# io_in_debounce

**io_in_debounce: pin map**

Pins as bars across the die edge, other pins in grey.
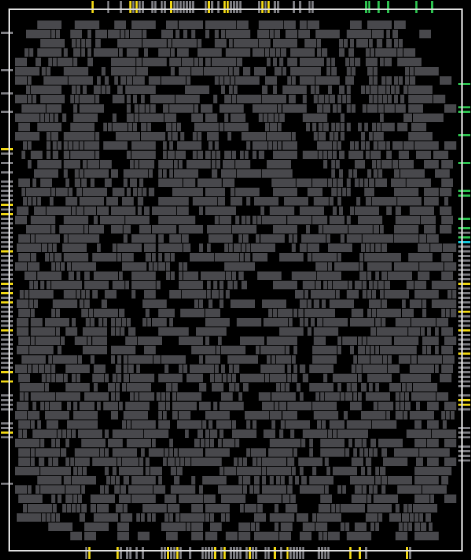
**io_in_debounce: sequential cells grouped by signal name**

Bar = 50 um.
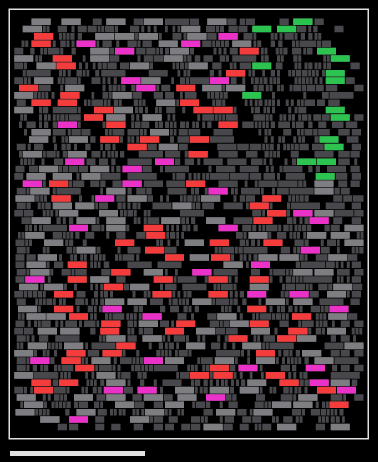
$ cat config.mk
export PLATFORM = sky130hd
export DESIGN_NAME = io_in_debounce
export DESIGN_NICKNAME = d
export VERILOG_FILES = /design/src/rtl/io_in_debounce.sv
export SDC_FILE = /design/constraint.sdc
export NUM_CORES = 1
export LEC_CHECK = 0
export ABC_AREA = 1
export CAP_MARGIN = 0
export CORE_ASPECT_RATIO = 1.2
export CORE_UTILIZATION = 55
export DETAILED_ROUTE_END_ITERATION = 8
export PLACE_DENSITY_LB_ADDON = 0.08
export SYNTH_ARGS = -nofsm -noshare
export SYNTH_HDL_FRONTEND = slang
export SYNTH_SLANG_ARGS = --single-unit
$ cat constraint.sdc
create_clock -name wb_clk_i -period 18.61 [get_ports wb_clk_i]
set_input_delay 3.722 -clock wb_clk_i [delete_from_list [all_inputs] [get_ports wb_clk_i]]
set_output_delay 3.722 -clock wb_clk_i [all_outputs]
set_load 0.01 [all_outputs]
$ cat src/rtl/io_in_debounce.sv
// io_in_debounce: pad input conditioning ahead of the user project.
// Each io_in bit is synchronised, then debounced with its own persistence
// counter. The block also produces registered rise/fall pulses and a
// saturating count of accepted transitions across all bits.
module io_in_debounce #(
  parameter int WIDTH           = 38,
  parameter int SYNC_STAGES     = 2,
  parameter int DEBOUNCE_CYCLES = 4,
  parameter int CNT_W           = 16
) (
  input  logic             wb_clk_i,
  input  logic             wb_rst_i,
  input  logic [WIDTH-1:0] io_in,
  input  logic             bypass_i,
  input  logic             clear_cnt_i,
  output logic [WIDTH-1:0] sync_o,
  output logic [WIDTH-1:0] stable_o,
  output logic [WIDTH-1:0] rise_o,
  output logic [WIDTH-1:0] fall_o,
  output logic [CNT_W-1:0] trans_cnt_o
);

  // A debounce counter never has to hold more than DEBOUNCE_CYCLES-1.
  localparam int DB_W = (DEBOUNCE_CYCLES > 1) ? $clog2(DEBOUNCE_CYCLES) : 1;
  localparam logic [DB_W-1:0] DB_LAST = DB_W'(DEBOUNCE_CYCLES - 1);
  localparam int PC_W  = $clog2(WIDTH + 1);
  // Wide enough that the sum cannot wrap before the saturation test.
  localparam int SUM_W = CNT_W + PC_W;
  localparam logic [CNT_W-1:0] CNT_MAX = '1;

  logic [WIDTH-1:0] sync_reg [SYNC_STAGES];
  logic [WIDTH-1:0] stable_reg, stable_next;
  logic [WIDTH-1:0] rise_reg, fall_reg;
  logic [WIDTH-1:0] edge_any;
  logic [PC_W-1:0]  edge_pop;
  logic [SUM_W-1:0] cnt_sum;
  logic [CNT_W-1:0] trans_cnt_reg, trans_cnt_next;

  // Synchroniser chain: plain flop-to-flop, nothing between stages.
  genvar gi;
  generate
    for (gi = 0; gi < SYNC_STAGES; gi++) begin : g_sync
      if (gi == 0) begin : g_first
        // First stage captures the asynchronous pads.
        always_ff @(posedge wb_clk_i) begin
          if (wb_rst_i) sync_reg[gi] <= '0;
          else          sync_reg[gi] <= io_in;
        end
      end else begin : g_rest
        // Later stages only shift the previous stage.
        always_ff @(posedge wb_clk_i) begin
          if (wb_rst_i) sync_reg[gi] <= '0;
          else          sync_reg[gi] <= sync_reg[gi-1];
        end
      end
    end
  endgenerate

  assign sync_o = sync_reg[SYNC_STAGES-1];

  // Per-bit persistence counters deciding when a new level is accepted.
  generate
    for (gi = 0; gi < WIDTH; gi++) begin : g_bit
      logic [DB_W-1:0] db_cnt_reg, db_cnt_next;
      logic            stable_bit_next;

      // Count consecutive mismatch cycles; accept on the last one, and any
      // match (or bypass) throws away a partial count.
      always_comb begin
        db_cnt_next     = '0;
        stable_bit_next = stable_reg[gi];
        if (bypass_i) begin
          stable_bit_next = sync_o[gi];
        end else if (sync_o[gi] != stable_reg[gi]) begin
          if (db_cnt_reg == DB_LAST) stable_bit_next = sync_o[gi];
          else                       db_cnt_next     = db_cnt_reg + DB_W'(1);
        end
      end

      // Debounce counter register.
      always_ff @(posedge wb_clk_i) begin
        if (wb_rst_i) db_cnt_reg <= '0;
        else          db_cnt_reg <= db_cnt_next;
      end

      assign stable_next[gi] = stable_bit_next;
    end
  endgenerate

  // Stable level plus edge pulses, registered together so a pulse lines up
  // with the first cycle the new level is visible.
  always_ff @(posedge wb_clk_i) begin
    if (wb_rst_i) begin
      stable_reg <= '0;
      rise_reg   <= '0;
      fall_reg   <= '0;
    end else begin
      stable_reg <= stable_next;
      rise_reg   <= stable_next & ~stable_reg;
      fall_reg   <= ~stable_next & stable_reg;
    end
  end

  assign edge_any = rise_reg | fall_reg;

  // Popcount of the pulses currently visible, then saturating add; clear wins.
  always_comb begin
    edge_pop = '0;
    for (int i = 0; i < WIDTH; i++) begin
      edge_pop = edge_pop + PC_W'(edge_any[i]);
    end
    cnt_sum = SUM_W'(trans_cnt_reg) + SUM_W'(edge_pop);
    if (clear_cnt_i)                    trans_cnt_next = '0;
    else if (cnt_sum > SUM_W'(CNT_MAX)) trans_cnt_next = CNT_MAX;
    else                                trans_cnt_next = cnt_sum[CNT_W-1:0];
  end

  // Transition counter register.
  always_ff @(posedge wb_clk_i) begin
    if (wb_rst_i) trans_cnt_reg <= '0;
    else          trans_cnt_reg <= trans_cnt_next;
  end

  assign stable_o    = stable_reg;
  assign rise_o      = rise_reg;
  assign fall_o      = fall_reg;
  assign trans_cnt_o = trans_cnt_reg;

endmodule

==> run notes <==
Numbers from the implementation run.

The library cells used most frequently in the layout, excluding fill and tap cells, are 282 x sky130_fd_sc_hd__inv_1, 282 x sky130_fd_sc_hd__dfxtp_1, 265 x sky130_fd_sc_hd__nor2_1. The total core area is approximately 20,000 um2. The worst stage delay on the critical path is 0.55 ns. The run finished with clean final reports.

The count of inserted tapcells is 261. The highest metal layer carrying signal wires in the routed design is met4. The layout cell share with drive strength beyond 1 is 5.19%. The area growth from synthesis to layout is 29.3%. In the finished design the tool counted flip-flops and latches totalling 282. The total detailed-routing wirelength is approximately 23,000 um.

The smallest hold slack is ~0.40 ns. The busiest layer in global routing is met2. The internal power component is 1.18 mW. The chip occupies 20,900 um2. The synthesis stat section lists a flop and latch total of around 280.

In the finished design, the share of the clock period the worst path needs comes to 33.3%. The area fraction of the dominant cell type after synthesis is 50.6%. The final cell utilization of the core is 73.2%.

The worst setup slack for register-to-register paths is 12.41 ns. The last element of the critical path is trans_cnt_o[15]. The all-layer global routing usage is 23.1%.

Measured against its own limit, the worst slew margin works out to 36.9%. The largest net degree at the start of global routing is about 110. The total power draw is 1.68 mW. Looking at the critical path, the single cell with the biggest stage delay is sky130_fd_sc_hd__fa_1. The combinational gate area is 4300 um2. Per report_power, the Clock row totals a little under 600 uW. With fillers left out, the area of the finished cells amounts to 14,400 um2. In this run the worst hold path is classified as reg -> reg. The worst-case reg-to-reg path depth is 22.
About 'pin map' of io_in_debounce:
| port | colour | pins | direction | edge |
|---|---|---|---|---|
| trans_cnt_o | green | 16 | output | 10 east, 6 north |
| clear_cnt_i | cyan | 1 | input | east |
| sync_o | yellow | 38 | output | 12 south, 11 west, 9 north, 6 east |
die extent in x: 132 um
PortBufs: 209
die extent in y: 158 um

About 'sequential cells grouped by signal name' of io_in_debounce:
| signal | colour | flops |
|---|---|---|
| rise_o | magenta | 38 |
| g_bit.db_cnt_reg | red | 76 |
| trans_cnt_o | green | 16 |
not coloured: 152

-- logic make-up (layout without fill, tap and decap cells) --
| logic type | Yosys count | count (layout) | share of synthesized area (%) |
|---|---|---|---|
| and+or+nand+nor | 598 | 598 | 22.9 |
| AOI/OAI and AO/OA | 57 | 57 | 2.75 |
| buffers and inverters | 314 | 545 | 10.8 |
| adders and majority gates | 92 | 92 | 12.4 |
| DFF | 282 | 282 | 50.6 |
| xor gates and xnor gates | 7 | 7 | 0.550 |

# run_controller

`src/rtl/run_controller.sv`:
```
// Run sequencer for the single-cycle core: req/ack host handshake, start hold,
// done-address detection, RUN-cycle counter and watchdog abort.
module run_controller #(
  parameter int unsigned PC_BITS        = 10,
  parameter int unsigned CYCLE_BITS     = 16,
  parameter int unsigned START_CYCLES   = 2,
  parameter int unsigned TIMEOUT_CYCLES = 16'hFFFF
) (
  input  logic                  clock,
  input  logic                  reset_n,
  input  logic                  req,
  input  logic [PC_BITS-1:0]    done_addr,
  input  logic [PC_BITS-1:0]    pc,
  output logic                  start,
  output logic                  run_en,
  output logic                  busy,
  output logic                  ack,
  output logic                  timeout,
  output logic [CYCLE_BITS-1:0] cycle_count
);

  localparam int unsigned SC_BITS = (START_CYCLES > 1) ? $clog2(START_CYCLES) : 1;
  localparam logic [SC_BITS-1:0]    SC_LAST  = SC_BITS'(START_CYCLES - 1);
  localparam logic [CYCLE_BITS-1:0] TMO_LAST = CYCLE_BITS'(TIMEOUT_CYCLES - 1);

  typedef enum logic [2:0] {
    IDLE  = 3'd0,
    START = 3'd1,
    RUN   = 3'd2,
    DONE  = 3'd3,
    TMO   = 3'd4
  } state_t;

  state_t             state;
  logic               req_q;
  logic [SC_BITS-1:0] start_cnt;

  // req_q resets high so a req held through reset cannot launch a run.
  always_ff @(posedge clock or negedge reset_n) begin
    if (!reset_n) begin
      state       <= IDLE;
      req_q       <= 1'b1;
      start_cnt   <= '0;
      start       <= 1'b0;
      run_en      <= 1'b0;
      busy        <= 1'b0;
      ack         <= 1'b0;
      timeout     <= 1'b0;
      cycle_count <= '0;
    end else begin
      req_q <= req;
      case (state)
        IDLE: begin
          if (req && !req_q) begin
            state       <= START;
            cycle_count <= '0;
            start_cnt   <= '0;
            start       <= 1'b1;
            busy        <= 1'b1;
          end
        end

        START: begin
          if (!req) begin
            state <= IDLE;
            start <= 1'b0;
            busy  <= 1'b0;
          end else if (start_cnt == SC_LAST) begin
            state  <= RUN;
            start  <= 1'b0;
            run_en <= 1'b1;
          end else begin
            start_cnt <= start_cnt + SC_BITS'(1);
          end
        end

        // Counter advances on every RUN edge, exit edge included; done beats timeout.
        RUN: begin
          cycle_count <= cycle_count + CYCLE_BITS'(1);
          if (!req) begin
            state  <= IDLE;
            run_en <= 1'b0;
            busy   <= 1'b0;
          end else if (pc == done_addr) begin
            state  <= DONE;
            run_en <= 1'b0;
            busy   <= 1'b0;
            ack    <= 1'b1;
          end else if (cycle_count == TMO_LAST) begin
            state   <= TMO;
            run_en  <= 1'b0;
            busy    <= 1'b0;
            ack     <= 1'b1;
            timeout <= 1'b1;
          end
        end

        DONE, TMO: begin
          if (!req) begin
            state   <= IDLE;
            ack     <= 1'b0;
            timeout <= 1'b0;
          end
        end

        default: begin
          state   <= IDLE;
          start   <= 1'b0;
          run_en  <= 1'b0;
          busy    <= 1'b0;
          ack     <= 1'b0;
          timeout <= 1'b0;
        end
      endcase
    end
  end

endmodule

```
`config.mk`:
```
export PLATFORM = sky130hd
export DESIGN_NAME = run_controller
export DESIGN_NICKNAME = d
export VERILOG_FILES = /design/src/rtl/run_controller.sv
export SDC_FILE = /design/constraint.sdc
export NUM_CORES = 1
export LEC_CHECK = 0
export CAP_MARGIN = 40
export CORE_ASPECT_RATIO = 0.7
export CORE_MARGIN = 3
export CORE_UTILIZATION = 43
export DETAILED_ROUTE_END_ITERATION = 8
export GPL_TIMING_DRIVEN = 0
export PLACE_DENSITY = 0.76
export SYNTH_ARGS = -nofsm -noshare
export SYNTH_HDL_FRONTEND = slang
export SYNTH_SLANG_ARGS = --single-unit
```
`constraint.sdc`:
```
create_clock -name clock -period 1.82 [get_ports clock]
set_input_delay 0.273 -clock clock [delete_from_list [all_inputs] [get_ports clock]]
set_output_delay 0.273 -clock clock [all_outputs]
set_load 0.05 [all_outputs]
```
**Run_controller: selected gate families**

Bar = 20 um.
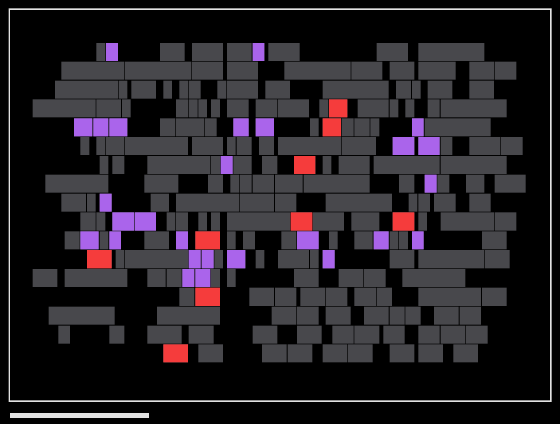
| family | colour | cells |
|---|---|---|
| AND-OR and OR-AND gates | red | 9 |
| inverting AOI/OAI gates | purple | 27 |

**Run_controller: sequential cells grouped by signal name**

Bar = 20 um.
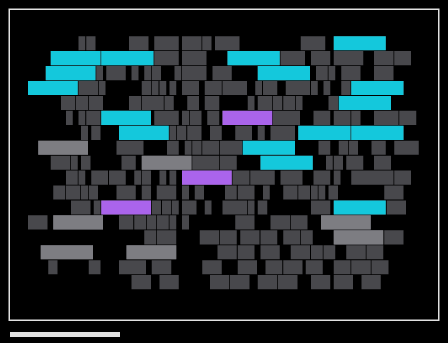
| signal | colour | flops |
|---|---|---|
| cycle_count | cyan | 16 |
| state | purple | 3 |
sequential share of cell area: 30.3%
Sequential Area: 666 um2
Util after Layout: 66.5%

**Run_controller: metal layers overlaid**

Two of the layers only.
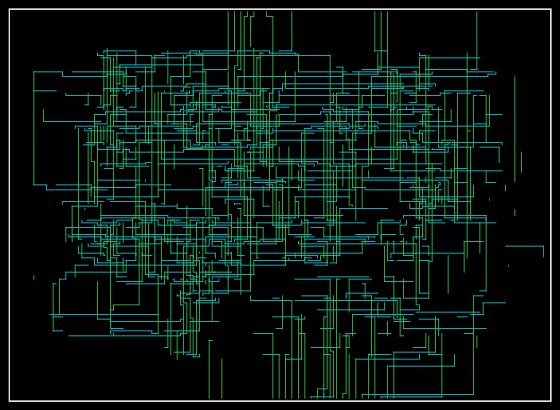
| layer | colour | wire length |
|---|---|---|
| metal 2 | green | 2,040 um |
| metal 1 | cyan | 2,110 um |

==> run notes <==
Numbers from the implementation run.

The timing report notes that buffer and inverter cells on the critical path total 1. The power per unit of standard cell area is 676 nW/um2. The initial antenna violation count is 0. The area growth from synthesis to layout is 40.7%.

The flip-flop and latch count after synthesis is 26. The remaining antenna violation count after routing is 0. Headroom to the max-slew limit came out at roughly 66%. The internal power component is 966 uW. The number of sequential cells reported for the layout is 26.

The post-synthesis instance area is 1560 um2. Counting instances in the post-synthesis netlist gives the leading cell types as 25 x sky130_fd_sc_hd__dfrtp_1, 23 x sky130_fd_sc_hd__nand2_1, 9 x sky130_fd_sc_hd__nor2_1, 9 x sky130_fd_sc_hd__o21ai_0, 9 x sky130_fd_sc_hd__xor2_1. The flow inserted 47 tap cells.

The run finished with clean final reports. The number of clock-tree buffers in the layout is 4. Leaving out fill and tap cells, the most frequent cells in the layout are 28 x sky130_fd_sc_hd__clkdlybuf4s50_1, 23 x sky130_fd_sc_hd__nand2_1, 14 x sky130_fd_sc_hd__dfrtp_1. For reference, the top cells by area after synthesis are sky130_fd_sc_hd__dfrtp_1 40%, sky130_fd_sc_hd__nand2_1 5.5%, sky130_fd_sc_hd__xor2_1 5.1%, sky130_fd_sc_hd__mux2i_1 3.9%, sky130_fd_sc_hd__o21ai_0 2.9%. The startpoint identified for the worst register-to-register timing path is state[2]. After synthesis, the netlist uses roughly 47 different library cells. In the per-layer summary, the met1 wirelength comes to 2110 um. The skew report gives the latency at the later pin of the worst-skew pair as 0.27 ns. The highest supply drop recorded on VDD is ~0.67 mV.

The floorplan has 17 rows. The final setup slack of the worst path is around 0.045 ns. The via count of the first global-routing pass came to 1,431.

At the end of the flow, the number of nets in the layout was 244.
-- registers in the layout (all words and copies together) (netlist names) --
| name | count |
|---|---|
| cycle_count | 16 |
| state | 3 |
| ack | 1 |
| busy | 1 |
| req_q | 1 |
| run_en | 1 |
| start | 1 |
| start_cnt | 1 |
| timeout | 1 |
-- logic make-up after synthesis --
| family | synth area share, % |
|---|---|
| buffers and inverters | 4.17 |
| AND/OR/NAND/NOR | 25.8 |
| adder cells (fa/ha/maj) | 1.60 |
| AND-OR/OR-AND | 16.0 |
| XOR/XNOR | 6.74 |
| flip-flops | 41.8 |
| multiplexers | 3.85 |

# ctrl_ramdrv_seq

**ctrl_ramdrv_seq: clock routing**

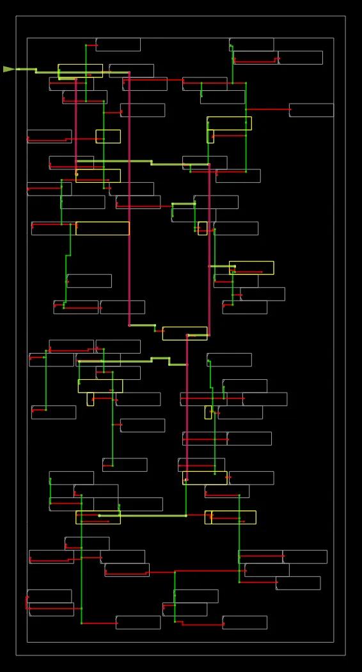
**ctrl_ramdrv_seq: selected gate families**

Bar = 20 um.
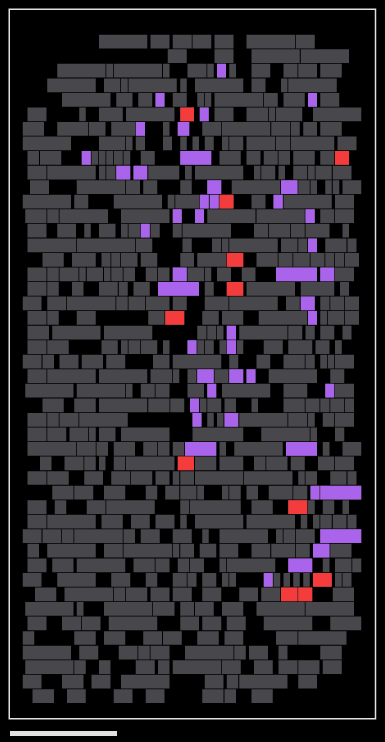
<file path="config.mk">
export PLATFORM = sky130hd
export DESIGN_NAME = ctrl_ramdrv_seq
export DESIGN_NICKNAME = d
export VERILOG_FILES = /design/src/rtl/ctrl_pkg.sv /design/src/rtl/ctrl_ramdrv_tapptr.sv /design/src/rtl/ctrl_ramdrv_seq.sv
export SDC_FILE = /design/constraint.sdc
export NUM_CORES = 1
export LEC_CHECK = 0
export CAP_MARGIN = 20
export CORE_ASPECT_RATIO = 2
export CORE_MARGIN = 2
export CORE_UTILIZATION = 49
export CTS_CLUSTER_DIAMETER = 50
export DETAILED_ROUTE_END_ITERATION = 6
export PLACE_DENSITY_LB_ADDON = 0.1
export SYNTH_ARGS = -nofsm -noshare
export SYNTH_HDL_FRONTEND = slang
export SYNTH_SLANG_ARGS = --single-unit
</file>
<file path="constraint.sdc">
create_clock -name clk -period 3 [get_ports clk]
set_clock_uncertainty 0.15 [all_clocks]
set_input_delay 0.6 -clock clk [delete_from_list [all_inputs] [get_ports clk]]
set_output_delay 0.6 -clock clk [all_outputs]
set_load 0.01 [all_outputs]
</file>
<file path="src/rtl/ctrl_pkg.sv">
// Shared types for the RAM-driver sequencer: FSM states and header command encodings.
package ctrl_pkg;

  typedef enum logic [2:0] {
    IDLE  = 3'd0,
    LOAD  = 3'd1,
    INC   = 3'd2,
    HEAD  = 3'd3,
    WRITE = 3'd4,
    TAPS  = 3'd5,
    DONE  = 3'd6
  } seq_state_t;

  // Header command word is {init, head_inc, read}; one-hot by construction.
  localparam logic [2:0] CMD_SLEEP          = 3'b000;
  localparam logic [2:0] CMD_LOAD_LENGTH    = 3'b100;
  localparam logic [2:0] CMD_HEAD_INCREMENT = 3'b010;
  localparam logic [2:0] CMD_READ_HEAD      = 3'b001;

endpackage

</file>
<file path="src/rtl/ctrl_ramdrv_tapptr.sv">
// Tap pointer: walks the ring from the latched head towards older samples,
// wrapping 0 -> L, and counts taps so the last one can be flagged.
module ctrl_ramdrv_tapptr #(
  parameter int DATA_OFFSET_WIDTH = 10
) (
  input  logic                         clk,
  input  logic                         rst,
  input  logic                         i_load,
  input  logic [DATA_OFFSET_WIDTH-1:0] i_load_ptr,
  input  logic                         i_step,
  input  logic [DATA_OFFSET_WIDTH-1:0] i_len,
  output logic [DATA_OFFSET_WIDTH-1:0] o_ptr,
  output logic                         o_first,
  output logic                         o_last
);

  logic [DATA_OFFSET_WIDTH-1:0] r_ptr;
  logic [DATA_OFFSET_WIDTH-1:0] r_k;

  always_ff @(posedge clk or posedge rst) begin
    if (rst) begin
      r_ptr <= '0;
      r_k   <= '0;
    end else if (i_load) begin
      r_ptr <= i_load_ptr;
      r_k   <= '0;
    end else if (i_step) begin
      // Never stepped on the last tap, so k cannot overflow even when L is all ones.
      r_k   <= r_k + 1'b1;
      r_ptr <= (r_ptr == '0) ? i_len : r_ptr - 1'b1;
    end
  end

  assign o_ptr   = r_ptr;
  assign o_first = (r_k == '0);
  assign o_last  = (r_k == i_len);

endmodule

</file>
<file path="src/rtl/ctrl_ramdrv_seq.sv">
// Per-sample sequencer: advances a vector's ring head, writes the new sample
// there and streams len+1 tap read addresses, newest to oldest.
module ctrl_ramdrv_seq
  import ctrl_pkg::*;
#(
  parameter int DATA_OFFSET_WIDTH  = 10,
  parameter int VECTOR_INDEX_WIDTH = 4,
  parameter int ADDR_WIDTH         = 14,
  parameter int DATA_WIDTH         = 16
) (
  input  logic                          clk,
  input  logic                          rst,
  input  logic                          start_valid,
  output logic                          start_ready,
  input  logic [VECTOR_INDEX_WIDTH-1:0] start_index,
  input  logic [DATA_OFFSET_WIDTH-1:0]  start_length,
  input  logic [ADDR_WIDTH-1:0]         start_base,
  input  logic [DATA_WIDTH-1:0]         start_sample,
  output logic                          hdr_init,
  output logic                          hdr_head_inc,
  output logic                          hdr_read,
  output logic [VECTOR_INDEX_WIDTH-1:0] hdr_index,
  output logic [DATA_OFFSET_WIDTH-1:0]  hdr_length,
  input  logic [DATA_OFFSET_WIDTH-1:0]  hdr_head_offset,
  output logic [ADDR_WIDTH-1:0]         ram_addr,
  output logic                          ram_we,
  output logic [DATA_WIDTH-1:0]         ram_wdata,
  output logic                          ram_re,
  input  logic                          tap_ready,
  output logic                          tap_first,
  output logic                          tap_last,
  output logic                          done
);

  seq_state_t r_state, w_next;

  logic [VECTOR_INDEX_WIDTH-1:0] r_idx;
  logic [DATA_OFFSET_WIDTH-1:0]  r_len;
  logic [ADDR_WIDTH-1:0]         r_base;
  logic [DATA_WIDTH-1:0]         r_sample;

  logic                         w_accept;
  logic                         w_step;
  logic                         w_first;
  logic                         w_last;
  logic [DATA_OFFSET_WIDTH-1:0] w_ptr;
  logic [ADDR_WIDTH-1:0]        w_addr;
  logic [2:0]                   w_cmd;

  assign start_ready = (r_state == IDLE);
  assign w_accept    = start_ready & start_valid;
  assign w_step      = (r_state == TAPS) & tap_ready & ~w_last;
  // Offset is zero-extended; the sum wraps silently at the RAM size.
  assign w_addr      = r_base + ADDR_WIDTH'(w_ptr);
  assign {hdr_init, hdr_head_inc, hdr_read} = w_cmd;

  always_ff @(posedge clk or posedge rst) begin
    if (rst) begin
      r_state  <= IDLE;
      r_idx    <= '0;
      r_len    <= '0;
      r_base   <= '0;
      r_sample <= '0;
    end else begin
      r_state <= w_next;
      if (w_accept) begin
        r_idx    <= start_index;
        r_len    <= start_length;
        r_base   <= start_base;
        r_sample <= start_sample;
      end
    end
  end

  ctrl_ramdrv_tapptr #(
    .DATA_OFFSET_WIDTH(DATA_OFFSET_WIDTH)
  ) u_tapptr (
    .clk       (clk),
    .rst       (rst),
    .i_load    (r_state == HEAD),
    .i_load_ptr(hdr_head_offset),
    .i_step    (w_step),
    .i_len     (r_len),
    .o_ptr     (w_ptr),
    .o_first   (w_first),
    .o_last    (w_last)
  );

  always_comb begin
    w_next     = r_state;
    w_cmd      = CMD_SLEEP;
    hdr_index  = '0;
    hdr_length = '0;
    ram_addr   = '0;
    ram_we     = 1'b0;
    ram_wdata  = '0;
    ram_re     = 1'b0;
    tap_first  = 1'b0;
    tap_last   = 1'b0;
    done       = 1'b0;
    case (r_state)
      IDLE: if (start_valid) w_next = LOAD;
      LOAD: begin
        w_cmd      = CMD_LOAD_LENGTH;
        hdr_index  = r_idx;
        hdr_length = r_len;
        w_next     = INC;
      end
      INC: begin
        w_cmd     = CMD_HEAD_INCREMENT;
        hdr_index = r_idx;
        w_next    = HEAD;
      end
      HEAD: begin
        w_cmd     = CMD_READ_HEAD;
        hdr_index = r_idx;
        w_next    = WRITE;
      end
      WRITE: begin
        ram_we    = 1'b1;
        ram_addr  = w_addr;
        ram_wdata = r_sample;
        w_next    = TAPS;
      end
      TAPS: begin
        ram_re    = 1'b1;
        ram_addr  = w_addr;
        tap_first = w_first;
        tap_last  = w_last;
        if (tap_ready && w_last) w_next = DONE;
      end
      DONE: begin
        done   = 1'b1;
        w_next = IDLE;
      end
      default: w_next = IDLE;
    endcase
  end

endmodule
</file>
==> run notes <==
Numbers from the implementation run.

The tightest hold path in the finished design has a slack of 0.345 ns. The final setup slack of the worst path is -0.322 ns. The number of vias after detailed routing is 3,608. The final reports fail on setup timing. In the final routed layout, each cell accounts on average for 17.9 um. The flow ran to the end, but the final reports show violations. Per the Yosys statistics, synthesis produced 401 cells. STA classifies the critical path endpoint as an output port. The final report lists the setup-violating endpoint count as 5. The hold-critical path endpoint is r_sample[5]. The worst register-to-register path depth is 10.

Synthesis produced a netlist with a net count of 473. The top routing layer in use is met4. In the final layout, the clock buffer count is 14.

The tightest slew margin relative to the limit is 60.5%. The proportion of synthesized chip area in sequential cells is 41.5%. The finished design was reported to have a net count of 631. Counting plain and timing-repair buffers in the layout gives approximately 170. Checking hold timing, the worst path is listed with class reg -> reg.

The OpenROAD report gives the critical path a data arrival time of roughly 2.6 ns. Overall routing resource usage recorded by global route was 28.0%. The area occupied by registers is 1680 um2. Setup repair after global routing could not meet its margin everywhere. The chip occupies ~9000 um2.

The combinational gate area is 2340 um2. The count of final max-slew check failures is 0. The clock period minus final worst setup slack is 3.32 ns. The floorplan step set the die width to 68.2 um. The flip-flop and latch count after synthesis is 67. At the end of the flow the core is filled with cells to 75.5%.
Notes on 'clock routing' of ctrl_ramdrv_seq above:
CTS Buf Count: 9
flop count: 67

Notes on 'selected gate families' of ctrl_ramdrv_seq above:
| family | colour | cells |
|---|---|---|
| AND-OR and OR-AND gates | red | 11 |
| inverting AOI/OAI gates | purple | 45 |

cell families after synthesis:
group	count (synthesis)	share of synthesized area (%)
buf+inv	34	4.89
mux	43	11.9
simple gates	161	21.6
xor+xnor	26	5.82
compound gates	56	9.76
fa+ha+maj	14	4.52
flops	67	41.5
sequential cells by signal, summed over array words and instances, names as in the netlist:
register        count
r_base             14
u_tapptr.o_ptr     10
r_sample           16
r_len              10
r_idx               4
u_tapptr.r_k       10
r_state             3

# io_port_controller

===== config.mk =====
export PLATFORM = sky130hd
export DESIGN_NAME = io_port_controller
export DESIGN_NICKNAME = d
export VERILOG_FILES = /design/src/rtl/io_port_controller.sv
export SDC_FILE = /design/constraint.sdc
export NUM_CORES = 1
export LEC_CHECK = 0
export CAP_MARGIN = 15
export CORE_UTILIZATION = 36
export DETAILED_ROUTE_END_ITERATION = 8
export HOLD_SLACK_MARGIN = 0.08
export PLACE_DENSITY = 0.64
export SETUP_SLACK_MARGIN = 0.02
export SLEW_MARGIN = 20
export SYNTH_ARGS = -nofsm -noshare
export SYNTH_HDL_FRONTEND = slang
export SYNTH_HIERARCHICAL = 1
export SYNTH_SLANG_ARGS = --single-unit

===== constraint.sdc =====
create_clock -name clk100 -period 4.11 [get_ports clk100]
set_input_delay 0.411 -clock clk100 [delete_from_list [all_inputs] [get_ports clk100]]
set_output_delay 0.411 -clock clk100 [all_outputs]
set_load 0.01 [all_outputs]

===== src/rtl/io_port_controller.sv =====
// Port-mapped I/O controller: decodes UART data/status/control and GPIO ports at PORT_BASE+0..3,
// buffering UART traffic in TX and RX FIFOs so the processor pipeline never stalls on I/O.
module io_fifo #(
   parameter int DEPTH = 16
) (
   input  logic                       clk,
   input  logic                       rst_n,
   input  logic                       push,
   input  logic                       pop,
   input  logic                       flush,
   input  logic [7:0]                 wdata,
   output logic [7:0]                 head,
   output logic [$clog2(DEPTH):0]     count,
   output logic                       empty,
   output logic                       full,
   output logic                       drop
);
   localparam int AW = $clog2(DEPTH);

   logic [7:0]    mem [DEPTH];
   logic [AW-1:0] wr_ptr, rd_ptr;
   logic          do_push, do_pop;

   assign empty   = (count == '0);
   assign full    = (count == (AW+1)'(DEPTH));
   assign do_pop  = pop & ~empty;
   // A pop on the same edge frees the slot, so a push at full still lands.
   assign do_push = push & (~full | do_pop);
   assign drop    = push & full & ~do_pop & ~flush;
   assign head    = empty ? 8'h00 : mem[rd_ptr];

   always_ff @(posedge clk or negedge rst_n) begin
      if (!rst_n) begin
         wr_ptr <= '0;
         rd_ptr <= '0;
         count  <= '0;
      end else if (flush) begin
         wr_ptr <= '0;
         rd_ptr <= '0;
         count  <= '0;
      end else begin
         if (do_push) wr_ptr <= wr_ptr + 1'b1;
         if (do_pop)  rd_ptr <= rd_ptr + 1'b1;
         case ({do_push, do_pop})
            2'b10:   count <= count + 1'b1;
            2'b01:   count <= count - 1'b1;
            default: count <= count;
         endcase
      end
   end

   // Storage is deliberately left out of reset; only pointers and counts clear.
   always_ff @(posedge clk) begin
      if (do_push && !flush) mem[wr_ptr] <= wdata;
   end
endmodule

module io_port_controller #(
   parameter int         TX_DEPTH  = 16,
   parameter int         RX_DEPTH  = 16,
   parameter logic [7:0] PORT_BASE = 8'h00
) (
   input  logic       clk100,
   input  logic       reset,
   input  logic [7:0] IO_port_ID,
   input  logic       IO_write_strobe,
   input  logic       IO_read_strobe,
   input  logic [7:0] IO_write_data,
   output logic [7:0] IO_read_data,
   output logic [7:0] tx_data,
   output logic       tx_valid,
   input  logic       tx_ready,
   input  logic [7:0] rx_data,
   input  logic       rx_valid,
   input  logic [7:0] gpio_in,
   output logic [7:0] gpio_out
);
   logic [7:0] port_q;
   logic [7:0] wr_off, rd_off, rd_mux, status, tx_head, rx_head;
   logic       wr_hit, rd_hit;
   logic       tx_push, tx_pop, rx_pop, ctl_wr, flush, clr_ovf;
   logic       tx_empty, tx_full, tx_drop, rx_empty, rx_drop;
   logic       tx_ovf, rx_ovf;
   logic       rx_full_unused;
   logic [$clog2(TX_DEPTH):0] tx_count_unused;
   logic [$clog2(RX_DEPTH):0] rx_count_unused;

   // Strobes belong to the instruction whose ID was presented one cycle earlier.
   assign wr_off  = port_q - PORT_BASE;
   assign wr_hit  = (wr_off[7:2] == 6'd0);
   assign rd_off  = IO_port_ID - PORT_BASE;
   assign rd_hit  = (rd_off[7:2] == 6'd0);

   assign tx_push = IO_write_strobe & wr_hit & (wr_off[1:0] == 2'd0);
   assign ctl_wr  = IO_write_strobe & wr_hit & (wr_off[1:0] == 2'd2);
   assign flush   = ctl_wr & IO_write_data[1];
   assign clr_ovf = ctl_wr & IO_write_data[0];
   assign rx_pop  = IO_read_strobe & wr_hit & (wr_off[1:0] == 2'd0);
   assign tx_pop  = tx_valid & tx_ready;

   io_fifo #(.DEPTH(TX_DEPTH)) u_tx (
      .clk(clk100), .rst_n(reset), .push(tx_push), .pop(tx_pop), .flush(flush),
      .wdata(IO_write_data), .head(tx_head), .count(tx_count_unused),
      .empty(tx_empty), .full(tx_full), .drop(tx_drop)
   );

   io_fifo #(.DEPTH(RX_DEPTH)) u_rx (
      .clk(clk100), .rst_n(reset), .push(rx_valid), .pop(rx_pop), .flush(flush),
      .wdata(rx_data), .head(rx_head), .count(rx_count_unused),
      .empty(rx_empty), .full(rx_full_unused), .drop(rx_drop)
   );

   assign tx_valid = ~tx_empty;
   assign tx_data  = tx_head;
   assign status   = {4'b0, tx_ovf, rx_ovf, tx_full, ~rx_empty};

   always_comb begin
      rd_mux = 8'h00;
      if (rd_hit) begin
         case (rd_off[1:0])
            2'd0:    rd_mux = rx_head;
            2'd1:    rd_mux = status;
            2'd3:    rd_mux = gpio_in;
            default: rd_mux = 8'h00;
         endcase
      end
   end

   always_ff @(posedge clk100 or negedge reset) begin
      if (!reset) begin
         port_q       <= 8'h00;
         IO_read_data <= 8'h00;
         gpio_out     <= 8'h00;
         tx_ovf       <= 1'b0;
         rx_ovf       <= 1'b0;
      end else begin
         port_q       <= IO_port_ID;
         IO_read_data <= rd_mux;
         if (IO_write_strobe && wr_hit && wr_off[1:0] == 2'd3) gpio_out <= IO_write_data;
         // A drop on the clearing edge still leaves the flag set.
         tx_ovf <= (tx_ovf & ~clr_ovf) | tx_drop;
         rx_ovf <= (rx_ovf & ~clr_ovf) | rx_drop;
      end
   end
endmodule


==> run notes <==
Numbers from the implementation run.

The total core area is 34,600 um2. Counting the inverters off the clock network in the layout gives 9. The required time at the worst-slack endpoint is 3.70 ns.

The post-CTS hold buffer count recorded in the log is 1. The flow ran to the end, and the final reports show no timing, DRC or antenna violations. In this run, the combinational gates consume 21.2% of the power. The initial antenna violation count is 0.

Data on the critical path arrives at its endpoint at ~2.9 ns. The count of buffers added on input and output ports is just over 60. The placed instance count is ~1.2k. Looking at the setup timing report, the critical path kind is reg -> out. The top achievable clock speed is 0.300 GHz.

The launching point of the worst reg2reg path is port_q[3]. The final layout report lists a non-clock buffer count of around 83. The initial utilization of the core area, before any placement, comes to about 37%. The number of clock sinks seen by CTS is 308.

Per STA, the startpoint of the critical path is u_tx/rd_ptr[0]. In this run, the clock network consumes 32.7% of the power. The sequential share of power is 46.0%.

The run reported a max-capacitance violation count of 0. The area of the chip is around 36,000 um2. Detailed placement reports a standard cell area of around 14,000 um2.
==> worst max-delay path: stages, from the launching register on <==
cell and delay [ns]:
sky130_fd_sc_hd__dfrtp_2 0.37, sky130_fd_sc_hd__buf_12 0.27, sky130_fd_sc_hd__mux4_2 0.58, sky130_fd_sc_hd__mux4_2 0.49, sky130_fd_sc_hd__nor2b_1 0.16, sky130_fd_sc_hd__clkdlybuf4s50_1 0.48
==> flip-flops by register name, summed over array words and instances, names as in the netlist, 5 cells and up <==
name	count
u_rx/mem	128
u_tx/count	5
u_rx/count	5
gpio_out	8
IO_read_data	8
u_tx/mem	128
port_q	8
**io_port_controller: metal layers overlaid**

Two of the layers only.
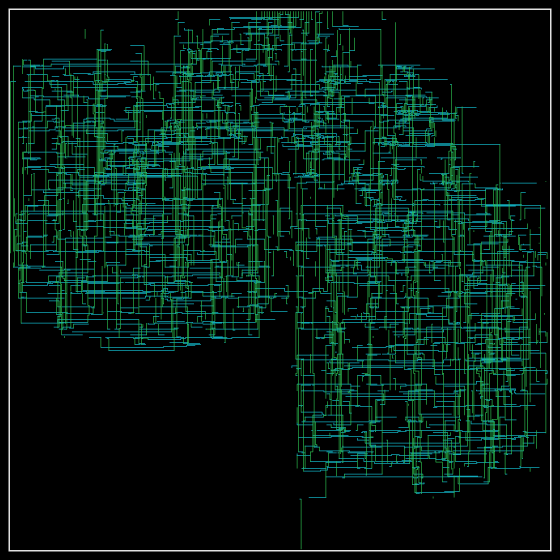
| layer | colour | wire length |
|---|---|---|
| metal 2 | green | 12,200 um |
| metal 1 | cyan | 11,000 um |
global-route usage over all layers: 14.1%
number of vias in the routed layout: 6,281
total wire length after detailed routing: 24,600 um
detailed-route wire length per cell: 19.6 um

**io_port_controller: sequential cells grouped by signal name**

Bar = 50 um.
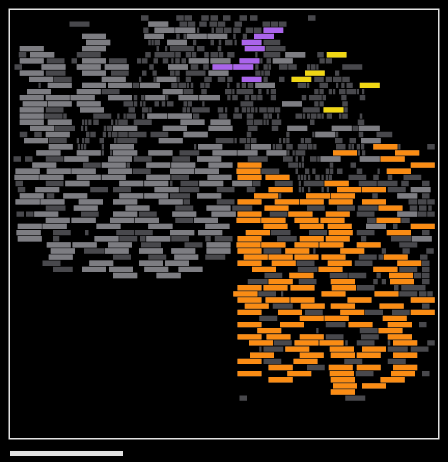
| signal | colour | flops |
|---|---|---|
| u_tx/mem | orange | 128 |
| u_tx/count | yellow | 5 |
| port_q | purple | 8 |
not coloured: 167
Sequential Area: 8990 um2
Util after Layout: 43.0%


# calc_entry_ctrl

<file path="src/rtl/calc_pkg.sv">
// Shared constants and types for the keypad calculator entry path.
// Latency: n/a (declarations only).
// Backpressure: n/a.
package calc_pkg;

   // Operand geometry: three decimal digits fit in 10 bits; the x10+d product needs 14
   localparam int MAXDIG_DEF = 3;
   localparam int NUM_W      = 10;
   localparam int ACC_W      = 14;
   localparam int CNT_W      = 2;
   localparam int RES_W      = 20;

   localparam logic [NUM_W-1:0] MAX_OPERAND = 10'd999;

   // Operator/control key codes (key_type = 1)
   localparam logic [3:0] KEY_ADD = 4'hA;
   localparam logic [3:0] KEY_SUB = 4'hB;
   localparam logic [3:0] KEY_MUL = 4'hC;
   localparam logic [3:0] KEY_DIV = 4'hD;
   localparam logic [3:0] KEY_EQ  = 4'hE;
   localparam logic [3:0] KEY_CLR = 4'hF;

   // Operator encodings presented to the arithmetic unit
   localparam logic [1:0] OPER_ADD = 2'b00;
   localparam logic [1:0] OPER_SUB = 2'b01;
   localparam logic [1:0] OPER_MUL = 2'b10;
   localparam logic [1:0] OPER_DIV = 2'b11;

   typedef enum logic [2:0] {
      PH_ENTA  = 3'd0,
      PH_ENTOP = 3'd1,
      PH_ENTB  = 3'd2,
      PH_EXEC  = 3'd3,
      PH_WAIT  = 3'd4,
      PH_SHOW  = 3'd5,
      PH_ERR   = 3'd6
   } phase_t;

   // True for the four arithmetic operator keys A..D
   function automatic logic is_arith_key(input logic [3:0] code);
      return (code >= KEY_ADD) && (code <= KEY_DIV);
   endfunction

   // A..D map in order onto add/sub/mul/div
   function automatic logic [1:0] key_to_oper(input logic [3:0] code);
      return 2'(code - KEY_ADD);
   endfunction

endpackage

</file>
<file path="src/rtl/calc_digit_acc.sv">
// Decimal digit accumulator: next = acc*10 + digit with a per-operand digit cap.
// Latency: combinational; the caller owns the value and count registers.
// Backpressure: digits past MAXDIG (or codes above 9) are refused via accept=0.
module calc_digit_acc
   import calc_pkg::*;
#(
   parameter int MAXDIG = MAXDIG_DEF
) (
   input  logic [NUM_W-1:0] acc,
   input  logic [CNT_W-1:0] cnt,
   input  logic [3:0]       digit,
   output logic [NUM_W-1:0] acc_nxt,
   output logic [CNT_W-1:0] cnt_nxt,
   output logic             accept
);

   logic [ACC_W-1:0] prod;

   // Widen before multiplying so the x10 never wraps; the cap keeps the result within 10 bits
   always_comb begin
      prod    = ACC_W'(acc) * ACC_W'(10) + ACC_W'(digit);
      accept  = (32'(cnt) < MAXDIG) && (digit <= 4'd9);
      acc_nxt = accept ? prod[NUM_W-1:0] : acc;
      cnt_nxt = accept ? cnt + CNT_W'(1) : cnt;
   end

endmodule

</file>
<file path="src/rtl/calc_entry_ctrl.sv">
// Keypad calculator entry sequencer: operand/operator entry, launch, result hold; CALC_CHAIN_EN chains results from SHOW.
// Latency: all outputs registered one edge after an accepted key; '=' to op_start is one cycle.
// Backpressure: none on keys (out-of-phase keys are dropped); op_done awaited up to TIMEOUT cycles, then ERR.
module calc_entry_ctrl
   import calc_pkg::*;
#(
   parameter int TIMEOUT = 1024,
   parameter int MAXDIG  = MAXDIG_DEF
) (
   input  logic             clk,
   input  logic             rst,
   input  logic             key_valid,
   input  logic [3:0]       key_code,
   input  logic             key_type,
   input  logic             op_done,
   input  logic [RES_W-1:0] res_mag,
   input  logic             res_neg,
   output logic [NUM_W-1:0] num1,
   output logic [NUM_W-1:0] num2,
   output logic             sig1,
   output logic [1:0]       oper,
   output logic             op_start,
   output logic [2:0]       phase,
   output logic [CNT_W-1:0] ndig,
   output logic             err
);

   localparam int TCW = (TIMEOUT > 2) ? $clog2(TIMEOUT) : 1;
   // Last WAIT count: ERR is taken on the edge where the counter would reach TIMEOUT-1,
   // which lands exactly TIMEOUT cycles after op_start rose
   localparam logic [TCW-1:0] TO_LAST = TCW'(TIMEOUT - 2);

   phase_t           state;
   logic [TCW-1:0]   to_cnt;

   logic             is_digit;
   logic             is_op;
   logic             is_sub;
   logic             is_eq;
   logic             is_clr;

   logic [NUM_W-1:0] a_nxt;
   logic [CNT_W-1:0] a_cnt_nxt;
   logic             a_accept;
   logic [NUM_W-1:0] b_nxt;
   logic [CNT_W-1:0] b_cnt_nxt;
   logic             b_accept;

   assign phase = state;

   // Decode the key event into the few classes the sequencer reacts to
   always_comb begin
      is_digit = key_valid && !key_type && (key_code <= 4'd9);
      is_op    = key_valid && key_type && is_arith_key(key_code);
      is_sub   = key_valid && key_type && (key_code == KEY_SUB);
      is_eq    = key_valid && key_type && (key_code == KEY_EQ);
      is_clr   = key_valid && key_type && (key_code == KEY_CLR);
   end

   // ndig always tracks the operand being edited, so both accumulators count from it
   calc_digit_acc #(.MAXDIG(MAXDIG)) u_acc_a (
      .acc     (num1),
      .cnt     (ndig),
      .digit   (key_code),
      .acc_nxt (a_nxt),
      .cnt_nxt (a_cnt_nxt),
      .accept  (a_accept)
   );

   calc_digit_acc #(.MAXDIG(MAXDIG)) u_acc_b (
      .acc     (num2),
      .cnt     (ndig),
      .digit   (key_code),
      .acc_nxt (b_nxt),
      .cnt_nxt (b_cnt_nxt),
      .accept  (b_accept)
   );

`ifndef CALC_CHAIN_EN
   // Result inputs only matter when chaining out of SHOW
   logic unused_res;
   assign unused_res = ^{res_mag, res_neg};
`endif

   // Sequencer: clear behaves exactly like reset, so a late op_done can never leak through
   always_ff @(posedge clk) begin
      if (rst || is_clr) begin
         state    <= PH_ENTA;
         num1     <= '0;
         num2     <= '0;
         sig1     <= 1'b0;
         oper     <= OPER_ADD;
         op_start <= 1'b0;
         ndig     <= '0;
         err      <= 1'b0;
         to_cnt   <= '0;
      end else begin
         op_start <= 1'b0;
         case (state)
            PH_ENTA: begin
               if (is_digit && a_accept) begin
                  num1 <= a_nxt;
                  ndig <= a_cnt_nxt;
               end else if (is_sub && (ndig == '0)) begin
                  sig1 <= ~sig1;
               end else if (is_op && (ndig != '0)) begin
                  oper  <= key_to_oper(key_code);
                  state <= PH_ENTOP;
               end
            end
            PH_ENTOP: begin
               if (is_op) begin
                  oper <= key_to_oper(key_code);
               end else if (is_digit) begin
                  num2  <= NUM_W'(key_code);
                  ndig  <= CNT_W'(1);
                  state <= PH_ENTB;
               end
            end
            PH_ENTB: begin
               if (is_digit && b_accept) begin
                  num2 <= b_nxt;
                  ndig <= b_cnt_nxt;
               end else if (is_eq) begin
                  if ((oper == OPER_DIV) && (num2 == '0)) begin
                     err   <= 1'b1;
                     state <= PH_ERR;
                  end else begin
                     op_start <= 1'b1;
                     state    <= PH_EXEC;
                  end
               end
            end
            PH_EXEC: begin
               to_cnt <= '0;
               state  <= PH_WAIT;
            end
            PH_WAIT: begin
               if (op_done) begin
                  state <= PH_SHOW;
               end else if (to_cnt == TO_LAST) begin
                  err   <= 1'b1;
                  state <= PH_ERR;
               end else begin
                  to_cnt <= to_cnt + TCW'(1);
               end
            end
            PH_SHOW: begin
               if (is_digit) begin
                  num1  <= NUM_W'(key_code);
                  num2  <= '0;
                  sig1  <= 1'b0;
                  oper  <= OPER_ADD;
                  ndig  <= CNT_W'(1);
                  state <= PH_ENTA;
               end
`ifdef CALC_CHAIN_EN
               else if (is_op) begin
                  if (res_mag > RES_W'(MAX_OPERAND)) begin
                     err   <= 1'b1;
                     state <= PH_ERR;
                  end else begin
                     num1  <= res_mag[NUM_W-1:0];
                     sig1  <= res_neg;
                     oper  <= key_to_oper(key_code);
                     ndig  <= CNT_W'(MAXDIG);
                     state <= PH_ENTOP;
                  end
               end
`endif
            end
            PH_ERR: begin
               // Held until clear or reset
            end
            default: begin
               state <= PH_ENTA;
            end
         endcase
      end
   end

endmodule

</file>
<file path="config.mk">
export PLATFORM = sky130hd
export DESIGN_NAME = calc_entry_ctrl
export DESIGN_NICKNAME = d
export VERILOG_FILES = /design/src/rtl/calc_pkg.sv /design/src/rtl/calc_digit_acc.sv /design/src/rtl/calc_entry_ctrl.sv
export SDC_FILE = /design/constraint.sdc
export NUM_CORES = 1
export LEC_CHECK = 0
export CAP_MARGIN = 25
export CORE_ASPECT_RATIO = 0.75
export CORE_MARGIN = 2
export CORE_UTILIZATION = 47
export CTS_CLUSTER_DIAMETER = 60
export CTS_CLUSTER_SIZE = 30
export DETAILED_ROUTE_END_ITERATION = 8
export PLACE_DENSITY = 0.77
export SYNTH_ARGS = -nofsm -noshare
export SYNTH_HDL_FRONTEND = slang
export SYNTH_SLANG_ARGS = --single-unit
</file>
<file path="constraint.sdc">
create_clock -name clk -period 2.5 [get_ports clk]
set_input_delay 0.625 -clock clk [delete_from_list [all_inputs] [get_ports clk]]
set_output_delay 0.625 -clock clk [all_outputs]
set_load 0.05 [all_outputs]
</file>
**calc_entry_ctrl: selected gate families**

Bar = 20 um.
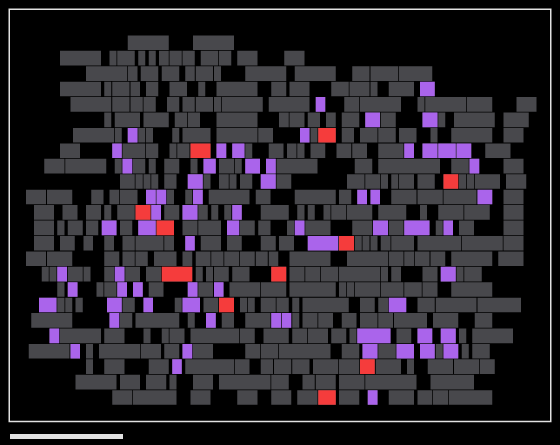
| family | colour | cells |
|---|---|---|
| inverting AOI/OAI gates | purple | 67 |
| AND-OR and OR-AND gates | red | 11 |

==> run notes <==
Numbers from the implementation run.

The final setup slack of the worst path is -0.0328 ns. Counting every instance in the synthesized netlist gives 355. Multi-input gates account for 53.4% of the area.

The number of fill cells is 489. After its last routability iteration, the placer logged a weighted congestion of around 0.9. In this run the critical path is formed by ha_4 > ha_4 > fa_2 > a21o_1 > a21oi_2 > xnor2_2 > nand3_1 > or4_4 > a41oi_2.

The global-route track usage on met2 is around 37%. The post-placement worst setup slack is -0.571 ns. The library cell used most frequently in the layout, excluding fill and tap cells, is sky130_fd_sc_hd__buf_4. The arrival time reported for the critical path endpoint is 2.76 ns. The busiest layer in global routing is met2. The number of post-CTS setup repair buffers is 0. The placed instance count is 508. The layout has 5 clock buffers. The checks that failed: setup timing. Among the non-sequential cells, simple AND/OR/NAND/NOR gates take the most area. The run finished, with violations left. The root buffer cell is sky130_fd_sc_hd__clkbuf_8.

The total of endpoints with negative setup slack in the final report is 1. The part of the power in the clock network is between 30 and 40%. The post-synthesis cell type with the largest instance count is sky130_fd_sc_hd__nor2_1. The dominant power group in this design is registers. Power attributed to combinational cells is 292 uW. The met3 wirelength from detailed routing is roughly 430 um. The vertical die dimension reported for this design is 72.4 um. Checking hold timing, the worst path is listed with class reg -> reg. The number of core rows is 24. The final cell utilization of the core is 67.1%.
-- sequential cells by signal, indices dropped and copies added (netlist names) --
signal,cells
phase,3
err,1
num1,10
to_cnt,10
sig1,1
num2,10
op_start,1
oper,2
ndig,2
-- worst min-delay path by stage --
| stage | slack (ns) | start | to | cells past startpoint |
|---|---|---|---|---|
| final | 0.49 | err | err | 2 |
| after global routing | 0.54 | sig1 | sig1 | 2 |
| after CTS | 0.50 | num1[9] | num1[9] | 2 |
| after detailed placement | 0.48 | num1[9] | num1[9] | 2 |
| after global placement | 0.48 | err | err | 2 |
| after floorplan | 0.47 | to_cnt[9] | to_cnt[9] | 2 |

# multicycle_control_fsm_flat

**multicycle_control_fsm_flat: metal layers overlaid**

Two of the layers only.
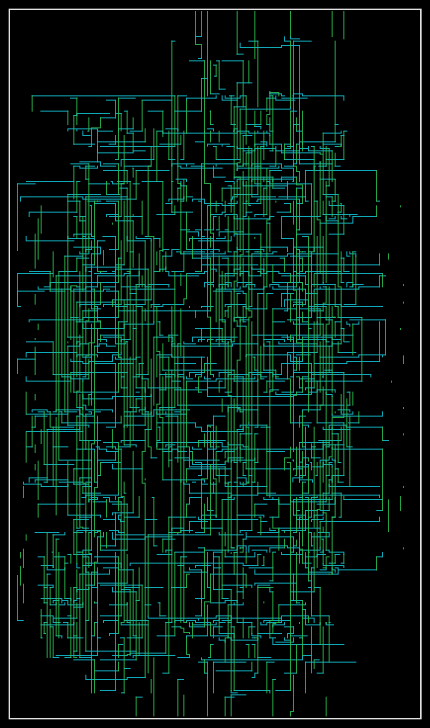
**multicycle_control_fsm_flat: pin map**

Pins as bars across the die edge, other pins in grey.
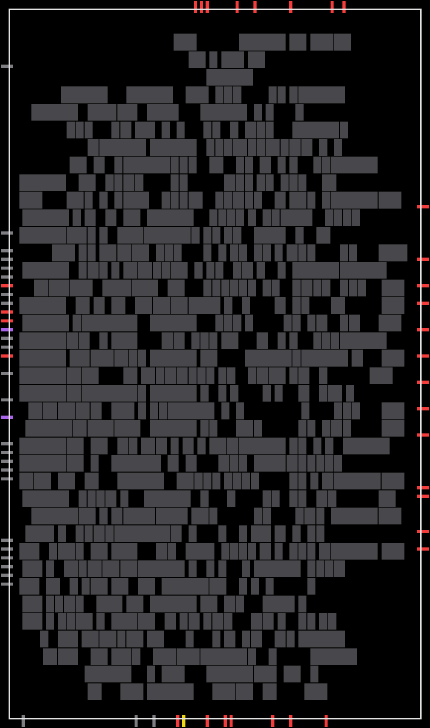
<file path="src/rtl/multicycle_control_fsm_pkg.sv">
// Shared definitions for the multicycle MIPS-subset control FSM.
// Holds the opcode constants, the controller state encoding, the ALU and
// PC mux select encodings, the bundled control word and small decode helpers.
// No ports: imported by the interface, the timer and the top-level FSM.
package cpu_ctrl_pkg;

  localparam int OPCODE_W = 6;

  localparam logic [5:0] OP_RTYPE = 6'b000000;
  localparam logic [5:0] OP_LW    = 6'b100011;
  localparam logic [5:0] OP_SW    = 6'b101011;
  localparam logic [5:0] OP_BEQ   = 6'b000100;
  localparam logic [5:0] OP_J     = 6'b000010;
  localparam logic [5:0] OP_ADDI  = 6'b001000;

  typedef enum logic [3:0] {
    IDLE   = 4'd0,
    FETCH  = 4'd1,
    DECODE = 4'd2,
    RTEXE  = 4'd3,
    RTWB   = 4'd4,
    MEMADR = 4'd5,
    MEMRD  = 4'd6,
    MEMWB  = 4'd7,
    MEMWR  = 4'd8,
    BEQ    = 4'd9,
    JUMP   = 4'd10,
    ADDIEX = 4'd11,
    ADDIWB = 4'd12
  } state_t;

  typedef enum logic [1:0] {
    ALUOP_ADD   = 2'b00,
    ALUOP_SUB   = 2'b01,
    ALUOP_FUNCT = 2'b10
  } alu_op_t;

  typedef enum logic [1:0] {
    SRCB_REG    = 2'b00,
    SRCB_FOUR   = 2'b01,
    SRCB_IMM    = 2'b10,
    SRCB_IMM_SH = 2'b11
  } srcb_t;

  typedef enum logic [1:0] {
    PCSRC_ALU    = 2'b00,
    PCSRC_ALUOUT = 2'b01,
    PCSRC_JUMP   = 2'b10
  } pcsrc_t;

  // One bundle for every control output so the output decode can clear all
  // of them with a single default assignment.
  typedef struct packed {
    logic    pc_write;
    logic    pc_write_cond;
    logic    iord;
    logic    mem_read;
    logic    mem_write;
    logic    ir_write;
    logic    mem_to_reg;
    logic    reg_dst;
    logic    reg_write;
    logic    alu_src_a;
    srcb_t   alu_src_b;
    alu_op_t alu_op;
    pcsrc_t  pc_source;
    logic    retire;
  } ctrl_t;

  // States that wait on the memory handshake and are guarded by the timer.
  function automatic logic is_wait_state(input state_t s);
    return (s == FETCH) || (s == MEMRD) || (s == MEMWR);
  endfunction

  function automatic logic is_legal_op(input logic [5:0] op);
    logic legal;
    case (op)
      OP_RTYPE, OP_LW, OP_SW, OP_BEQ, OP_J, OP_ADDI: legal = 1'b1;
      default:                                       legal = 1'b0;
    endcase
    return legal;
  endfunction

endpackage

</file>
<file path="src/rtl/multicycle_control_fsm_if.sv">
// Bus between the control FSM and the datapath/memory.
// Inputs to the FSM: Opcode (IR[31:26]), Zero (ALU flag), MemReady.
// Outputs of the FSM: PC/IR/regfile/memory enables, mux selects, ALUOp,
// Retire pulse, InstrCount, and the sticky IllegalOp / MemTimeout flags.
// master = controller side, slave = datapath side.
interface multicycle_control_fsm_if
  import cpu_ctrl_pkg::*;
#(
  parameter int CNT_W = 32
);

  logic [OPCODE_W-1:0] Opcode;
  logic                Zero;
  logic                MemReady;

  logic                PCWrite;
  logic                PCWriteCond;
  logic                IorD;
  logic                MemRead;
  logic                MemWrite;
  logic                IRWrite;
  logic                MemtoReg;
  logic                RegDst;
  logic                RegWrite;
  logic                ALUSrcA;
  logic [1:0]          ALUSrcB;
  logic [1:0]          ALUOp;
  logic [1:0]          PCSource;
  logic                Retire;
  logic [CNT_W-1:0]    InstrCount;
  logic                IllegalOp;
  logic                MemTimeout;

  modport master (
    input  Opcode, Zero, MemReady,
    output PCWrite, PCWriteCond, IorD, MemRead, MemWrite, IRWrite,
           MemtoReg, RegDst, RegWrite, ALUSrcA, ALUSrcB, ALUOp, PCSource,
           Retire, InstrCount, IllegalOp, MemTimeout
  );

  modport slave (
    output Opcode, Zero, MemReady,
    input  PCWrite, PCWriteCond, IorD, MemRead, MemWrite, IRWrite,
           MemtoReg, RegDst, RegWrite, ALUSrcA, ALUSrcB, ALUOp, PCSource,
           Retire, InstrCount, IllegalOp, MemTimeout
  );

endinterface

</file>
<file path="src/rtl/multicycle_control_fsm_timer.sv">
// mem_wait_timer: counts cycles spent waiting for MemReady in one memory state.
// Ports: clk, rst_n (synchronous, active-low), clear (restart from zero),
// count (one more waiting cycle), expired (this is the TIMEOUT-th waiting
// cycle). TIMEOUT = 0 disables expiry entirely.
module mem_wait_timer
  import cpu_ctrl_pkg::*;
#(
  parameter int TIMEOUT = 16
) (
  input  logic clk,
  input  logic rst_n,
  input  logic clear,
  input  logic count,
  output logic expired
);

  localparam int CW = (TIMEOUT < 2) ? 1 : $clog2(TIMEOUT);
  // The counter holds the number of cycles already waited, so the cycle in
  // which it equals TIMEOUT-1 is the last one allowed.
  localparam logic [CW-1:0] LAST = (TIMEOUT == 0) ? '0 : CW'(TIMEOUT - 1);

  logic [CW-1:0] timer_r;

  // Wait-cycle counter; wraps harmlessly when expiry is disabled.
  always_ff @(posedge clk) begin
    if (!rst_n) begin
      timer_r <= '0;
    end else if (clear) begin
      timer_r <= '0;
    end else if (count) begin
      timer_r <= timer_r + CW'(1);
    end else begin
      timer_r <= timer_r;
    end
  end

  assign expired = (TIMEOUT != 0) && (timer_r == LAST);

endmodule

</file>
<file path="src/rtl/multicycle_control_fsm.sv">
// multicycle_control_fsm: main control FSM of the multicycle MIPS-subset CPU.
// Ports: Clk, Rst_n (synchronous, active-low), bus (master modport) carrying
// Opcode/Zero/MemReady in and all datapath control signals out, plus the
// Retire pulse, the wrapping InstrCount and the sticky IllegalOp/MemTimeout.
// Control outputs are decoded from the state (IRWrite/PCWrite/Retire in the
// memory states also depend on MemReady) and are forced low while Rst_n=0.
module multicycle_control_fsm
  import cpu_ctrl_pkg::*;
#(
  parameter int TIMEOUT = 16,
  parameter int CNT_W   = 32
) (
  input  logic                     Clk,
  input  logic                     Rst_n,
  multicycle_control_fsm_if.master bus
);

  state_t           state_r;
  state_t           state_nxt_s;
  ctrl_t            ctl_s;
  logic             wait_s;
  logic             stay_s;
  logic             abort_s;
  logic             expired_s;
  logic             illegal_s;
  logic [CNT_W-1:0] instr_count_r;
  logic             illegal_r;
  logic             mem_timeout_r;

  assign wait_s    = is_wait_state(state_r);
  // MemReady wins over an expiring timer in the same cycle.
  assign stay_s    = wait_s && !bus.MemReady && !expired_s;
  assign abort_s   = wait_s && !bus.MemReady && expired_s;
  assign illegal_s = (state_r == DECODE) && !is_legal_op(bus.Opcode);

  // Leaving a wait state (or never being in one) restarts the timer, so it
  // is always zero on entry to FETCH/MEMRD/MEMWR, including FETCH re-entry.
  mem_wait_timer #(
    .TIMEOUT (TIMEOUT)
  ) u_timer (
    .clk     (Clk),
    .rst_n   (Rst_n),
    .clear   (!stay_s),
    .count   (stay_s),
    .expired (expired_s)
  );

  // State register, retired-instruction counter and sticky error flags.
  always_ff @(posedge Clk) begin
    if (!Rst_n) begin
      state_r       <= IDLE;
      instr_count_r <= '0;
      illegal_r     <= 1'b0;
      mem_timeout_r <= 1'b0;
    end else begin
      state_r <= state_nxt_s;
      if (ctl_s.retire) begin
        instr_count_r <= instr_count_r + CNT_W'(1);
      end else begin
        instr_count_r <= instr_count_r;
      end
      illegal_r     <= illegal_r | illegal_s;
      mem_timeout_r <= mem_timeout_r | abort_s;
    end
  end

  // Next-state logic.
  always_comb begin
    state_nxt_s = state_r;
    case (state_r)
      IDLE:   state_nxt_s = FETCH;
      FETCH: begin
        // A timed-out fetch simply re-enters FETCH with a fresh timer.
        if (bus.MemReady) begin
          state_nxt_s = DECODE;
        end else begin
          state_nxt_s = FETCH;
        end
      end
      DECODE: begin
        case (bus.Opcode)
          OP_RTYPE:     state_nxt_s = RTEXE;
          OP_LW, OP_SW: state_nxt_s = MEMADR;
          OP_BEQ:       state_nxt_s = BEQ;
          OP_J:         state_nxt_s = JUMP;
          OP_ADDI:      state_nxt_s = ADDIEX;
          default:      state_nxt_s = FETCH;
        endcase
      end
      RTEXE:  state_nxt_s = RTWB;
      RTWB:   state_nxt_s = FETCH;
      MEMADR: begin
        if (bus.Opcode == OP_LW) begin
          state_nxt_s = MEMRD;
        end else begin
          state_nxt_s = MEMWR;
        end
      end
      MEMRD: begin
        if (bus.MemReady) begin
          state_nxt_s = MEMWB;
        end else if (expired_s) begin
          state_nxt_s = FETCH;
        end else begin
          state_nxt_s = MEMRD;
        end
      end
      MEMWB:  state_nxt_s = FETCH;
      MEMWR: begin
        if (bus.MemReady || expired_s) begin
          state_nxt_s = FETCH;
        end else begin
          state_nxt_s = MEMWR;
        end
      end
      BEQ:    state_nxt_s = FETCH;
      JUMP:   state_nxt_s = FETCH;
      ADDIEX: state_nxt_s = ADDIWB;
      ADDIWB: state_nxt_s = FETCH;
      default: state_nxt_s = IDLE;
    endcase
  end

  // Output decode; everything is held low during reset so no write enable
  // escapes in the cycle that aborts an instruction.
  always_comb begin
    ctl_s = '0;
    if (Rst_n) begin
      case (state_r)
        IDLE: ctl_s = '0;
        FETCH: begin
          ctl_s.mem_read  = 1'b1;
          ctl_s.alu_src_b = SRCB_FOUR;
          ctl_s.alu_op    = ALUOP_ADD;
          ctl_s.pc_source = PCSRC_ALU;
          ctl_s.ir_write  = bus.MemReady;
          ctl_s.pc_write  = bus.MemReady;
        end
        DECODE: begin
          ctl_s.alu_src_b = SRCB_IMM_SH;
          ctl_s.alu_op    = ALUOP_ADD;
          ctl_s.retire    = illegal_s;
        end
        RTEXE: begin
          ctl_s.alu_src_a = 1'b1;
          ctl_s.alu_src_b = SRCB_REG;
          ctl_s.alu_op    = ALUOP_FUNCT;
        end
        RTWB: begin
          ctl_s.reg_dst   = 1'b1;
          ctl_s.reg_write = 1'b1;
          ctl_s.retire    = 1'b1;
        end
        MEMADR, ADDIEX: begin
          ctl_s.alu_src_a = 1'b1;
          ctl_s.alu_src_b = SRCB_IMM;
          ctl_s.alu_op    = ALUOP_ADD;
        end
        MEMRD: begin
          ctl_s.mem_read = 1'b1;
          ctl_s.iord     = 1'b1;
        end
        MEMWB: begin
          ctl_s.mem_to_reg = 1'b1;
          ctl_s.reg_write  = 1'b1;
          ctl_s.retire     = 1'b1;
        end
        MEMWR: begin
          ctl_s.mem_write = 1'b1;
          ctl_s.iord      = 1'b1;
          ctl_s.retire    = bus.MemReady;
        end
        BEQ: begin
          ctl_s.alu_src_a     = 1'b1;
          ctl_s.alu_src_b     = SRCB_REG;
          ctl_s.alu_op        = ALUOP_SUB;
          ctl_s.pc_write_cond = 1'b1;
          ctl_s.pc_source     = PCSRC_ALUOUT;
          ctl_s.retire        = 1'b1;
        end
        JUMP: begin
          ctl_s.pc_write  = 1'b1;
          ctl_s.pc_source = PCSRC_JUMP;
          ctl_s.retire    = 1'b1;
        end
        ADDIWB: begin
          ctl_s.reg_write = 1'b1;
          ctl_s.retire    = 1'b1;
        end
        default: ctl_s = '0;
      endcase
    end else begin
      ctl_s = '0;
    end
  end

  assign bus.PCWrite     = ctl_s.pc_write;
  assign bus.PCWriteCond = ctl_s.pc_write_cond;
  assign bus.IorD        = ctl_s.iord;
  assign bus.MemRead     = ctl_s.mem_read;
  assign bus.MemWrite    = ctl_s.mem_write;
  assign bus.IRWrite     = ctl_s.ir_write;
  assign bus.MemtoReg    = ctl_s.mem_to_reg;
  assign bus.RegDst      = ctl_s.reg_dst;
  assign bus.RegWrite    = ctl_s.reg_write;
  assign bus.ALUSrcA     = ctl_s.alu_src_a;
  assign bus.ALUSrcB     = ctl_s.alu_src_b;
  assign bus.ALUOp       = ctl_s.alu_op;
  assign bus.PCSource    = ctl_s.pc_source;
  assign bus.Retire      = ctl_s.retire;
  assign bus.InstrCount  = instr_count_r;
  assign bus.IllegalOp   = illegal_r;
  assign bus.MemTimeout  = mem_timeout_r;

endmodule

</file>
<file path="src/flat_wrapper.sv">
// flat-port wrapper written by rule: the top's interface ports become plain ports
module multicycle_control_fsm_flat import cpu_ctrl_pkg::*;
#(
  parameter int TIMEOUT = 16,
  parameter int CNT_W   = 32
)
  (Clk, Rst_n, bus_Opcode, bus_Zero, bus_MemReady, bus_PCWrite, bus_PCWriteCond, bus_IorD, bus_MemRead, bus_MemWrite, bus_IRWrite, bus_MemtoReg, bus_RegDst, bus_RegWrite, bus_ALUSrcA, bus_ALUSrcB, bus_ALUOp, bus_PCSource, bus_Retire, bus_InstrCount, bus_IllegalOp, bus_MemTimeout);
  multicycle_control_fsm_if #(.CNT_W(CNT_W)) bus_i ();
  input  logic Clk;
  input  logic Rst_n;
  input wire logic [$bits(bus_i.Opcode)-1:0] bus_Opcode;
  input wire logic [$bits(bus_i.Zero)-1:0] bus_Zero;
  input wire logic [$bits(bus_i.MemReady)-1:0] bus_MemReady;
  output wire logic [$bits(bus_i.PCWrite)-1:0] bus_PCWrite;
  output wire logic [$bits(bus_i.PCWriteCond)-1:0] bus_PCWriteCond;
  output wire logic [$bits(bus_i.IorD)-1:0] bus_IorD;
  output wire logic [$bits(bus_i.MemRead)-1:0] bus_MemRead;
  output wire logic [$bits(bus_i.MemWrite)-1:0] bus_MemWrite;
  output wire logic [$bits(bus_i.IRWrite)-1:0] bus_IRWrite;
  output wire logic [$bits(bus_i.MemtoReg)-1:0] bus_MemtoReg;
  output wire logic [$bits(bus_i.RegDst)-1:0] bus_RegDst;
  output wire logic [$bits(bus_i.RegWrite)-1:0] bus_RegWrite;
  output wire logic [$bits(bus_i.ALUSrcA)-1:0] bus_ALUSrcA;
  output wire logic [$bits(bus_i.ALUSrcB)-1:0] bus_ALUSrcB;
  output wire logic [$bits(bus_i.ALUOp)-1:0] bus_ALUOp;
  output wire logic [$bits(bus_i.PCSource)-1:0] bus_PCSource;
  output wire logic [$bits(bus_i.Retire)-1:0] bus_Retire;
  output wire logic [$bits(bus_i.InstrCount)-1:0] bus_InstrCount;
  output wire logic [$bits(bus_i.IllegalOp)-1:0] bus_IllegalOp;
  output wire logic [$bits(bus_i.MemTimeout)-1:0] bus_MemTimeout;
  assign bus_i.Opcode = bus_Opcode;
  assign bus_i.Zero = bus_Zero;
  assign bus_i.MemReady = bus_MemReady;
  assign bus_PCWrite = bus_i.PCWrite;
  assign bus_PCWriteCond = bus_i.PCWriteCond;
  assign bus_IorD = bus_i.IorD;
  assign bus_MemRead = bus_i.MemRead;
  assign bus_MemWrite = bus_i.MemWrite;
  assign bus_IRWrite = bus_i.IRWrite;
  assign bus_MemtoReg = bus_i.MemtoReg;
  assign bus_RegDst = bus_i.RegDst;
  assign bus_RegWrite = bus_i.RegWrite;
  assign bus_ALUSrcA = bus_i.ALUSrcA;
  assign bus_ALUSrcB = bus_i.ALUSrcB;
  assign bus_ALUOp = bus_i.ALUOp;
  assign bus_PCSource = bus_i.PCSource;
  assign bus_Retire = bus_i.Retire;
  assign bus_InstrCount = bus_i.InstrCount;
  assign bus_IllegalOp = bus_i.IllegalOp;
  assign bus_MemTimeout = bus_i.MemTimeout;
  multicycle_control_fsm #(.TIMEOUT(TIMEOUT), .CNT_W(CNT_W)) u_core (.Clk(Clk), .Rst_n(Rst_n), .bus(bus_i));
endmodule
</file>
<file path="config.mk">
export PLATFORM = sky130hd
export DESIGN_NAME = multicycle_control_fsm_flat
export DESIGN_NICKNAME = d
export VERILOG_FILES = /design/src/rtl/multicycle_control_fsm_pkg.sv /design/src/rtl/multicycle_control_fsm_if.sv /design/src/rtl/multicycle_control_fsm_timer.sv /design/src/rtl/multicycle_control_fsm.sv /design/src/flat_wrapper.sv
export SDC_FILE = /design/constraint.sdc
export NUM_CORES = 1
export LEC_CHECK = 0
export ABC_AREA = 1
export CAP_MARGIN = 30
export CORE_ASPECT_RATIO = 1.75
export CORE_UTILIZATION = 41
export CTS_CLUSTER_DIAMETER = 50
export CTS_CLUSTER_SIZE = 20
export DETAILED_ROUTE_END_ITERATION = 12
export PLACE_DENSITY_LB_ADDON = 0.3
export SLEW_MARGIN = 10
export SYNTH_ARGS = -nofsm -noshare
export SYNTH_HDL_FRONTEND = slang
export SYNTH_SLANG_ARGS = --single-unit
</file>
<file path="constraint.sdc">
create_clock -name Clk -period 2 [get_ports Clk]
set_input_delay 0.4 -clock Clk [delete_from_list [all_inputs] [get_ports Clk]]
set_output_delay 0.4 -clock Clk [all_outputs]
set_load 0.05 [all_outputs]
</file>
==> run notes <==
Numbers from the implementation run.

The number of non-filler instances in the completed layout is 640. Synthesis produced a netlist whose cell count is 471. Power attributed to sequential cells is 851 uW. The final hold violation count recorded for this run is 0.

The top achievable clock speed is 0.505 GHz. Per the detail_route report, routed wire per instance is 12.3 um. The run finished with clean final reports. The share of total power dissipated in combinational logic is 14.7%. For the finished layout, the period the worst path requires is roughly 2.0 ns.

The heaviest power group is registers. Row generation in the floorplan step produced 38 rows. Per the cell usage report, the commonest logic cells after layout are 144 x sky130_fd_sc_hd__nand2_1, 101 x sky130_fd_sc_hd__nor2_1, 40 x sky130_fd_sc_hd__buf_4.

The area taken by multi-input combinational cells is reported as 1740 um2. The tally of OpenROAD warnings is 29. In the routed design, unresolved DRC markers number 0.

The timing report gives the clock slew at the launch and capture registers of the worst setup and hold paths as ~0.080 ns. Summed over its instances, the top area cell type makes up 30.9% of the synthesized netlist area. The tightest slew margin relative to the limit is between 60% and 70%.

The H-tree level count is 2. In this run the number of cells on the critical path is 1.
## Picture notes: 'metal layers overlaid' of multicycle_control_fsm_flat
| layer | colour | wire length |
|---|---|---|
| metal 2 | green | 4,240 um |
| metal 1 | cyan | 2,960 um |

## Picture notes: 'pin map' of multicycle_control_fsm_flat
| port | colour | pins | direction | edge |
|---|---|---|---|---|
| bus_Retire | yellow | 1 | output | south |
| bus_ALUSrcB | purple | 2 | output | west |
| bus_InstrCount | red | 32 | output | 13 east, 8 north, 7 south, 4 west |
all pins by edge: 29 west, 13 east, 11 south, 8 north
die extent in x: 63.5 um
PortBufs: 59
die extent in y: 110 um

## cell type report
type / count / share of cell area, %
Clock buffer: 8 / 2.76
Sequential cell: 42 / 21.4
Tap cell: 80 / 2.51
Inverter: 47 / 4.61
Multi-Input combinational cell: 372 / 43.6
Timing Repair Buffer: 91 / 25.1
## synth_stat cells, drive strengths merged
cell type / n
ha: 2
a21oi: 27
clkbuf: 3
and2: 1
nand2: 161
dfxtp: 42
nand4: 2
buf: 7
o21ai: 10
xnor2: 2
xor2: 1
o21bai: 1
nor3: 8
nand3: 27
o31ai: 1
inv: 47
nand3b: 8
a31oi: 2
a211oi: 2
nor2: 117

# addsub_monitor_flat

==> config.mk <==
export PLATFORM = sky130hd
export DESIGN_NAME = addsub_monitor_flat
export DESIGN_NICKNAME = d
export VERILOG_FILES = /design/src/rtl/addsub_monitor_if.sv /design/src/rtl/addsub_monitor.sv /design/src/flat_wrapper.sv
export SDC_FILE = /design/constraint.sdc
export NUM_CORES = 1
export LEC_CHECK = 0
export CORE_MARGIN = 5
export CORE_UTILIZATION = 50
export CTS_CLUSTER_DIAMETER = 150
export DETAILED_ROUTE_END_ITERATION = 10
export PLACE_DENSITY = 0.86
export REMOVE_ABC_BUFFERS = 1
export SLEW_MARGIN = 20
export SYNTH_ARGS = -nofsm -noshare
export SYNTH_HDL_FRONTEND = slang
export SYNTH_SLANG_ARGS = --single-unit
export TNS_END_PERCENT = 1
==> constraint.sdc <==
create_clock -name clk -period 8.37 [get_ports clk]
set_clock_uncertainty 0.05 [all_clocks]
set_input_delay 0.837 -clock clk [delete_from_list [all_inputs] [get_ports clk]]
set_output_delay 0.837 -clock clk [all_outputs]
set_load 0.005 [all_outputs]
==> src/rtl/addsub_monitor_if.sv <==
// Operand/result bundle shared by the add/subtract datapath and its monitor.
//
// Handshake: `en` qualifies dataa/datab/add_sub in the cycle it is high and
// there is no ready/backpressure; the monitor is passive and always accepts.
// `result` is the datapath's registered output, valid one edge after `en`.
interface addsub_monitor_if #(
    parameter int W = 8
);
    logic         en;
    logic [W-1:0] dataa;
    logic [W-1:0] datab;
    logic         add_sub;
    logic [W-1:0] result;

    // Stimulus / datapath side drives everything.
    modport master (
        output en,
        output dataa,
        output datab,
        output add_sub,
        output result
    );

    // Monitor side only observes.
    modport slave (
        input en,
        input dataa,
        input datab,
        input add_sub,
        input result
    );
endinterface

==> src/rtl/addsub_monitor.sv <==
// Passive checker for the registered W-bit add/subtract datapath.
// Rebuilds the expected result one cycle behind the operands and compares it
// with the datapath's registered result. Reports a one-cycle error pulse, a
// sticky error flag, a sticky forbidden-state flag (1 + 1 -> 4), a wrapping
// check counter, a saturating error counter and a first-failure snapshot.
module addsub_monitor #(
    parameter int W            = 8,
    parameter int CNT_W        = 16,
    parameter int STOP_ON_FAIL = 0
) (
    input  logic             clk,
    input  logic             rst,
    addsub_monitor_if.slave  bus,
    input  logic             clear,
    output logic             err_pulse,
    output logic             err_sticky,
    output logic             forbidden_hit,
    output logic [CNT_W-1:0] check_count,
    output logic [CNT_W-1:0] err_count,
    output logic [W-1:0]     fail_a,
    output logic [W-1:0]     fail_b,
    output logic             fail_op,
    output logic [W-1:0]     fail_result,
    output logic [W-1:0]     fail_expected,
    output logic             halted,
    output logic [1:0]       dbg_state
);

    typedef enum logic [1:0] {
        IDLE   = 2'd0,
        CHECK  = 2'd1,
        HALTED = 2'd2
    } state_t;

    state_t           state_q, state_d;

    // Capture stage: mirrors what the datapath registered at the same edge.
    logic [W-1:0]     a_q, a_d;
    logic [W-1:0]     b_q, b_d;
    logic             op_q, op_d;
    logic             v_q, v_d;

    // Reporting state.
    logic             err_pulse_q, err_pulse_d;
    logic             err_sticky_q, err_sticky_d;
    logic             forbidden_q, forbidden_d;
    logic [CNT_W-1:0] check_cnt_q, check_cnt_d;
    logic [CNT_W-1:0] err_cnt_q, err_cnt_d;
    logic [W-1:0]     fail_a_q, fail_a_d;
    logic [W-1:0]     fail_b_q, fail_b_d;
    logic             fail_op_q, fail_op_d;
    logic [W-1:0]     fail_res_q, fail_res_d;
    logic [W-1:0]     fail_exp_q, fail_exp_d;

    // Comparison terms for the check pending in the capture stage.
    logic [W-1:0]     expected;
    logic             do_check;
    logic             mismatch;
    logic             forbidden;

    // Expected value and check qualification; carry/borrow are dropped.
    always_comb begin
        expected  = op_q ? (a_q + b_q) : (a_q - b_q);
        do_check  = v_q && (state_q == CHECK);
        mismatch  = (bus.result != expected);
        forbidden = (a_q == W'(1)) && (b_q == W'(1)) && (bus.result == W'(4));
    end

    // Next-state, capture and reporting logic; clear overrides any check.
    always_comb begin
        state_d      = state_q;
        a_d          = bus.dataa;
        b_d          = bus.datab;
        op_d         = bus.add_sub;
        v_d          = bus.en && (state_q != HALTED);
        err_pulse_d  = 1'b0;
        err_sticky_d = err_sticky_q;
        forbidden_d  = forbidden_q;
        check_cnt_d  = check_cnt_q;
        err_cnt_d    = err_cnt_q;
        fail_a_d     = fail_a_q;
        fail_b_d     = fail_b_q;
        fail_op_d    = fail_op_q;
        fail_res_d   = fail_res_q;
        fail_exp_d   = fail_exp_q;

        // IDLE leaves on the edge that loads v_q, so the first check is
        // evaluated in the very next cycle (two edges after en).
        case (state_q)
            IDLE: begin
                if (bus.en) begin
                    state_d = CHECK;
                end
            end
            CHECK: begin
                if (do_check && mismatch && (STOP_ON_FAIL != 0)) begin
                    state_d = HALTED;
                end
            end
            HALTED: begin
                state_d = HALTED;
            end
            default: begin
                state_d = IDLE;
            end
        endcase

        if (do_check) begin
            check_cnt_d = check_cnt_q + CNT_W'(1);
            if (forbidden) begin
                forbidden_d = 1'b1;
            end
            if (mismatch) begin
                err_pulse_d  = 1'b1;
                err_sticky_d = 1'b1;
                if (err_cnt_q != {CNT_W{1'b1}}) begin
                    err_cnt_d = err_cnt_q + CNT_W'(1);
                end
                // Snapshot only the first failure since reset/clear.
                if (!err_sticky_q) begin
                    fail_a_d   = a_q;
                    fail_b_d   = b_q;
                    fail_op_d  = op_q;
                    fail_res_d = bus.result;
                    fail_exp_d = expected;
                end
            end
        end

        // Clear discards a coinciding check; the capture stage still loads.
        if (clear) begin
            state_d      = IDLE;
            err_pulse_d  = 1'b0;
            err_sticky_d = 1'b0;
            forbidden_d  = 1'b0;
            check_cnt_d  = '0;
            err_cnt_d    = '0;
            fail_a_d     = '0;
            fail_b_d     = '0;
            fail_op_d    = 1'b0;
            fail_res_d   = '0;
            fail_exp_d   = '0;
        end
    end

    // State register; synchronous reset wins over clear.
    always_ff @(posedge clk) begin
        if (rst) begin
            state_q      <= IDLE;
            a_q          <= '0;
            b_q          <= '0;
            op_q         <= 1'b0;
            v_q          <= 1'b0;
            err_pulse_q  <= 1'b0;
            err_sticky_q <= 1'b0;
            forbidden_q  <= 1'b0;
            check_cnt_q  <= '0;
            err_cnt_q    <= '0;
            fail_a_q     <= '0;
            fail_b_q     <= '0;
            fail_op_q    <= 1'b0;
            fail_res_q   <= '0;
            fail_exp_q   <= '0;
        end else begin
            state_q      <= state_d;
            a_q          <= a_d;
            b_q          <= b_d;
            op_q         <= op_d;
            v_q          <= v_d;
            err_pulse_q  <= err_pulse_d;
            err_sticky_q <= err_sticky_d;
            forbidden_q  <= forbidden_d;
            check_cnt_q  <= check_cnt_d;
            err_cnt_q    <= err_cnt_d;
            fail_a_q     <= fail_a_d;
            fail_b_q     <= fail_b_d;
            fail_op_q    <= fail_op_d;
            fail_res_q   <= fail_res_d;
            fail_exp_q   <= fail_exp_d;
        end
    end

    // Outputs are straight flop copies.
    always_comb begin
        err_pulse     = err_pulse_q;
        err_sticky    = err_sticky_q;
        forbidden_hit = forbidden_q;
        check_count   = check_cnt_q;
        err_count     = err_cnt_q;
        fail_a        = fail_a_q;
        fail_b        = fail_b_q;
        fail_op       = fail_op_q;
        fail_result   = fail_res_q;
        fail_expected = fail_exp_q;
        halted        = (state_q == HALTED);
        dbg_state     = state_q;
    end

endmodule

==> src/flat_wrapper.sv <==
// flat-port wrapper written by rule: the top's interface ports become plain ports
module addsub_monitor_flat 
#(
    parameter int W            = 8,
    parameter int CNT_W        = 16,
    parameter int STOP_ON_FAIL = 0
)
  (clk, rst, clear, err_pulse, err_sticky, forbidden_hit, check_count, err_count, fail_a, fail_b, fail_op, fail_result, fail_expected, halted, dbg_state, bus_en, bus_dataa, bus_datab, bus_add_sub, bus_result);
  addsub_monitor_if #(.W(W)) bus_i ();
  input  logic clk;
  input  logic rst;
  input  logic clear;
  output logic err_pulse;
  output logic err_sticky;
  output logic forbidden_hit;
  output logic [CNT_W-1:0] check_count;
  output logic [CNT_W-1:0] err_count;
  output logic [W-1:0] fail_a;
  output logic [W-1:0] fail_b;
  output logic fail_op;
  output logic [W-1:0] fail_result;
  output logic [W-1:0] fail_expected;
  output logic halted;
  output logic [1:0] dbg_state;
  input wire logic [$bits(bus_i.en)-1:0] bus_en;
  input wire logic [$bits(bus_i.dataa)-1:0] bus_dataa;
  input wire logic [$bits(bus_i.datab)-1:0] bus_datab;
  input wire logic [$bits(bus_i.add_sub)-1:0] bus_add_sub;
  input wire logic [$bits(bus_i.result)-1:0] bus_result;
  assign bus_i.en = bus_en;
  assign bus_i.dataa = bus_dataa;
  assign bus_i.datab = bus_datab;
  assign bus_i.add_sub = bus_add_sub;
  assign bus_i.result = bus_result;
  addsub_monitor #(.W(W), .CNT_W(CNT_W), .STOP_ON_FAIL(STOP_ON_FAIL)) u_core (.clk(clk), .rst(rst), .bus(bus_i), .clear(clear), .err_pulse(err_pulse), .err_sticky(err_sticky), .forbidden_hit(forbidden_hit), .check_count(check_count), .err_count(err_count), .fail_a(fail_a), .fail_b(fail_b), .fail_op(fail_op), .fail_result(fail_result), .fail_expected(fail_expected), .halted(halted), .dbg_state(dbg_state));
endmodule
**addsub_monitor_flat: pin map**

Pins as bars across the die edge, other pins in grey.
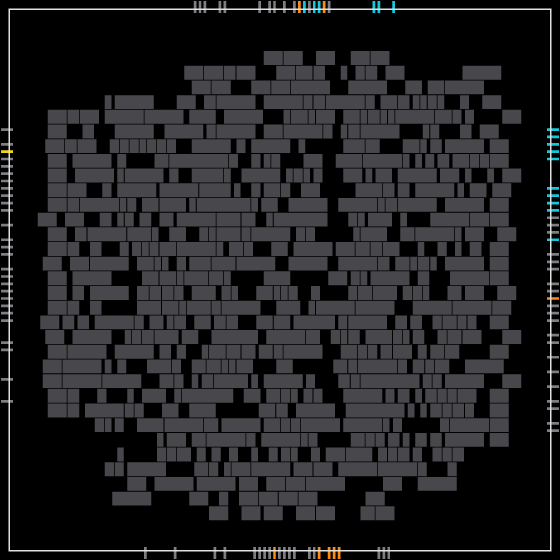
| port | colour | pins | direction | edge |
|---|---|---|---|---|
| fail_op | yellow | 1 | output | west |
| fail_result | orange | 8 | output | 5 south, 2 north, 1 east |
| check_count | cyan | 16 | output | 10 east, 6 north |
all pins by edge: 31 east, 27 west, 22 south, 20 north
die extent in x: 100 um
PortBufs: 99
die extent in y: 100 um

**addsub_monitor_flat: clock routing**

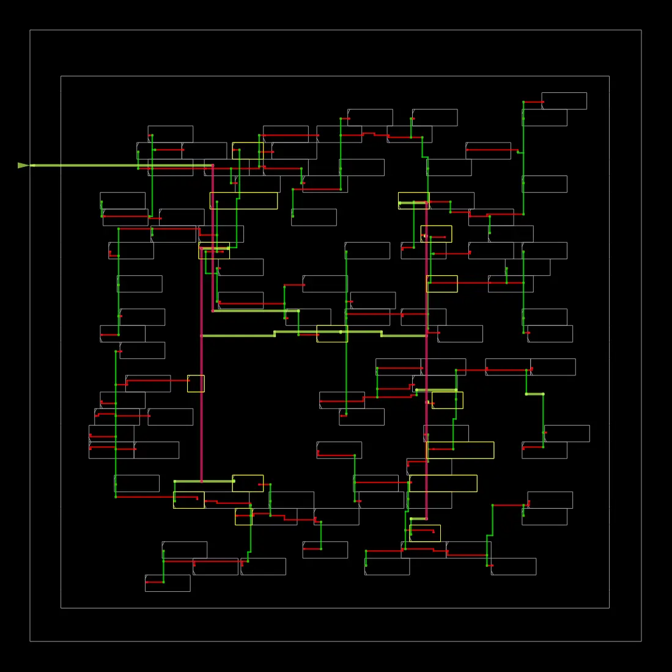
clk latency late pin: 0.36 ns
clock network power: 351 uW

**addsub_monitor_flat: metal layers overlaid**

Two of the layers only.
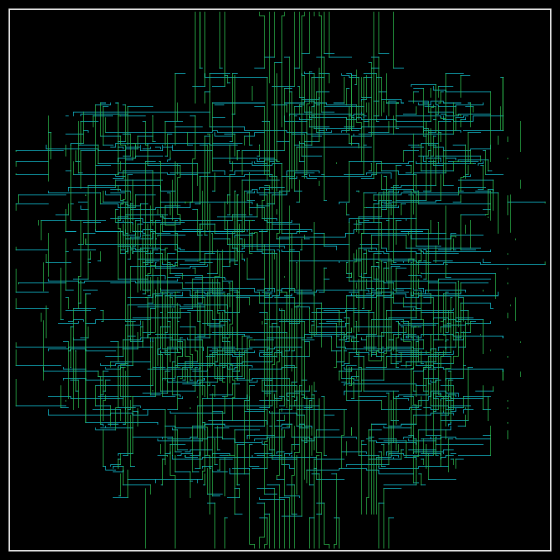
| layer | colour | wire length |
|---|---|---|
| metal 2 | green | 5,020 um |
| metal 1 | cyan | 4,160 um |

## routing by layer
layer / global-route usage (%) / wire length (um) / vias up
met4: 9.33 / 299 / 0
met3: 3.82 / 628 / 26
met1: 23.5 / 4160 / 1710
li1: - / - / 1787
met5: 0 / 0 / -
met2: 34.6 / 5020 / 119
## area by class of cell
class | instances | share of cell area [%]
multi-input combinational | 334 | 40.2
timing repair buffer | 101 | 18.9
clock buffer | 10 | 2.58
clock inverter | 5 | 1.97
inverter | 13 | 0.916
tap | 102 | 2.40
sequential | 88 | 33.1
==> run notes <==
Numbers from the implementation run.

The flow ran to the end, and the final reports show no timing, DRC or antenna violations. The number of buffers inserted for hold repair after clock tree synthesis is 0. STA puts the critical path data required time at between 8 and 9 ns. The first global-routing pass estimated 16,300 um of wire. Per the post-synthesis report, the number of cells in the design is 460. The post-place instance area is 5080 um2. The heaviest power group is registers. The final clock period utilization by the worst path is about 46%. The part of the power in the clock network is 38.8%.

STA puts the critical path data arrival time at roughly 4 ns. The all-layer global routing usage is 19.9%. In this run the critical path is formed by inv_1 > ha_1 > mux2_2 > ha_1 > nand3_1 > nand3b_1 > xor3_1 > nor4_1 > nand4_2 > o211ai_4 > buf_4 > nand3_1 > o21ai_1. Compared with the post-synthesis result, the final layout area differs by 31.4%. The power per unit of standard cell area is around 170 nW/um2.

The net count of the finished layout is 589. After floorplanning, the core was sized to cover 7810 um2. The share of the synthesized netlist area taken by xor and xnor gates is 7.94%. The total detailed-routing wirelength is slightly above 10,000 um.

The clock period minus final worst setup slack is approximately 3.8 ns. The routed layout reports a DRC error count of 0. In the post-route analysis, the smallest setup slack over all paths is 4.56 ns. The launching element type of the critical path is a flip-flop. The total power draw is 905 uW. The tightest slew margin relative to the limit is 41.6%.

The HPWL after detailed placement is between 7000 and 8000 um. Sequential cells account for a little under half of the total power. The fraction of power spent switching nets is 24.2%.

# mem_bus_responder

<file path="config.mk">
export PLATFORM = sky130hd
export DESIGN_NAME = mem_bus_responder
export DESIGN_NICKNAME = d
export VERILOG_FILES = /design/src/rtl/msi_pkg.sv /design/src/rtl/mem_block_array.sv /design/src/rtl/mem_bus_responder.sv
export SDC_FILE = /design/constraint.sdc
export NUM_CORES = 1
export LEC_CHECK = 0
export CORE_MARGIN = 10
export CORE_UTILIZATION = 40
export CTS_CLUSTER_DIAMETER = 80
export DETAILED_ROUTE_END_ITERATION = 10
export SETUP_SLACK_MARGIN = 0.5
export SLEW_MARGIN = 10
export SYNTH_ARGS = -nofsm -noshare
export SYNTH_HDL_FRONTEND = slang
export SYNTH_HIERARCHICAL = 1
export SYNTH_SLANG_ARGS = --single-unit
</file>
<file path="constraint.sdc">
create_clock -name clk -period 5.8 [get_ports clk]
set_input_delay 1.16 -clock clk [delete_from_list [all_inputs] [get_ports clk]]
set_output_delay 1.16 -clock clk [all_outputs]
set_load 0.02 [all_outputs]
</file>
<file path="src/rtl/msi_pkg.sv">
// Shared bus-protocol definitions for the MSI cache controllers and the memory
// bus responder: bus message encoding, responder FSM state type and the width
// of the memory wait counter.
package msi_pkg;

  // Bus message encoding, common to the CPU-side and snoop-side controllers
  localparam logic [1:0] OP_NONE       = 2'b00;
  localparam logic [1:0] OP_READ_MISS  = 2'b01;
  localparam logic [1:0] OP_WRITE_MISS = 2'b10;
  localparam logic [1:0] OP_INVALIDATE = 2'b11;

  // Wide enough for the largest legal memory latency (15)
  localparam int unsigned CNT_W = 4;

  typedef enum logic [2:0] {
    StIdle,
    StSnoop,
    StWriteback,
    StMemWait,
    StRespond
  } resp_state_e;

endpackage

</file>
<file path="src/rtl/mem_block_array.sv">
// Block storage behind the bus responder.
// Ports:
//   clk    - clock, write on rising edge
//   we     - write enable
//   waddr  - write block address
//   wdata  - write block data
//   raddr  - read block address
//   rdata  - read block data (combinational read)
// Contents are not reset; they start at zero in simulation.
module mem_block_array #(
  parameter int unsigned DATA_W = 8,
  parameter int unsigned ADDR_W = 4
) (
  input  logic              clk,
  input  logic              we,
  input  logic [ADDR_W-1:0] waddr,
  input  logic [DATA_W-1:0] wdata,
  input  logic [ADDR_W-1:0] raddr,
  output logic [DATA_W-1:0] rdata
);

  localparam int unsigned Depth = 2 ** ADDR_W;

  logic [DATA_W-1:0] mem [Depth] = '{default: '0};

  always_ff @(posedge clk) begin
    if (we) begin
      mem[waddr] <= wdata;
    end
  end

  assign rdata = mem[raddr];

endmodule

</file>
<file path="src/rtl/mem_bus_responder.sv">
// Memory-side responder for an MSI snooping bus. Accepts one bus request at a
// time, gives snooping caches one cycle to write back or supply the block,
// then answers from the cache data or from memory after MEM_LATENCY cycles.
// Ports:
//   clk, reset         - clock and synchronous active-high reset
//   bus_req_valid      - request present on the bus
//   bus_op, bus_addr   - bus message and block address
//   write_back_block   - snooper holds the block Modified, write it back
//   abort_mem_access   - snooper supplies the block, skip the memory read
//   wb_data            - block data from the snooper
//   bus_ready          - responder idle, request can be accepted
//   resp_valid         - one-cycle response strobe
//   resp_op, resp_data - answered message and block data
// Optional: define MEM_BUS_RESPONDER_STATS_EN for saturating activity counters
//   stat_mem_reads, stat_writebacks, stat_aborts.
module mem_bus_responder
  import msi_pkg::*;
#(
  parameter int unsigned DATA_W      = 8,
  parameter int unsigned ADDR_W      = 4,
  parameter int unsigned MEM_LATENCY = 3
) (
  input  logic              clk,
  input  logic              reset,
  input  logic              bus_req_valid,
  input  logic [1:0]        bus_op,
  input  logic [ADDR_W-1:0] bus_addr,
  input  logic              write_back_block,
  input  logic              abort_mem_access,
  input  logic [DATA_W-1:0] wb_data,
  output logic              bus_ready,
  output logic              resp_valid,
  output logic [1:0]        resp_op,
`ifdef MEM_BUS_RESPONDER_STATS_EN
  output logic [15:0]       stat_mem_reads,
  output logic [15:0]       stat_writebacks,
  output logic [15:0]       stat_aborts,
`endif
  output logic [DATA_W-1:0] resp_data
);

  localparam logic [CNT_W-1:0] CntLoad = CNT_W'(MEM_LATENCY - 1);

  resp_state_e       state_q, state_d;
  logic [CNT_W-1:0]  cnt_q;
  logic [1:0]        op_q;
  logic [ADDR_W-1:0] addr_q;
  logic              abort_q;
  logic [DATA_W-1:0] data_q;
  logic              resp_valid_q;
  logic [1:0]        resp_op_q;
  logic [DATA_W-1:0] resp_data_q;
  logic [DATA_W-1:0] rd_data;
  logic              accept;
  logic              mem_we;

  assign accept    = (state_q == StIdle) && bus_req_valid && (bus_op != OP_NONE);
  assign bus_ready = (state_q == StIdle);
  // A write coinciding with a reset edge is dropped
  assign mem_we    = (state_q == StWriteback) && !reset;

  always_comb begin
    state_d = state_q;
    unique case (state_q)
      StIdle:      if (accept) state_d = StSnoop;
      StSnoop: begin
        if (write_back_block)            state_d = StWriteback;
        else if (abort_mem_access)       state_d = StRespond;
        else if (op_q == OP_INVALIDATE)  state_d = StRespond;
        else                             state_d = StMemWait;
      end
      StWriteback: begin
        if (abort_q || (op_q == OP_INVALIDATE)) state_d = StRespond;
        else                                    state_d = StMemWait;
      end
      StMemWait:   if (cnt_q == '0) state_d = StRespond;
      StRespond:   state_d = StIdle;
      default:     state_d = StIdle;
    endcase
  end

  always_ff @(posedge clk) begin
    if (reset) begin
      state_q      <= StIdle;
      cnt_q        <= '0;
      op_q         <= OP_NONE;
      addr_q       <= '0;
      abort_q      <= 1'b0;
      data_q       <= '0;
      resp_valid_q <= 1'b0;
      resp_op_q    <= OP_NONE;
      resp_data_q  <= '0;
    end else begin
      state_q      <= state_d;
      resp_valid_q <= 1'b0;
      case (state_q)
        StIdle: begin
          if (accept) begin
            op_q   <= bus_op;
            addr_q <= bus_addr;
          end
        end
        StSnoop: begin
          abort_q <= abort_mem_access;
          // Plain invalidate answers with zero; every other path keeps the
          // snooper's block (overwritten later if memory is read)
          if (!write_back_block && !abort_mem_access && (op_q == OP_INVALIDATE)) begin
            data_q <= '0;
          end else begin
            data_q <= wb_data;
          end
        end
        StMemWait: begin
          if (cnt_q == '0) data_q <= rd_data;
        end
        StRespond: begin
          resp_valid_q <= 1'b1;
          resp_op_q    <= op_q;
          resp_data_q  <= data_q;
        end
        default: ;
      endcase
      if ((state_d == StMemWait) && (state_q != StMemWait)) begin
        cnt_q <= CntLoad;
      end else if ((state_q == StMemWait) && (cnt_q != '0)) begin
        cnt_q <= cnt_q - 1'b1;
      end
    end
  end

  assign resp_valid = resp_valid_q;
  assign resp_op    = resp_op_q;
  assign resp_data  = resp_data_q;

  mem_block_array #(
    .DATA_W(DATA_W),
    .ADDR_W(ADDR_W)
  ) u_mem (
    .clk  (clk),
    .we   (mem_we),
    .waddr(addr_q),
    .wdata(data_q),
    .raddr(addr_q),
    .rdata(rd_data)
  );

`ifdef MEM_BUS_RESPONDER_STATS_EN
  logic enter_mem_wait, enter_writeback, enter_abort;

  assign enter_mem_wait  = (state_d == StMemWait) && (state_q != StMemWait);
  assign enter_writeback = (state_d == StWriteback) && (state_q != StWriteback);
  // Responses supplied by a snooping cache rather than memory
  assign enter_abort     = (state_d == StRespond) &&
                           (((state_q == StSnoop) && !write_back_block && abort_mem_access) ||
                            ((state_q == StWriteback) && abort_q));

  always_ff @(posedge clk) begin
    if (reset) begin
      stat_mem_reads  <= '0;
      stat_writebacks <= '0;
      stat_aborts     <= '0;
    end else begin
      if (enter_mem_wait && (stat_mem_reads != 16'hFFFF))   stat_mem_reads  <= stat_mem_reads + 1'b1;
      if (enter_writeback && (stat_writebacks != 16'hFFFF)) stat_writebacks <= stat_writebacks + 1'b1;
      if (enter_abort && (stat_aborts != 16'hFFFF))         stat_aborts     <= stat_aborts + 1'b1;
    end
  end
`endif

endmodule

</file>
**mem_bus_responder: clock routing**

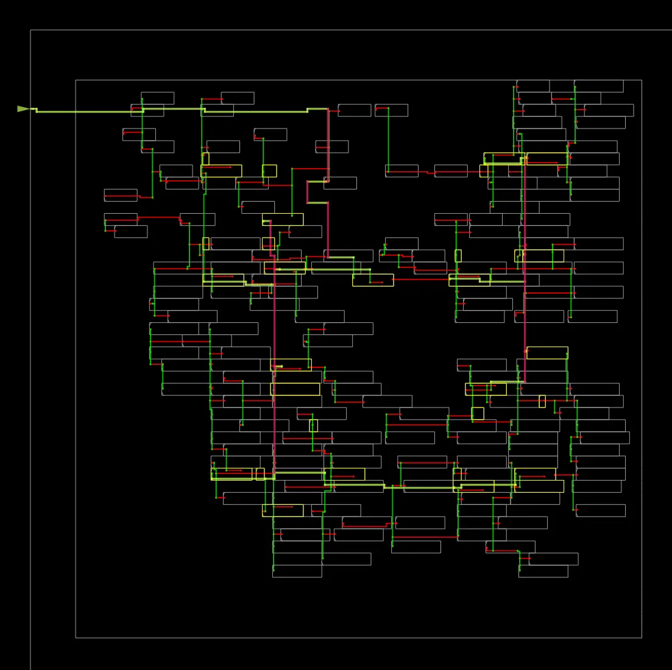
clk latency late pin: 0.42 ns
flop count: 161

**mem_bus_responder: selected gate families**

Bar = 50 um.
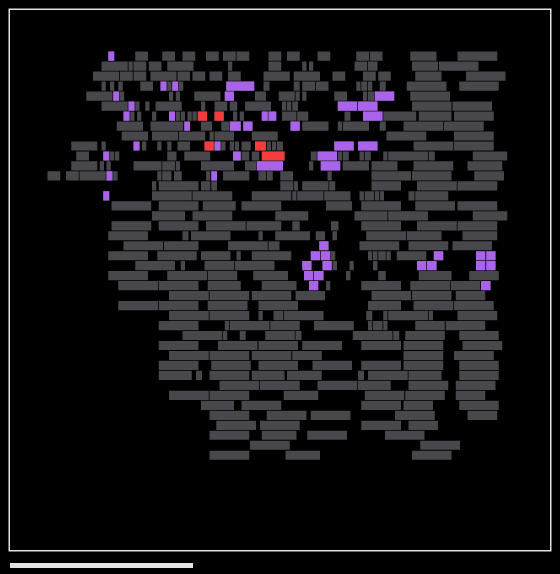
| family | colour | cells |
|---|---|---|
| inverting AOI/OAI gates | purple | 47 |
| AND-OR and OR-AND gates | red | 5 |

==> run notes <==
Numbers from the implementation run.

Sequential elements use 69.6% of the synthesized area. Per the OpenROAD timing report, the critical path contains 5 cells. Per the detail_route log, the uppermost layer with routed signals is met4. The total of endpoints with negative setup slack in the final report is 0. In this run, power in flip-flops and latches comes to 1.35 mW. The area occupied by registers is 4510 um2. The leading area contributor after synthesis is sky130_fd_sc_hd__edfxtp_1. The worst-case reg-to-reg path depth is 4. The arrival time reported for the critical path endpoint is 3.88 ns. Timing analysis after detailed placement gives a worst setup slack of 1.54 ns. The global routing usage on met3 is under 10%. The number of clock sinks seen by CTS is ~160.

0 antenna diodes ended up in the layout. TritonCTS built the clock tree. The number of top-level design ports is 31.

The flow ran to the end, and the final reports show no timing, DRC or antenna violations. The wire length on met2 is roughly 7200 um. Warnings reported by Yosys during synthesis add up to 6.

The H-tree level count is 4. Setup repair after global routing left no endpoint under its margin. The class of the most critical setup path is in -> reg. The combinational gate area is 1810 um2. The cell type taking the most area is flip-flops and latches. The number of post-CTS setup repair buffers is 0. The most critical min-delay path falls under reg -> reg. In this run, post-CTS hold repair placed 0 buffers.

According to the timing report, the critical path is captured at u_mem/mem[0][7]. According to the dpl log, the detail-placed design has an HPWL of 9200 um. The detailed-route DRC error count is 0. Leaving out fill and tap cells, the most frequent cells in the layout are 128 x sky130_fd_sc_hd__edfxtp_1, 40 x sky130_fd_sc_hd__nand2_1, 32 x sky130_fd_sc_hd__nor2_1, 32 x sky130_fd_sc_hd__dfxtp_1, 30 x sky130_fd_sc_hd__clkdlybuf4s50_1.
-- cell families (layout without fill, tap and decap cells) --
logic type      Yosys count  in the layout  synth area share, %
buf+inv                  26             69                 2.43
flops                   161            161                 69.6
xor+xnor                  1              1                0.135
mux                      38             38                 12.9
simple gates            110            110                 7.88
compound gates           52             52                 6.94
fa+ha+maj                 1              1                0.193
-- state kept, by name, indices dropped and copies added, names as in the netlist --
name and cells:
resp_op 2, resp_data 8, cnt_q 4, resp_valid 1
op_q 2, state_q 3, addr_q 4, abort_q 1
data_q 8, u_mem/mem 128

# bcd_updown_counter

**config.mk**
```make
export PLATFORM = sky130hd
export DESIGN_NAME = bcd_updown_counter
export DESIGN_NICKNAME = d
export VERILOG_FILES = /design/src/rtl/bcd_updown_counter.sv
export SDC_FILE = /design/constraint.sdc
export NUM_CORES = 1
export LEC_CHECK = 0
export CAP_MARGIN = 20
export CORE_MARGIN = 3
export CORE_UTILIZATION = 41
export CTS_CLUSTER_SIZE = 16
export DETAILED_ROUTE_END_ITERATION = 12
export MAX_ROUTING_LAYER = met4
export PLACE_DENSITY = 0.78
export SYNTH_ARGS = -nofsm -noshare
export SYNTH_HDL_FRONTEND = slang
export SYNTH_SLANG_ARGS = --single-unit
```
**constraint.sdc**
```tcl
create_clock -name clk -period 7.2 [get_ports clk]
set_clock_uncertainty 0.05 [all_clocks]
set_input_delay 0.72 -clock clk [delete_from_list [all_inputs] [get_ports clk]]
set_output_delay 0.72 -clock clk [all_outputs]
set_load 0.05 [all_outputs]
```
**src/rtl/bcd_updown_counter.sv**
```systemverilog
// bcd_updown_counter
//   Multi-digit BCD up/down counter with a programmable terminal value,
//   synchronous parallel load, wrap or saturate behaviour at the limits,
//   and cascade/overflow flags. Counts over 0..lim.
//
// Parameters
//   DIGITS : number of BCD digits (1..8)
//   WRAP   : 1 = wrap at the limits, 0 = hold at the limits
//
// Ports
//   clk : clock, rising edge
//   rst : synchronous active-high reset (q = 0, ovf = 0)
//   ce  : count enable, one step per cycle
//   dir : 1 = up, 0 = down
//   ld  : synchronous load strobe (priority over ce)
//   din : BCD load value, digit 0 in bits [3:0], digits > 9 clamp to 9
//   lim : BCD terminal value (upper bound of the range)
//   q   : registered BCD count
//   tc  : combinational terminal count, feeds ce of the next stage
//   ovf : registered one-cycle wrap/saturate event pulse
module bcd_updown_counter #(
    parameter int DIGITS = 4,
    parameter int WRAP   = 1
) (
    input  logic                  clk,
    input  logic                  rst,
    input  logic                  ce,
    input  logic                  dir,
    input  logic                  ld,
    input  logic [4*DIGITS-1:0]   din,
    input  logic [4*DIGITS-1:0]   lim,
    output logic [4*DIGITS-1:0]   q,
    output logic                  tc,
    output logic                  ovf
);

    localparam int W       = 4 * DIGITS;
    localparam bit WRAP_EN = (WRAP != 0);

    // BCD increment: a digit steps only while every lower digit was 9.
    function automatic logic [W-1:0] bcd_inc(input logic [W-1:0] v);
        logic [W-1:0] r;
        logic         c;
        r = v;
        c = 1'b1;
        for (int i = 0; i < DIGITS; i++) begin
            if (c) begin
                if (v[4*i +: 4] == 4'd9) begin
                    r[4*i +: 4] = 4'd0;
                end else begin
                    r[4*i +: 4] = v[4*i +: 4] + 4'd1;
                    c = 1'b0;
                end
            end
        end
        return r;
    endfunction

    // BCD decrement: a digit steps only while every lower digit was 0.
    function automatic logic [W-1:0] bcd_dec(input logic [W-1:0] v);
        logic [W-1:0] r;
        logic         b;
        r = v;
        b = 1'b1;
        for (int i = 0; i < DIGITS; i++) begin
            if (b) begin
                if (v[4*i +: 4] == 4'd0) begin
                    r[4*i +: 4] = 4'd9;
                end else begin
                    r[4*i +: 4] = v[4*i +: 4] - 4'd1;
                    b = 1'b0;
                end
            end
        end
        return r;
    endfunction

    // Load saturation: any non-decimal digit is forced to 9.
    function automatic logic [W-1:0] bcd_clamp(input logic [W-1:0] v);
        logic [W-1:0] r;
        for (int i = 0; i < DIGITS; i++) begin
            r[4*i +: 4] = (v[4*i +: 4] > 4'd9) ? 4'd9 : v[4*i +: 4];
        end
        return r;
    endfunction

    logic         up_term;
    logic         dn_term;
    logic [W-1:0] q_nxt;
    logic         ovf_nxt;

    // Packed-nibble compare is decimal compare for valid BCD; q > lim
    // (only reachable via load) is treated as terminal.
    assign up_term = (q >= lim);
    assign dn_term = (q == '0);
    assign tc      = ce & (dir ? up_term : dn_term);

    always_comb begin
        q_nxt   = q;
        ovf_nxt = 1'b0;
        if (ld) begin
            q_nxt = bcd_clamp(din);
        end else if (ce) begin
            if (dir) begin
                if (up_term) begin
                    q_nxt   = WRAP_EN ? '0 : q;
                    ovf_nxt = 1'b1;
                end else begin
                    q_nxt = bcd_inc(q);
                end
            end else begin
                if (dn_term) begin
                    q_nxt   = WRAP_EN ? lim : q;
                    ovf_nxt = 1'b1;
                end else begin
                    q_nxt = bcd_dec(q);
                end
            end
        end
    end

    // Register stage: count and event pulse
    always_ff @(posedge clk) begin
        if (rst) begin
            q   <= '0;
            ovf <= 1'b0;
        end else begin
            q   <= q_nxt;
            ovf <= ovf_nxt;
        end
    end

endmodule

```
**bcd_updown_counter: cells coloured by class**

Fill, decap, tap and diode cells in grey.
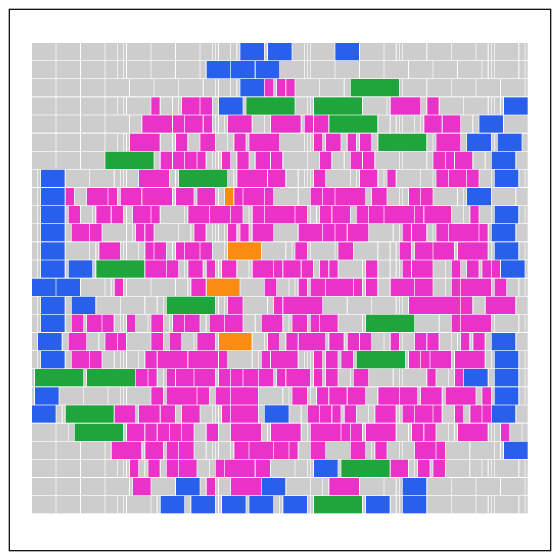
| class | colour | cells | share of their area |
|---|---|---|---|
| other buffers and delay cells | blue | 54 | 19% |
| combinational and other logic | magenta | 289 | 67% |
| clock drivers and dummy loads | orange | 4 | 1.6% |
| flops | green | 17 | 12% |

**bcd_updown_counter: clock routing**

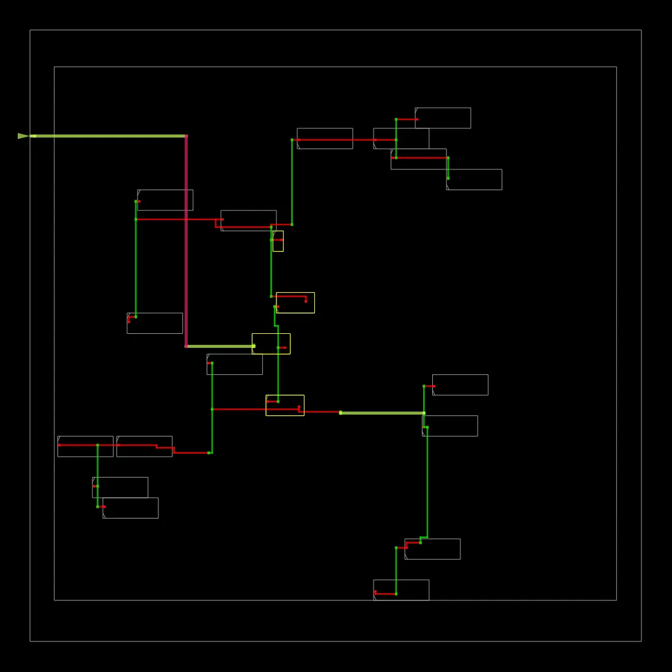
CTS Buf Count: 3
number of clock-tree buffers in the layout: 4
TritonCTS Sinks: 17
clk latency late pin: 0.25 ns
clock network power: 74.1 uW

**bcd_updown_counter: pin map**

Pins as bars across the die edge, other pins in grey.
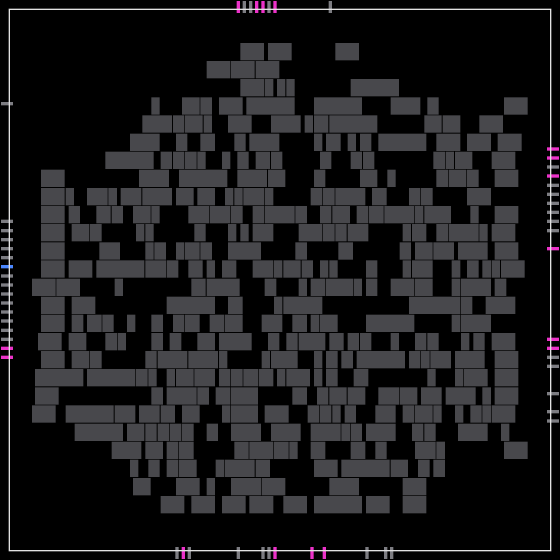
| port | colour | pins | direction | edge |
|---|---|---|---|---|
| q | magenta | 16 | output | 6 east, 4 north, 4 south, 2 west |
| ld | blue | 1 | input | west |
die extent in x: 81.0 um
die extent in y: 81.0 um
PortBufs: 54

-- registers in the layout (all words and copies together) (netlist names) --
register	count
q	16
ovf	1
-- routing by layer --
layer	vias to the layer above	share of wire [%]	GRT usage (%)
li1	1281	-	-
met1	1236	45	31.3
met2	134	46	36.9
met3	16	7.3	1.88
met4	0	1.3	5.07
met5	-	0	-
-- power by group --
group	switching, mW	internal [mW]	total (mW)
combinational	0.152	0.102	0.254
clock	0.0348	0.0393	0.0741
sequential	0.0257	0.104	0.130
==> run notes <==
Numbers from the implementation run.

The flow ran to the end, and the final reports show no timing, DRC or antenna violations. The number of cells on the critical path is 10. The H-tree level count is 1. Per the run report, area growth between synthesis and finish was 25.3%. Each instance of the synthesized netlist takes up on average 7.17 um2. The launching point of the worst reg2reg path is q[5]. The via count of the first global-routing pass was roughly 2.4k.

The remaining antenna violation count after routing is 0. The number of buffers on the longest clock path is 2. The number of distinct library cells after synthesis is ~54. The iteration tally of the first detailed-router pass is 5. Per the Yosys statistics, synthesis produced 322 cells. Looking at the gate-level netlist, the highest instance count belongs to sky130_fd_sc_hd__o21ai_0. After routing the design area is 2890 um2. The final report gives the core utilization as 54.9%.

The fraction of final cell area spent on non-clock buffers in this run is a little under a fifth. The count of endpoints failing hold in the final timing report is 0. The net count of the finished layout is around 430. The class of the most critical setup path is in -> out. The signal on the critical path passes through clkdlybuf4s50_1 > inv_1 > ha_1 > nor2b_1 > o211a_1 > o311a_1 > nor3_4 > mux2_2 > nor2b_1 > clkdlybuf4s50_1. Hold repair after CTS inserted 0 buffers. Including well taps, the total number of placed cells is 430.

Per the log, the first TritonRoute iteration ended with a DRC count of 326. Per STA, the highest per-stage delay on the worst path measures 0.70 ns. The layout cell share with drive strength beyond 1 is 4.40%.

# seg_scan_ctrl

**seg_scan_ctrl: sequential cells grouped by signal name**

Bar = 20 um.
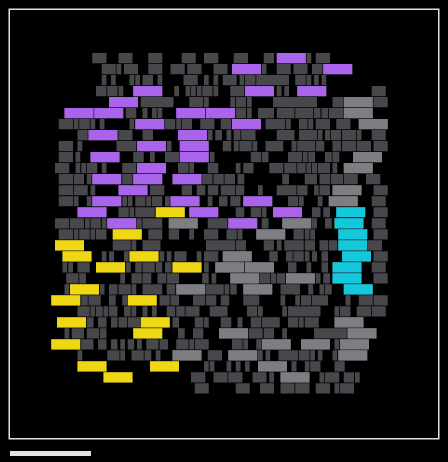
**seg_scan_ctrl: selected gate families**

Bar = 20 um.
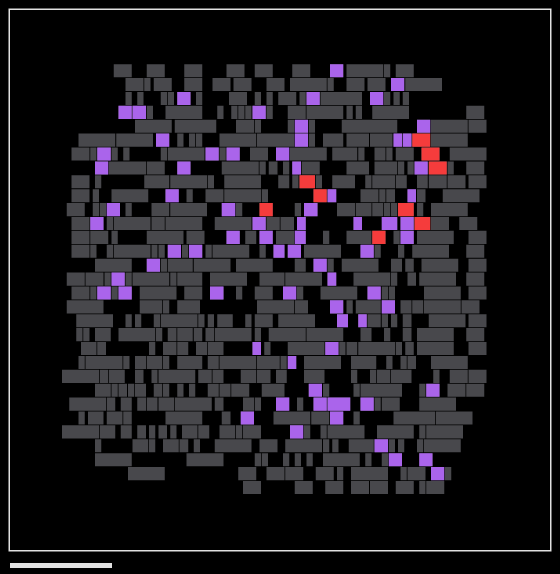
File: src/rtl/seg_scan_ctrl.sv
// Time-multiplexed common-anode 7-segment scanner with per-slot dead time and per-frame shadowing.
// Optional SEG_DIM_EN adds a 4-bit brightness input that PWM-gates the on phase.
module seg_scan_ctrl #(
  parameter int unsigned DIGITS    = 8,
  parameter int unsigned SCAN_DIV  = 100000,
  parameter int unsigned BLANK_CYC = 16
) (
  input  logic                  clk,
  input  logic                  rst_n,
  input  logic                  en,
  input  logic [4*DIGITS-1:0]   data,
  input  logic [DIGITS-1:0]     dp,
  input  logic [DIGITS-1:0]     blank_mask,
`ifdef SEG_DIM_EN
  input  logic [3:0]            brightness,
`endif
  output logic [7:0]            SEG,
  output logic [DIGITS-1:0]     AN,
  output logic                  frame_done
);

  localparam int unsigned CW = (SCAN_DIV > 1) ? $clog2(SCAN_DIV) : 1;
  localparam int unsigned IW = (DIGITS > 1) ? $clog2(DIGITS) : 1;
  localparam logic [CW-1:0] CntLast  = CW'(SCAN_DIV - 1);
  localparam logic [CW-1:0] CntBlank = CW'(BLANK_CYC);
  localparam logic [IW-1:0] IdxLast  = IW'(DIGITS - 1);

  logic [CW-1:0]       cnt_q, cnt_d;
  logic [IW-1:0]       idx_q, idx_d;
  logic [4*DIGITS-1:0] sh_data_q;
  logic [DIGITS-1:0]   sh_dp_q, sh_mask_q;
  logic [DIGITS-1:0]   an_d;
  logic [7:0]          seg_d;
  logic                last_cnt, last_idx, frame_end, drive;
  logic [3:0]          digit;

`ifdef SEG_DIM_EN
  logic [3:0] pwm_q, pwm_d, pwm_cur;
`endif

  // Active-low segment pattern CA..CG for one hex digit.
  function automatic logic [6:0] decode_hex(input logic [3:0] h);
    logic [6:0] s;
    unique case (h)
      4'h0: s = 7'h40;
      4'h1: s = 7'h79;
      4'h2: s = 7'h24;
      4'h3: s = 7'h30;
      4'h4: s = 7'h19;
      4'h5: s = 7'h12;
      4'h6: s = 7'h02;
      4'h7: s = 7'h78;
      4'h8: s = 7'h00;
      4'h9: s = 7'h10;
      4'hA: s = 7'h08;
      4'hB: s = 7'h03;
      4'hC: s = 7'h46;
      4'hD: s = 7'h21;
      4'hE: s = 7'h06;
      4'hF: s = 7'h0E;
    endcase
    return s;
  endfunction

  always_comb begin
    last_cnt  = (cnt_q == CntLast);
    last_idx  = (idx_q == IdxLast);
    frame_end = en && last_cnt && last_idx;

    cnt_d = '0;
    idx_d = '0;
    if (en) begin
      cnt_d = last_cnt ? '0 : cnt_q + 1'b1;
      idx_d = idx_q;
      if (last_cnt) idx_d = last_idx ? '0 : idx_q + 1'b1;
    end

    digit = sh_data_q[{idx_q, 2'b00} +: 4];
    drive = en && (cnt_q >= CntBlank) && !sh_mask_q[idx_q];

`ifdef SEG_DIM_EN
    // PWM phase restarts at the first on-phase cycle of every slot.
    pwm_cur = (cnt_q == CntBlank) ? 4'h0 : pwm_q;
    pwm_d   = pwm_cur + 4'h1;
    drive   = drive && ((brightness == 4'hF) || (pwm_cur < brightness));
`endif

    an_d  = '1;
    seg_d = 8'hFF;
    if (drive) begin
      an_d[idx_q] = 1'b0;
      seg_d       = {~sh_dp_q[idx_q], decode_hex(digit)};
    end
  end

  always_ff @(posedge clk) begin
    if (!rst_n) begin
      cnt_q      <= '0;
      idx_q      <= '0;
      sh_data_q  <= '0;
      sh_dp_q    <= '0;
      sh_mask_q  <= '0;
      AN         <= '1;
      SEG        <= 8'hFF;
      frame_done <= 1'b0;
`ifdef SEG_DIM_EN
      pwm_q      <= 4'h0;
`endif
    end else begin
      cnt_q      <= cnt_d;
      idx_q      <= idx_d;
      AN         <= an_d;
      SEG        <= seg_d;
      frame_done <= frame_end;
`ifdef SEG_DIM_EN
      pwm_q      <= pwm_d;
`endif
      if (frame_end) begin
        sh_data_q <= data;
        sh_dp_q   <= dp;
        sh_mask_q <= blank_mask;
      end
    end
  end

endmodule

File: config.mk
export PLATFORM = sky130hd
export DESIGN_NAME = seg_scan_ctrl
export DESIGN_NICKNAME = d
export VERILOG_FILES = /design/src/rtl/seg_scan_ctrl.sv
export SDC_FILE = /design/constraint.sdc
export NUM_CORES = 1
export LEC_CHECK = 0
export CORE_MARGIN = 10
export CORE_UTILIZATION = 52
export CTS_CLUSTER_DIAMETER = 60
export DETAILED_ROUTE_END_ITERATION = 12
export PLACE_DENSITY_LB_ADDON = 0.2
export RECOVER_POWER = 100
export SYNTH_ARGS = -nofsm -noshare
export SYNTH_HDL_FRONTEND = slang
export SYNTH_SLANG_ARGS = --single-unit
File: constraint.sdc
create_clock -name clk -period 3.5 [get_ports clk]
set_input_delay 0.7 -clock clk [delete_from_list [all_inputs] [get_ports clk]]
set_output_delay 0.7 -clock clk [all_outputs]
set_load 0.02 [all_outputs]
==> run notes <==
Numbers from the implementation run.

The total core area is 7210 um2. The transition at the pin with the smallest max-transition slack is 1.22 ns. The post-placement worst setup slack is 0.742 ns. The count of buffers from port buffering is 67.

The met1 track demand over resource in global routing is 18.7%. The non-clock inverter count in the final layout is 9. The iteration tally of the first detailed-router pass is 4. The number of warnings reported in the stage logs is 33. The part of the power in the clock network is 39.8%. The tightest slew margin relative to the limit is 18.2%. The vertical die size is 106 um. STA shows the worst reg2reg path with a cell count of 10. Across the whole layout, storage elements account for roughly 1700 um2.

Across the run, the number of max-cap violations was 0. For this run, combinational gates with multiple inputs come to 320. In the layout the commonest cells are 111 x sky130_fd_sc_hd__nand2_1, 85 x sky130_fd_sc_hd__dfxtp_1, 49 x sky130_fd_sc_hd__clkdlybuf4s50_1. The worst-case reg-to-reg setup slack stands at approximately 0.56 ns. The layout report gives the multi-input gate share of total cell area as 41.2%. The report shows a maximum critical-path fanout of 17.

The met3 wirelength from detailed routing is roughly 380 um. The number of setup buffers added after CTS is 0. The net count of the finished layout is 560. On the worst setup and hold paths after CTS, the clock-pin slew comes to approximately 0.08 ns. The number of violations reported at the end of detailed-routing iteration 0 is approximately 120. The run finished with clean final reports. The area growth from synthesis to layout is 24.1%. The register name with the most flops is sh_data_q. The fraction of power spent switching nets is 20.8%. Dividing the detail-routed via count by the number of cells gives roughly 5.3.

The HPWL after detailed placement is 6360 um.
About 'sequential cells grouped by signal name' of seg_scan_ctrl:
| signal | colour | flops |
|---|---|---|
| cnt_q | yellow | 17 |
| AN | cyan | 8 |
| sh_data_q | purple | 32 |
not coloured: 28

About 'selected gate families' of seg_scan_ctrl:
| family | colour | cells |
|---|---|---|
| inverting AOI/OAI gates | purple | 72 |
| AND-OR and OR-AND gates | red | 9 |

==> cell families (layout without fill, tap and decap cells) <==
| kind of cell | Yosys count | in the layout | synth area share, % |
|---|---|---|---|
| flops | 85 | 85 | 44.5 |
| mux | 20 | 20 | 6.75 |
| xor+xnor | 15 | 15 | 3.44 |
| simple gates | 194 | 194 | 22.4 |
| buf+inv | 34 | 99 | 4.03 |
| compound gates | 81 | 81 | 15.6 |
| fa+ha+maj | 10 | 10 | 3.27 |

# fetch_sequencer

<file path="config.mk">
export PLATFORM = sky130hd
export DESIGN_NAME = fetch_sequencer
export DESIGN_NICKNAME = d
export VERILOG_FILES = /design/src/rtl/fetch_sequencer.sv
export SDC_FILE = /design/constraint.sdc
export NUM_CORES = 1
export LEC_CHECK = 0
export ABC_CLOCK_PERIOD_IN_PS = 5500
export CORE_MARGIN = 5
export CORE_UTILIZATION = 44
export DETAILED_ROUTE_END_ITERATION = 16
export PLACE_DENSITY = 0.71
export SLEW_MARGIN = 20
export SYNTH_ARGS = -nofsm -noshare
export SYNTH_HDL_FRONTEND = slang
export SYNTH_SLANG_ARGS = --single-unit
</file>
<file path="constraint.sdc">
create_clock -name clk -period 5.5 [get_ports clk]
set_input_delay 1.1 -clock clk [delete_from_list [all_inputs] [get_ports clk]]
set_output_delay 1.1 -clock clk [all_outputs]
set_load 0.005 [all_outputs]
</file>
<file path="src/rtl/fetch_sequencer.sv">
// Instruction fetch sequencer: issues one fetch at a time, holds the returned
// word for decode, and redirects on branches and flushes. Responses to a
// request that was overtaken by a flush are drained and discarded.
module fetch_sequencer #(
  parameter int                   WORDSIZE    = 32,
  parameter logic [WORDSIZE-1:0]  PC_INIT_VAL = '0
) (
  input  logic                clk,
  input  logic                reset,
  output logic                imem_req,
  output logic [WORDSIZE-1:0] imem_addr,
  input  logic                imem_ack,
  input  logic [WORDSIZE-1:0] imem_rdata,
  output logic                instr_valid,
  output logic [WORDSIZE-1:0] instr,
  output logic [WORDSIZE-1:0] instr_pc,
  input  logic                instr_ready,
  input  logic                pcSrc,
  input  logic [WORDSIZE-1:0] immExt,
  input  logic                flush,
  input  logic [WORDSIZE-1:0] flush_target,
  output logic                misalign_err
);

  typedef enum logic [1:0] {FETCH, DRAIN, VALID, HALT} state_t;

  state_t              state, state_nxt;
  logic [WORDSIZE-1:0] pc, pc_nxt;
  logic [WORDSIZE-1:0] drain_addr;
  logic                run;
  logic                latch, set_err;

  // State register; run holds off the first request until one edge after reset
  always_ff @(posedge clk or negedge reset) begin
    if (!reset) begin
      state <= FETCH;
      run   <= 1'b0;
    end else begin
      state <= state_nxt;
      run   <= 1'b1;
    end
  end

  // Next-state and next-pc selection; flush always wins over ack/consume
  always_comb begin
    state_nxt = state;
    pc_nxt    = pc;
    latch     = 1'b0;
    set_err   = 1'b0;
    if (run) begin
      case (state)
        FETCH: begin
          if (flush) begin
            pc_nxt    = flush_target;
            state_nxt = imem_ack ? FETCH : DRAIN;
          end else if (imem_ack) begin
            latch     = 1'b1;
            state_nxt = VALID;
          end
        end
        DRAIN: begin
          if (flush) begin
            pc_nxt    = flush_target;
            state_nxt = DRAIN;
          end else if (imem_ack) begin
            state_nxt = FETCH;
          end
        end
        VALID: begin
          if (flush) begin
            pc_nxt    = flush_target;
            state_nxt = FETCH;
          end else if (instr_ready) begin
            pc_nxt    = pcSrc ? instr_pc + immExt : instr_pc + WORDSIZE'(4);
            state_nxt = FETCH;
          end
        end
        default: state_nxt = HALT;
      endcase
      // Any redirect to a non word-aligned address stops the sequencer
      if (state != HALT && pc_nxt != pc && pc_nxt[1:0] != 2'b00) begin
        set_err   = 1'b1;
        state_nxt = HALT;
      end
    end
  end

  // Datapath registers: pc, held instruction, drained address, sticky error
  always_ff @(posedge clk or negedge reset) begin
    if (!reset) begin
      pc           <= PC_INIT_VAL;
      instr        <= '0;
      instr_pc     <= '0;
      drain_addr   <= '0;
      misalign_err <= 1'b0;
    end else begin
      pc <= pc_nxt;
      if (latch) begin
        instr    <= imem_rdata;
        instr_pc <= pc;
      end
      // The abandoned request keeps its address on the bus while draining
      if (state == FETCH && state_nxt == DRAIN)
        drain_addr <= pc;
      if (set_err)
        misalign_err <= 1'b1;
    end
  end

  // Outputs decoded from state; request and valid are mutually exclusive
  always_comb begin
    imem_req    = run && (state == FETCH || state == DRAIN);
    imem_addr   = (state == DRAIN) ? drain_addr : pc;
    instr_valid = (state == VALID);
  end

endmodule

</file>
**fetch_sequencer: sequential cells grouped by signal name**

Bar = 50 um.
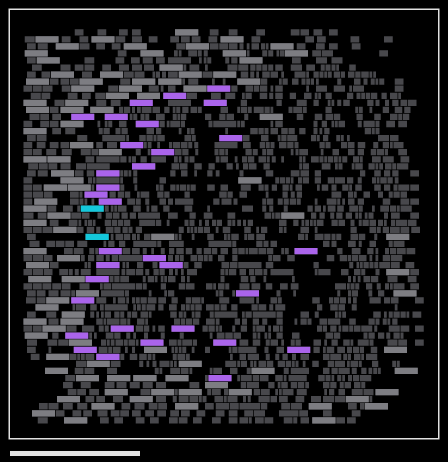
| signal | colour | flops |
|---|---|---|
| pc | purple | 32 |
| state | cyan | 2 |

==> run notes <==
Numbers from the implementation run.

Per the synth log, the flip-flop and latch total comes to 132. The number of clock-tree buffers in the layout is 18. The number of violations reported at the end of detailed-routing iteration 0 is 1,655. Counting instances, the worst hold path has a depth of 1.

The root buffer cell is sky130_fd_sc_hd__clkbuf_16. The number of post-CTS setup repair buffers is 0. The post-placement worst setup slack is -0.405 ns. The number of top-level design ports is 201. The number of vias after detailed routing is 11.9k. In the synthesis report, Yosys lists the chip area as 10,600 um2. For reference, simple AND, OR, NAND and NOR cells occupy 21.1% of the area reported after synthesis. Routing resource usage on met3 recorded by global route was 6.59%.

The data-path buffer share of cell area in the final layout is 22.2%. The first global-routing pass estimated 67,100 um of wire. The launching point of the worst reg2reg path is instr_pc[4]. The number of cells on the critical path is 18. The overall die width is 165 um. The flow ran to the end, and the final reports show no timing, DRC or antenna violations. The highest ir drop seen on vdd is between 0.3 and 0.4 mV. The finished layout cell area is 14,500 um2. The routed layout reports a DRC error count of 0. STA classifies the critical path endpoint as a flip-flop. The busiest layer in global routing is met2. Checking hold timing, the worst path is listed with class reg -> reg.
-- cell usage in the layout (no fill, tap or decap), drive strengths merged, types with 49 or more instances in the layout --
cell | synthesis | layout
mux2 | 111 | 111
a21oi | 83 | 83
dfrtp | 132 | 132
o21ai | 93 | 93
nand2 | 137 | 137
clkdlybuf4s50 | 0 | 197
inv | 40 | 49
nor2 | 105 | 105
buf | 25 | 155
-- power breakdown --
group	internal, mW	switching (mW)
Combinational	2.62	2.72
Clock	0.612	0.539
Sequential	1.41	0.690
Total	4.65	3.95


==> gallery <==
Clock routing.
Plate I
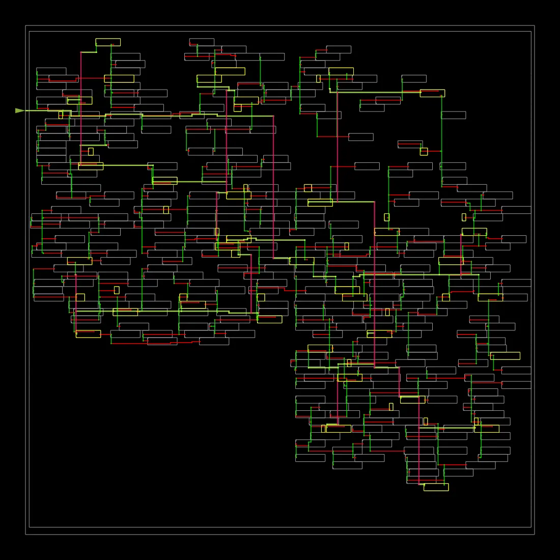
Plate II
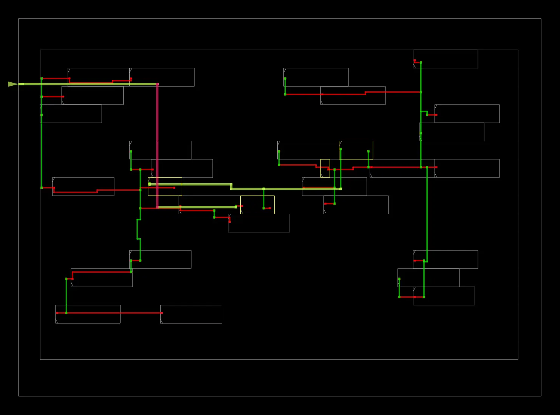
Plate III
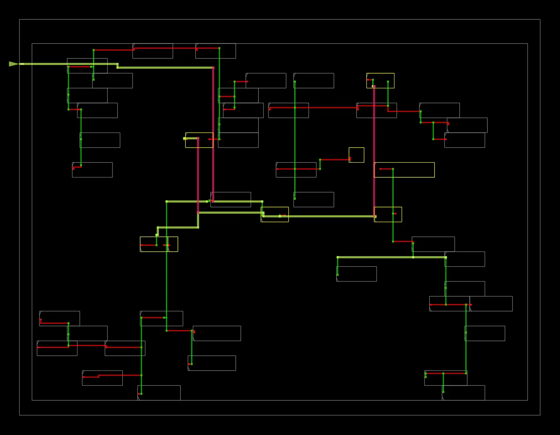
Plate IV
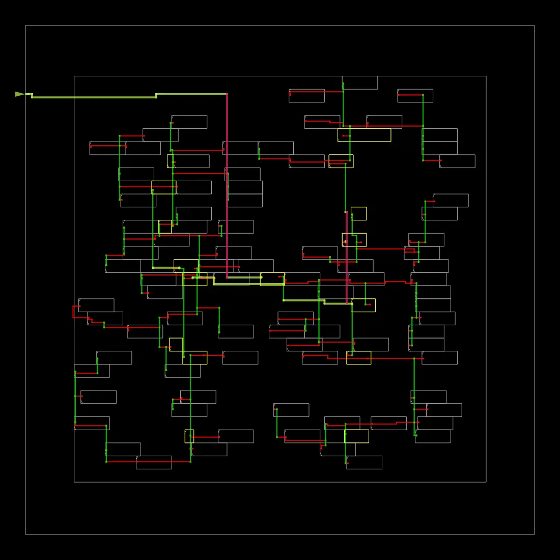
Plate V
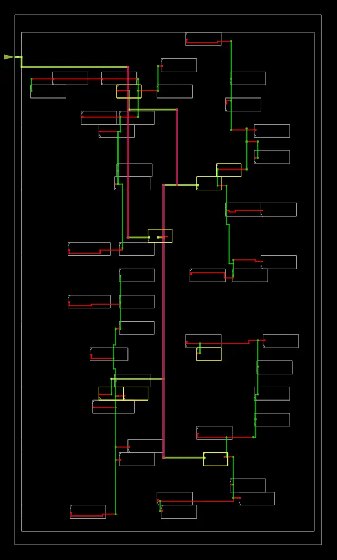
Plate VI
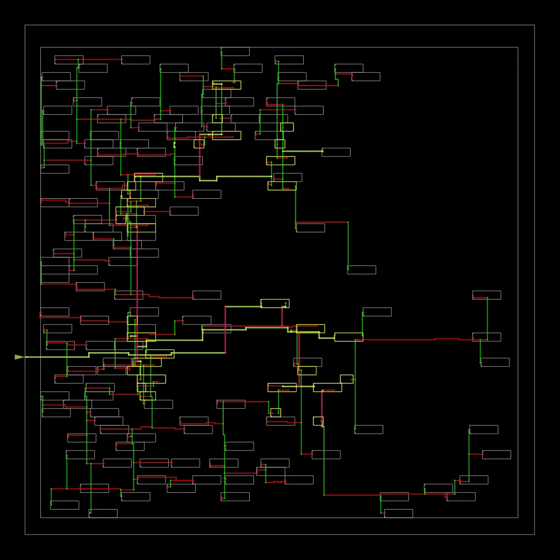
Plate III -> calc_entry_ctrl
Plate II -> run_controller
Plate I -> io_port_controller
Plate VI -> fetch_sequencer
Plate IV -> seg_scan_ctrl
Plate V -> multicycle_control_fsm_flat


==> notes/layouts.md <==
Pictures saved along the way, in no particular order.

Sequential cells grouped by signal name.
(a)
Bar = 20 um.
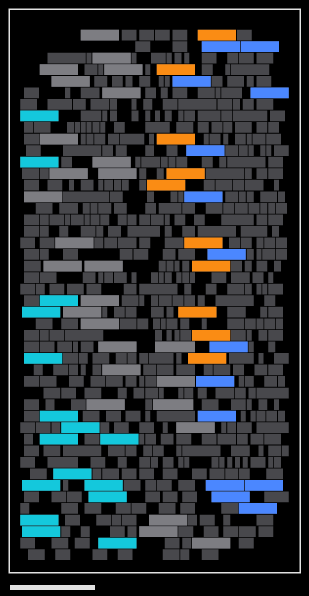
(b)
Bar = 20 um.
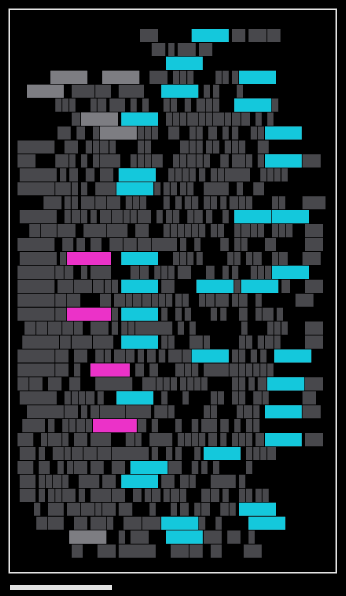
(c)
Bar = 20 um.
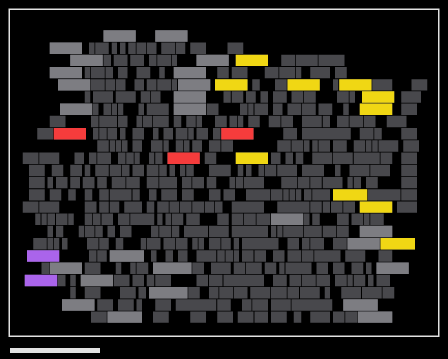
(d)
Bar = 50 um.
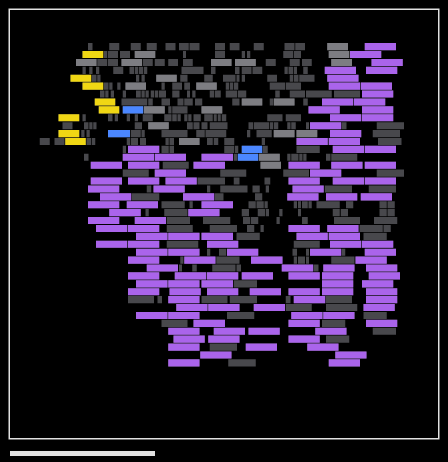
(e)
Bar = 20 um.
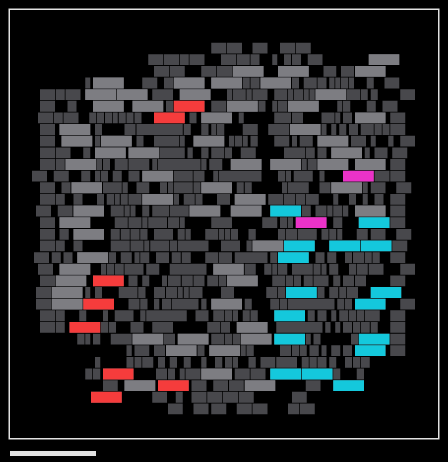
| picture | from |
|---|---|
| (a) | ctrl_ramdrv_seq |
| (b) | multicycle_control_fsm_flat |
| (c) | calc_entry_ctrl |
| (d) | mem_bus_responder |
| (e) | addsub_monitor_flat |
The one with the most sequential cells is (d).
The one with the fewest cells is (c).

Power is estimated from default activity; no workload was simulated.
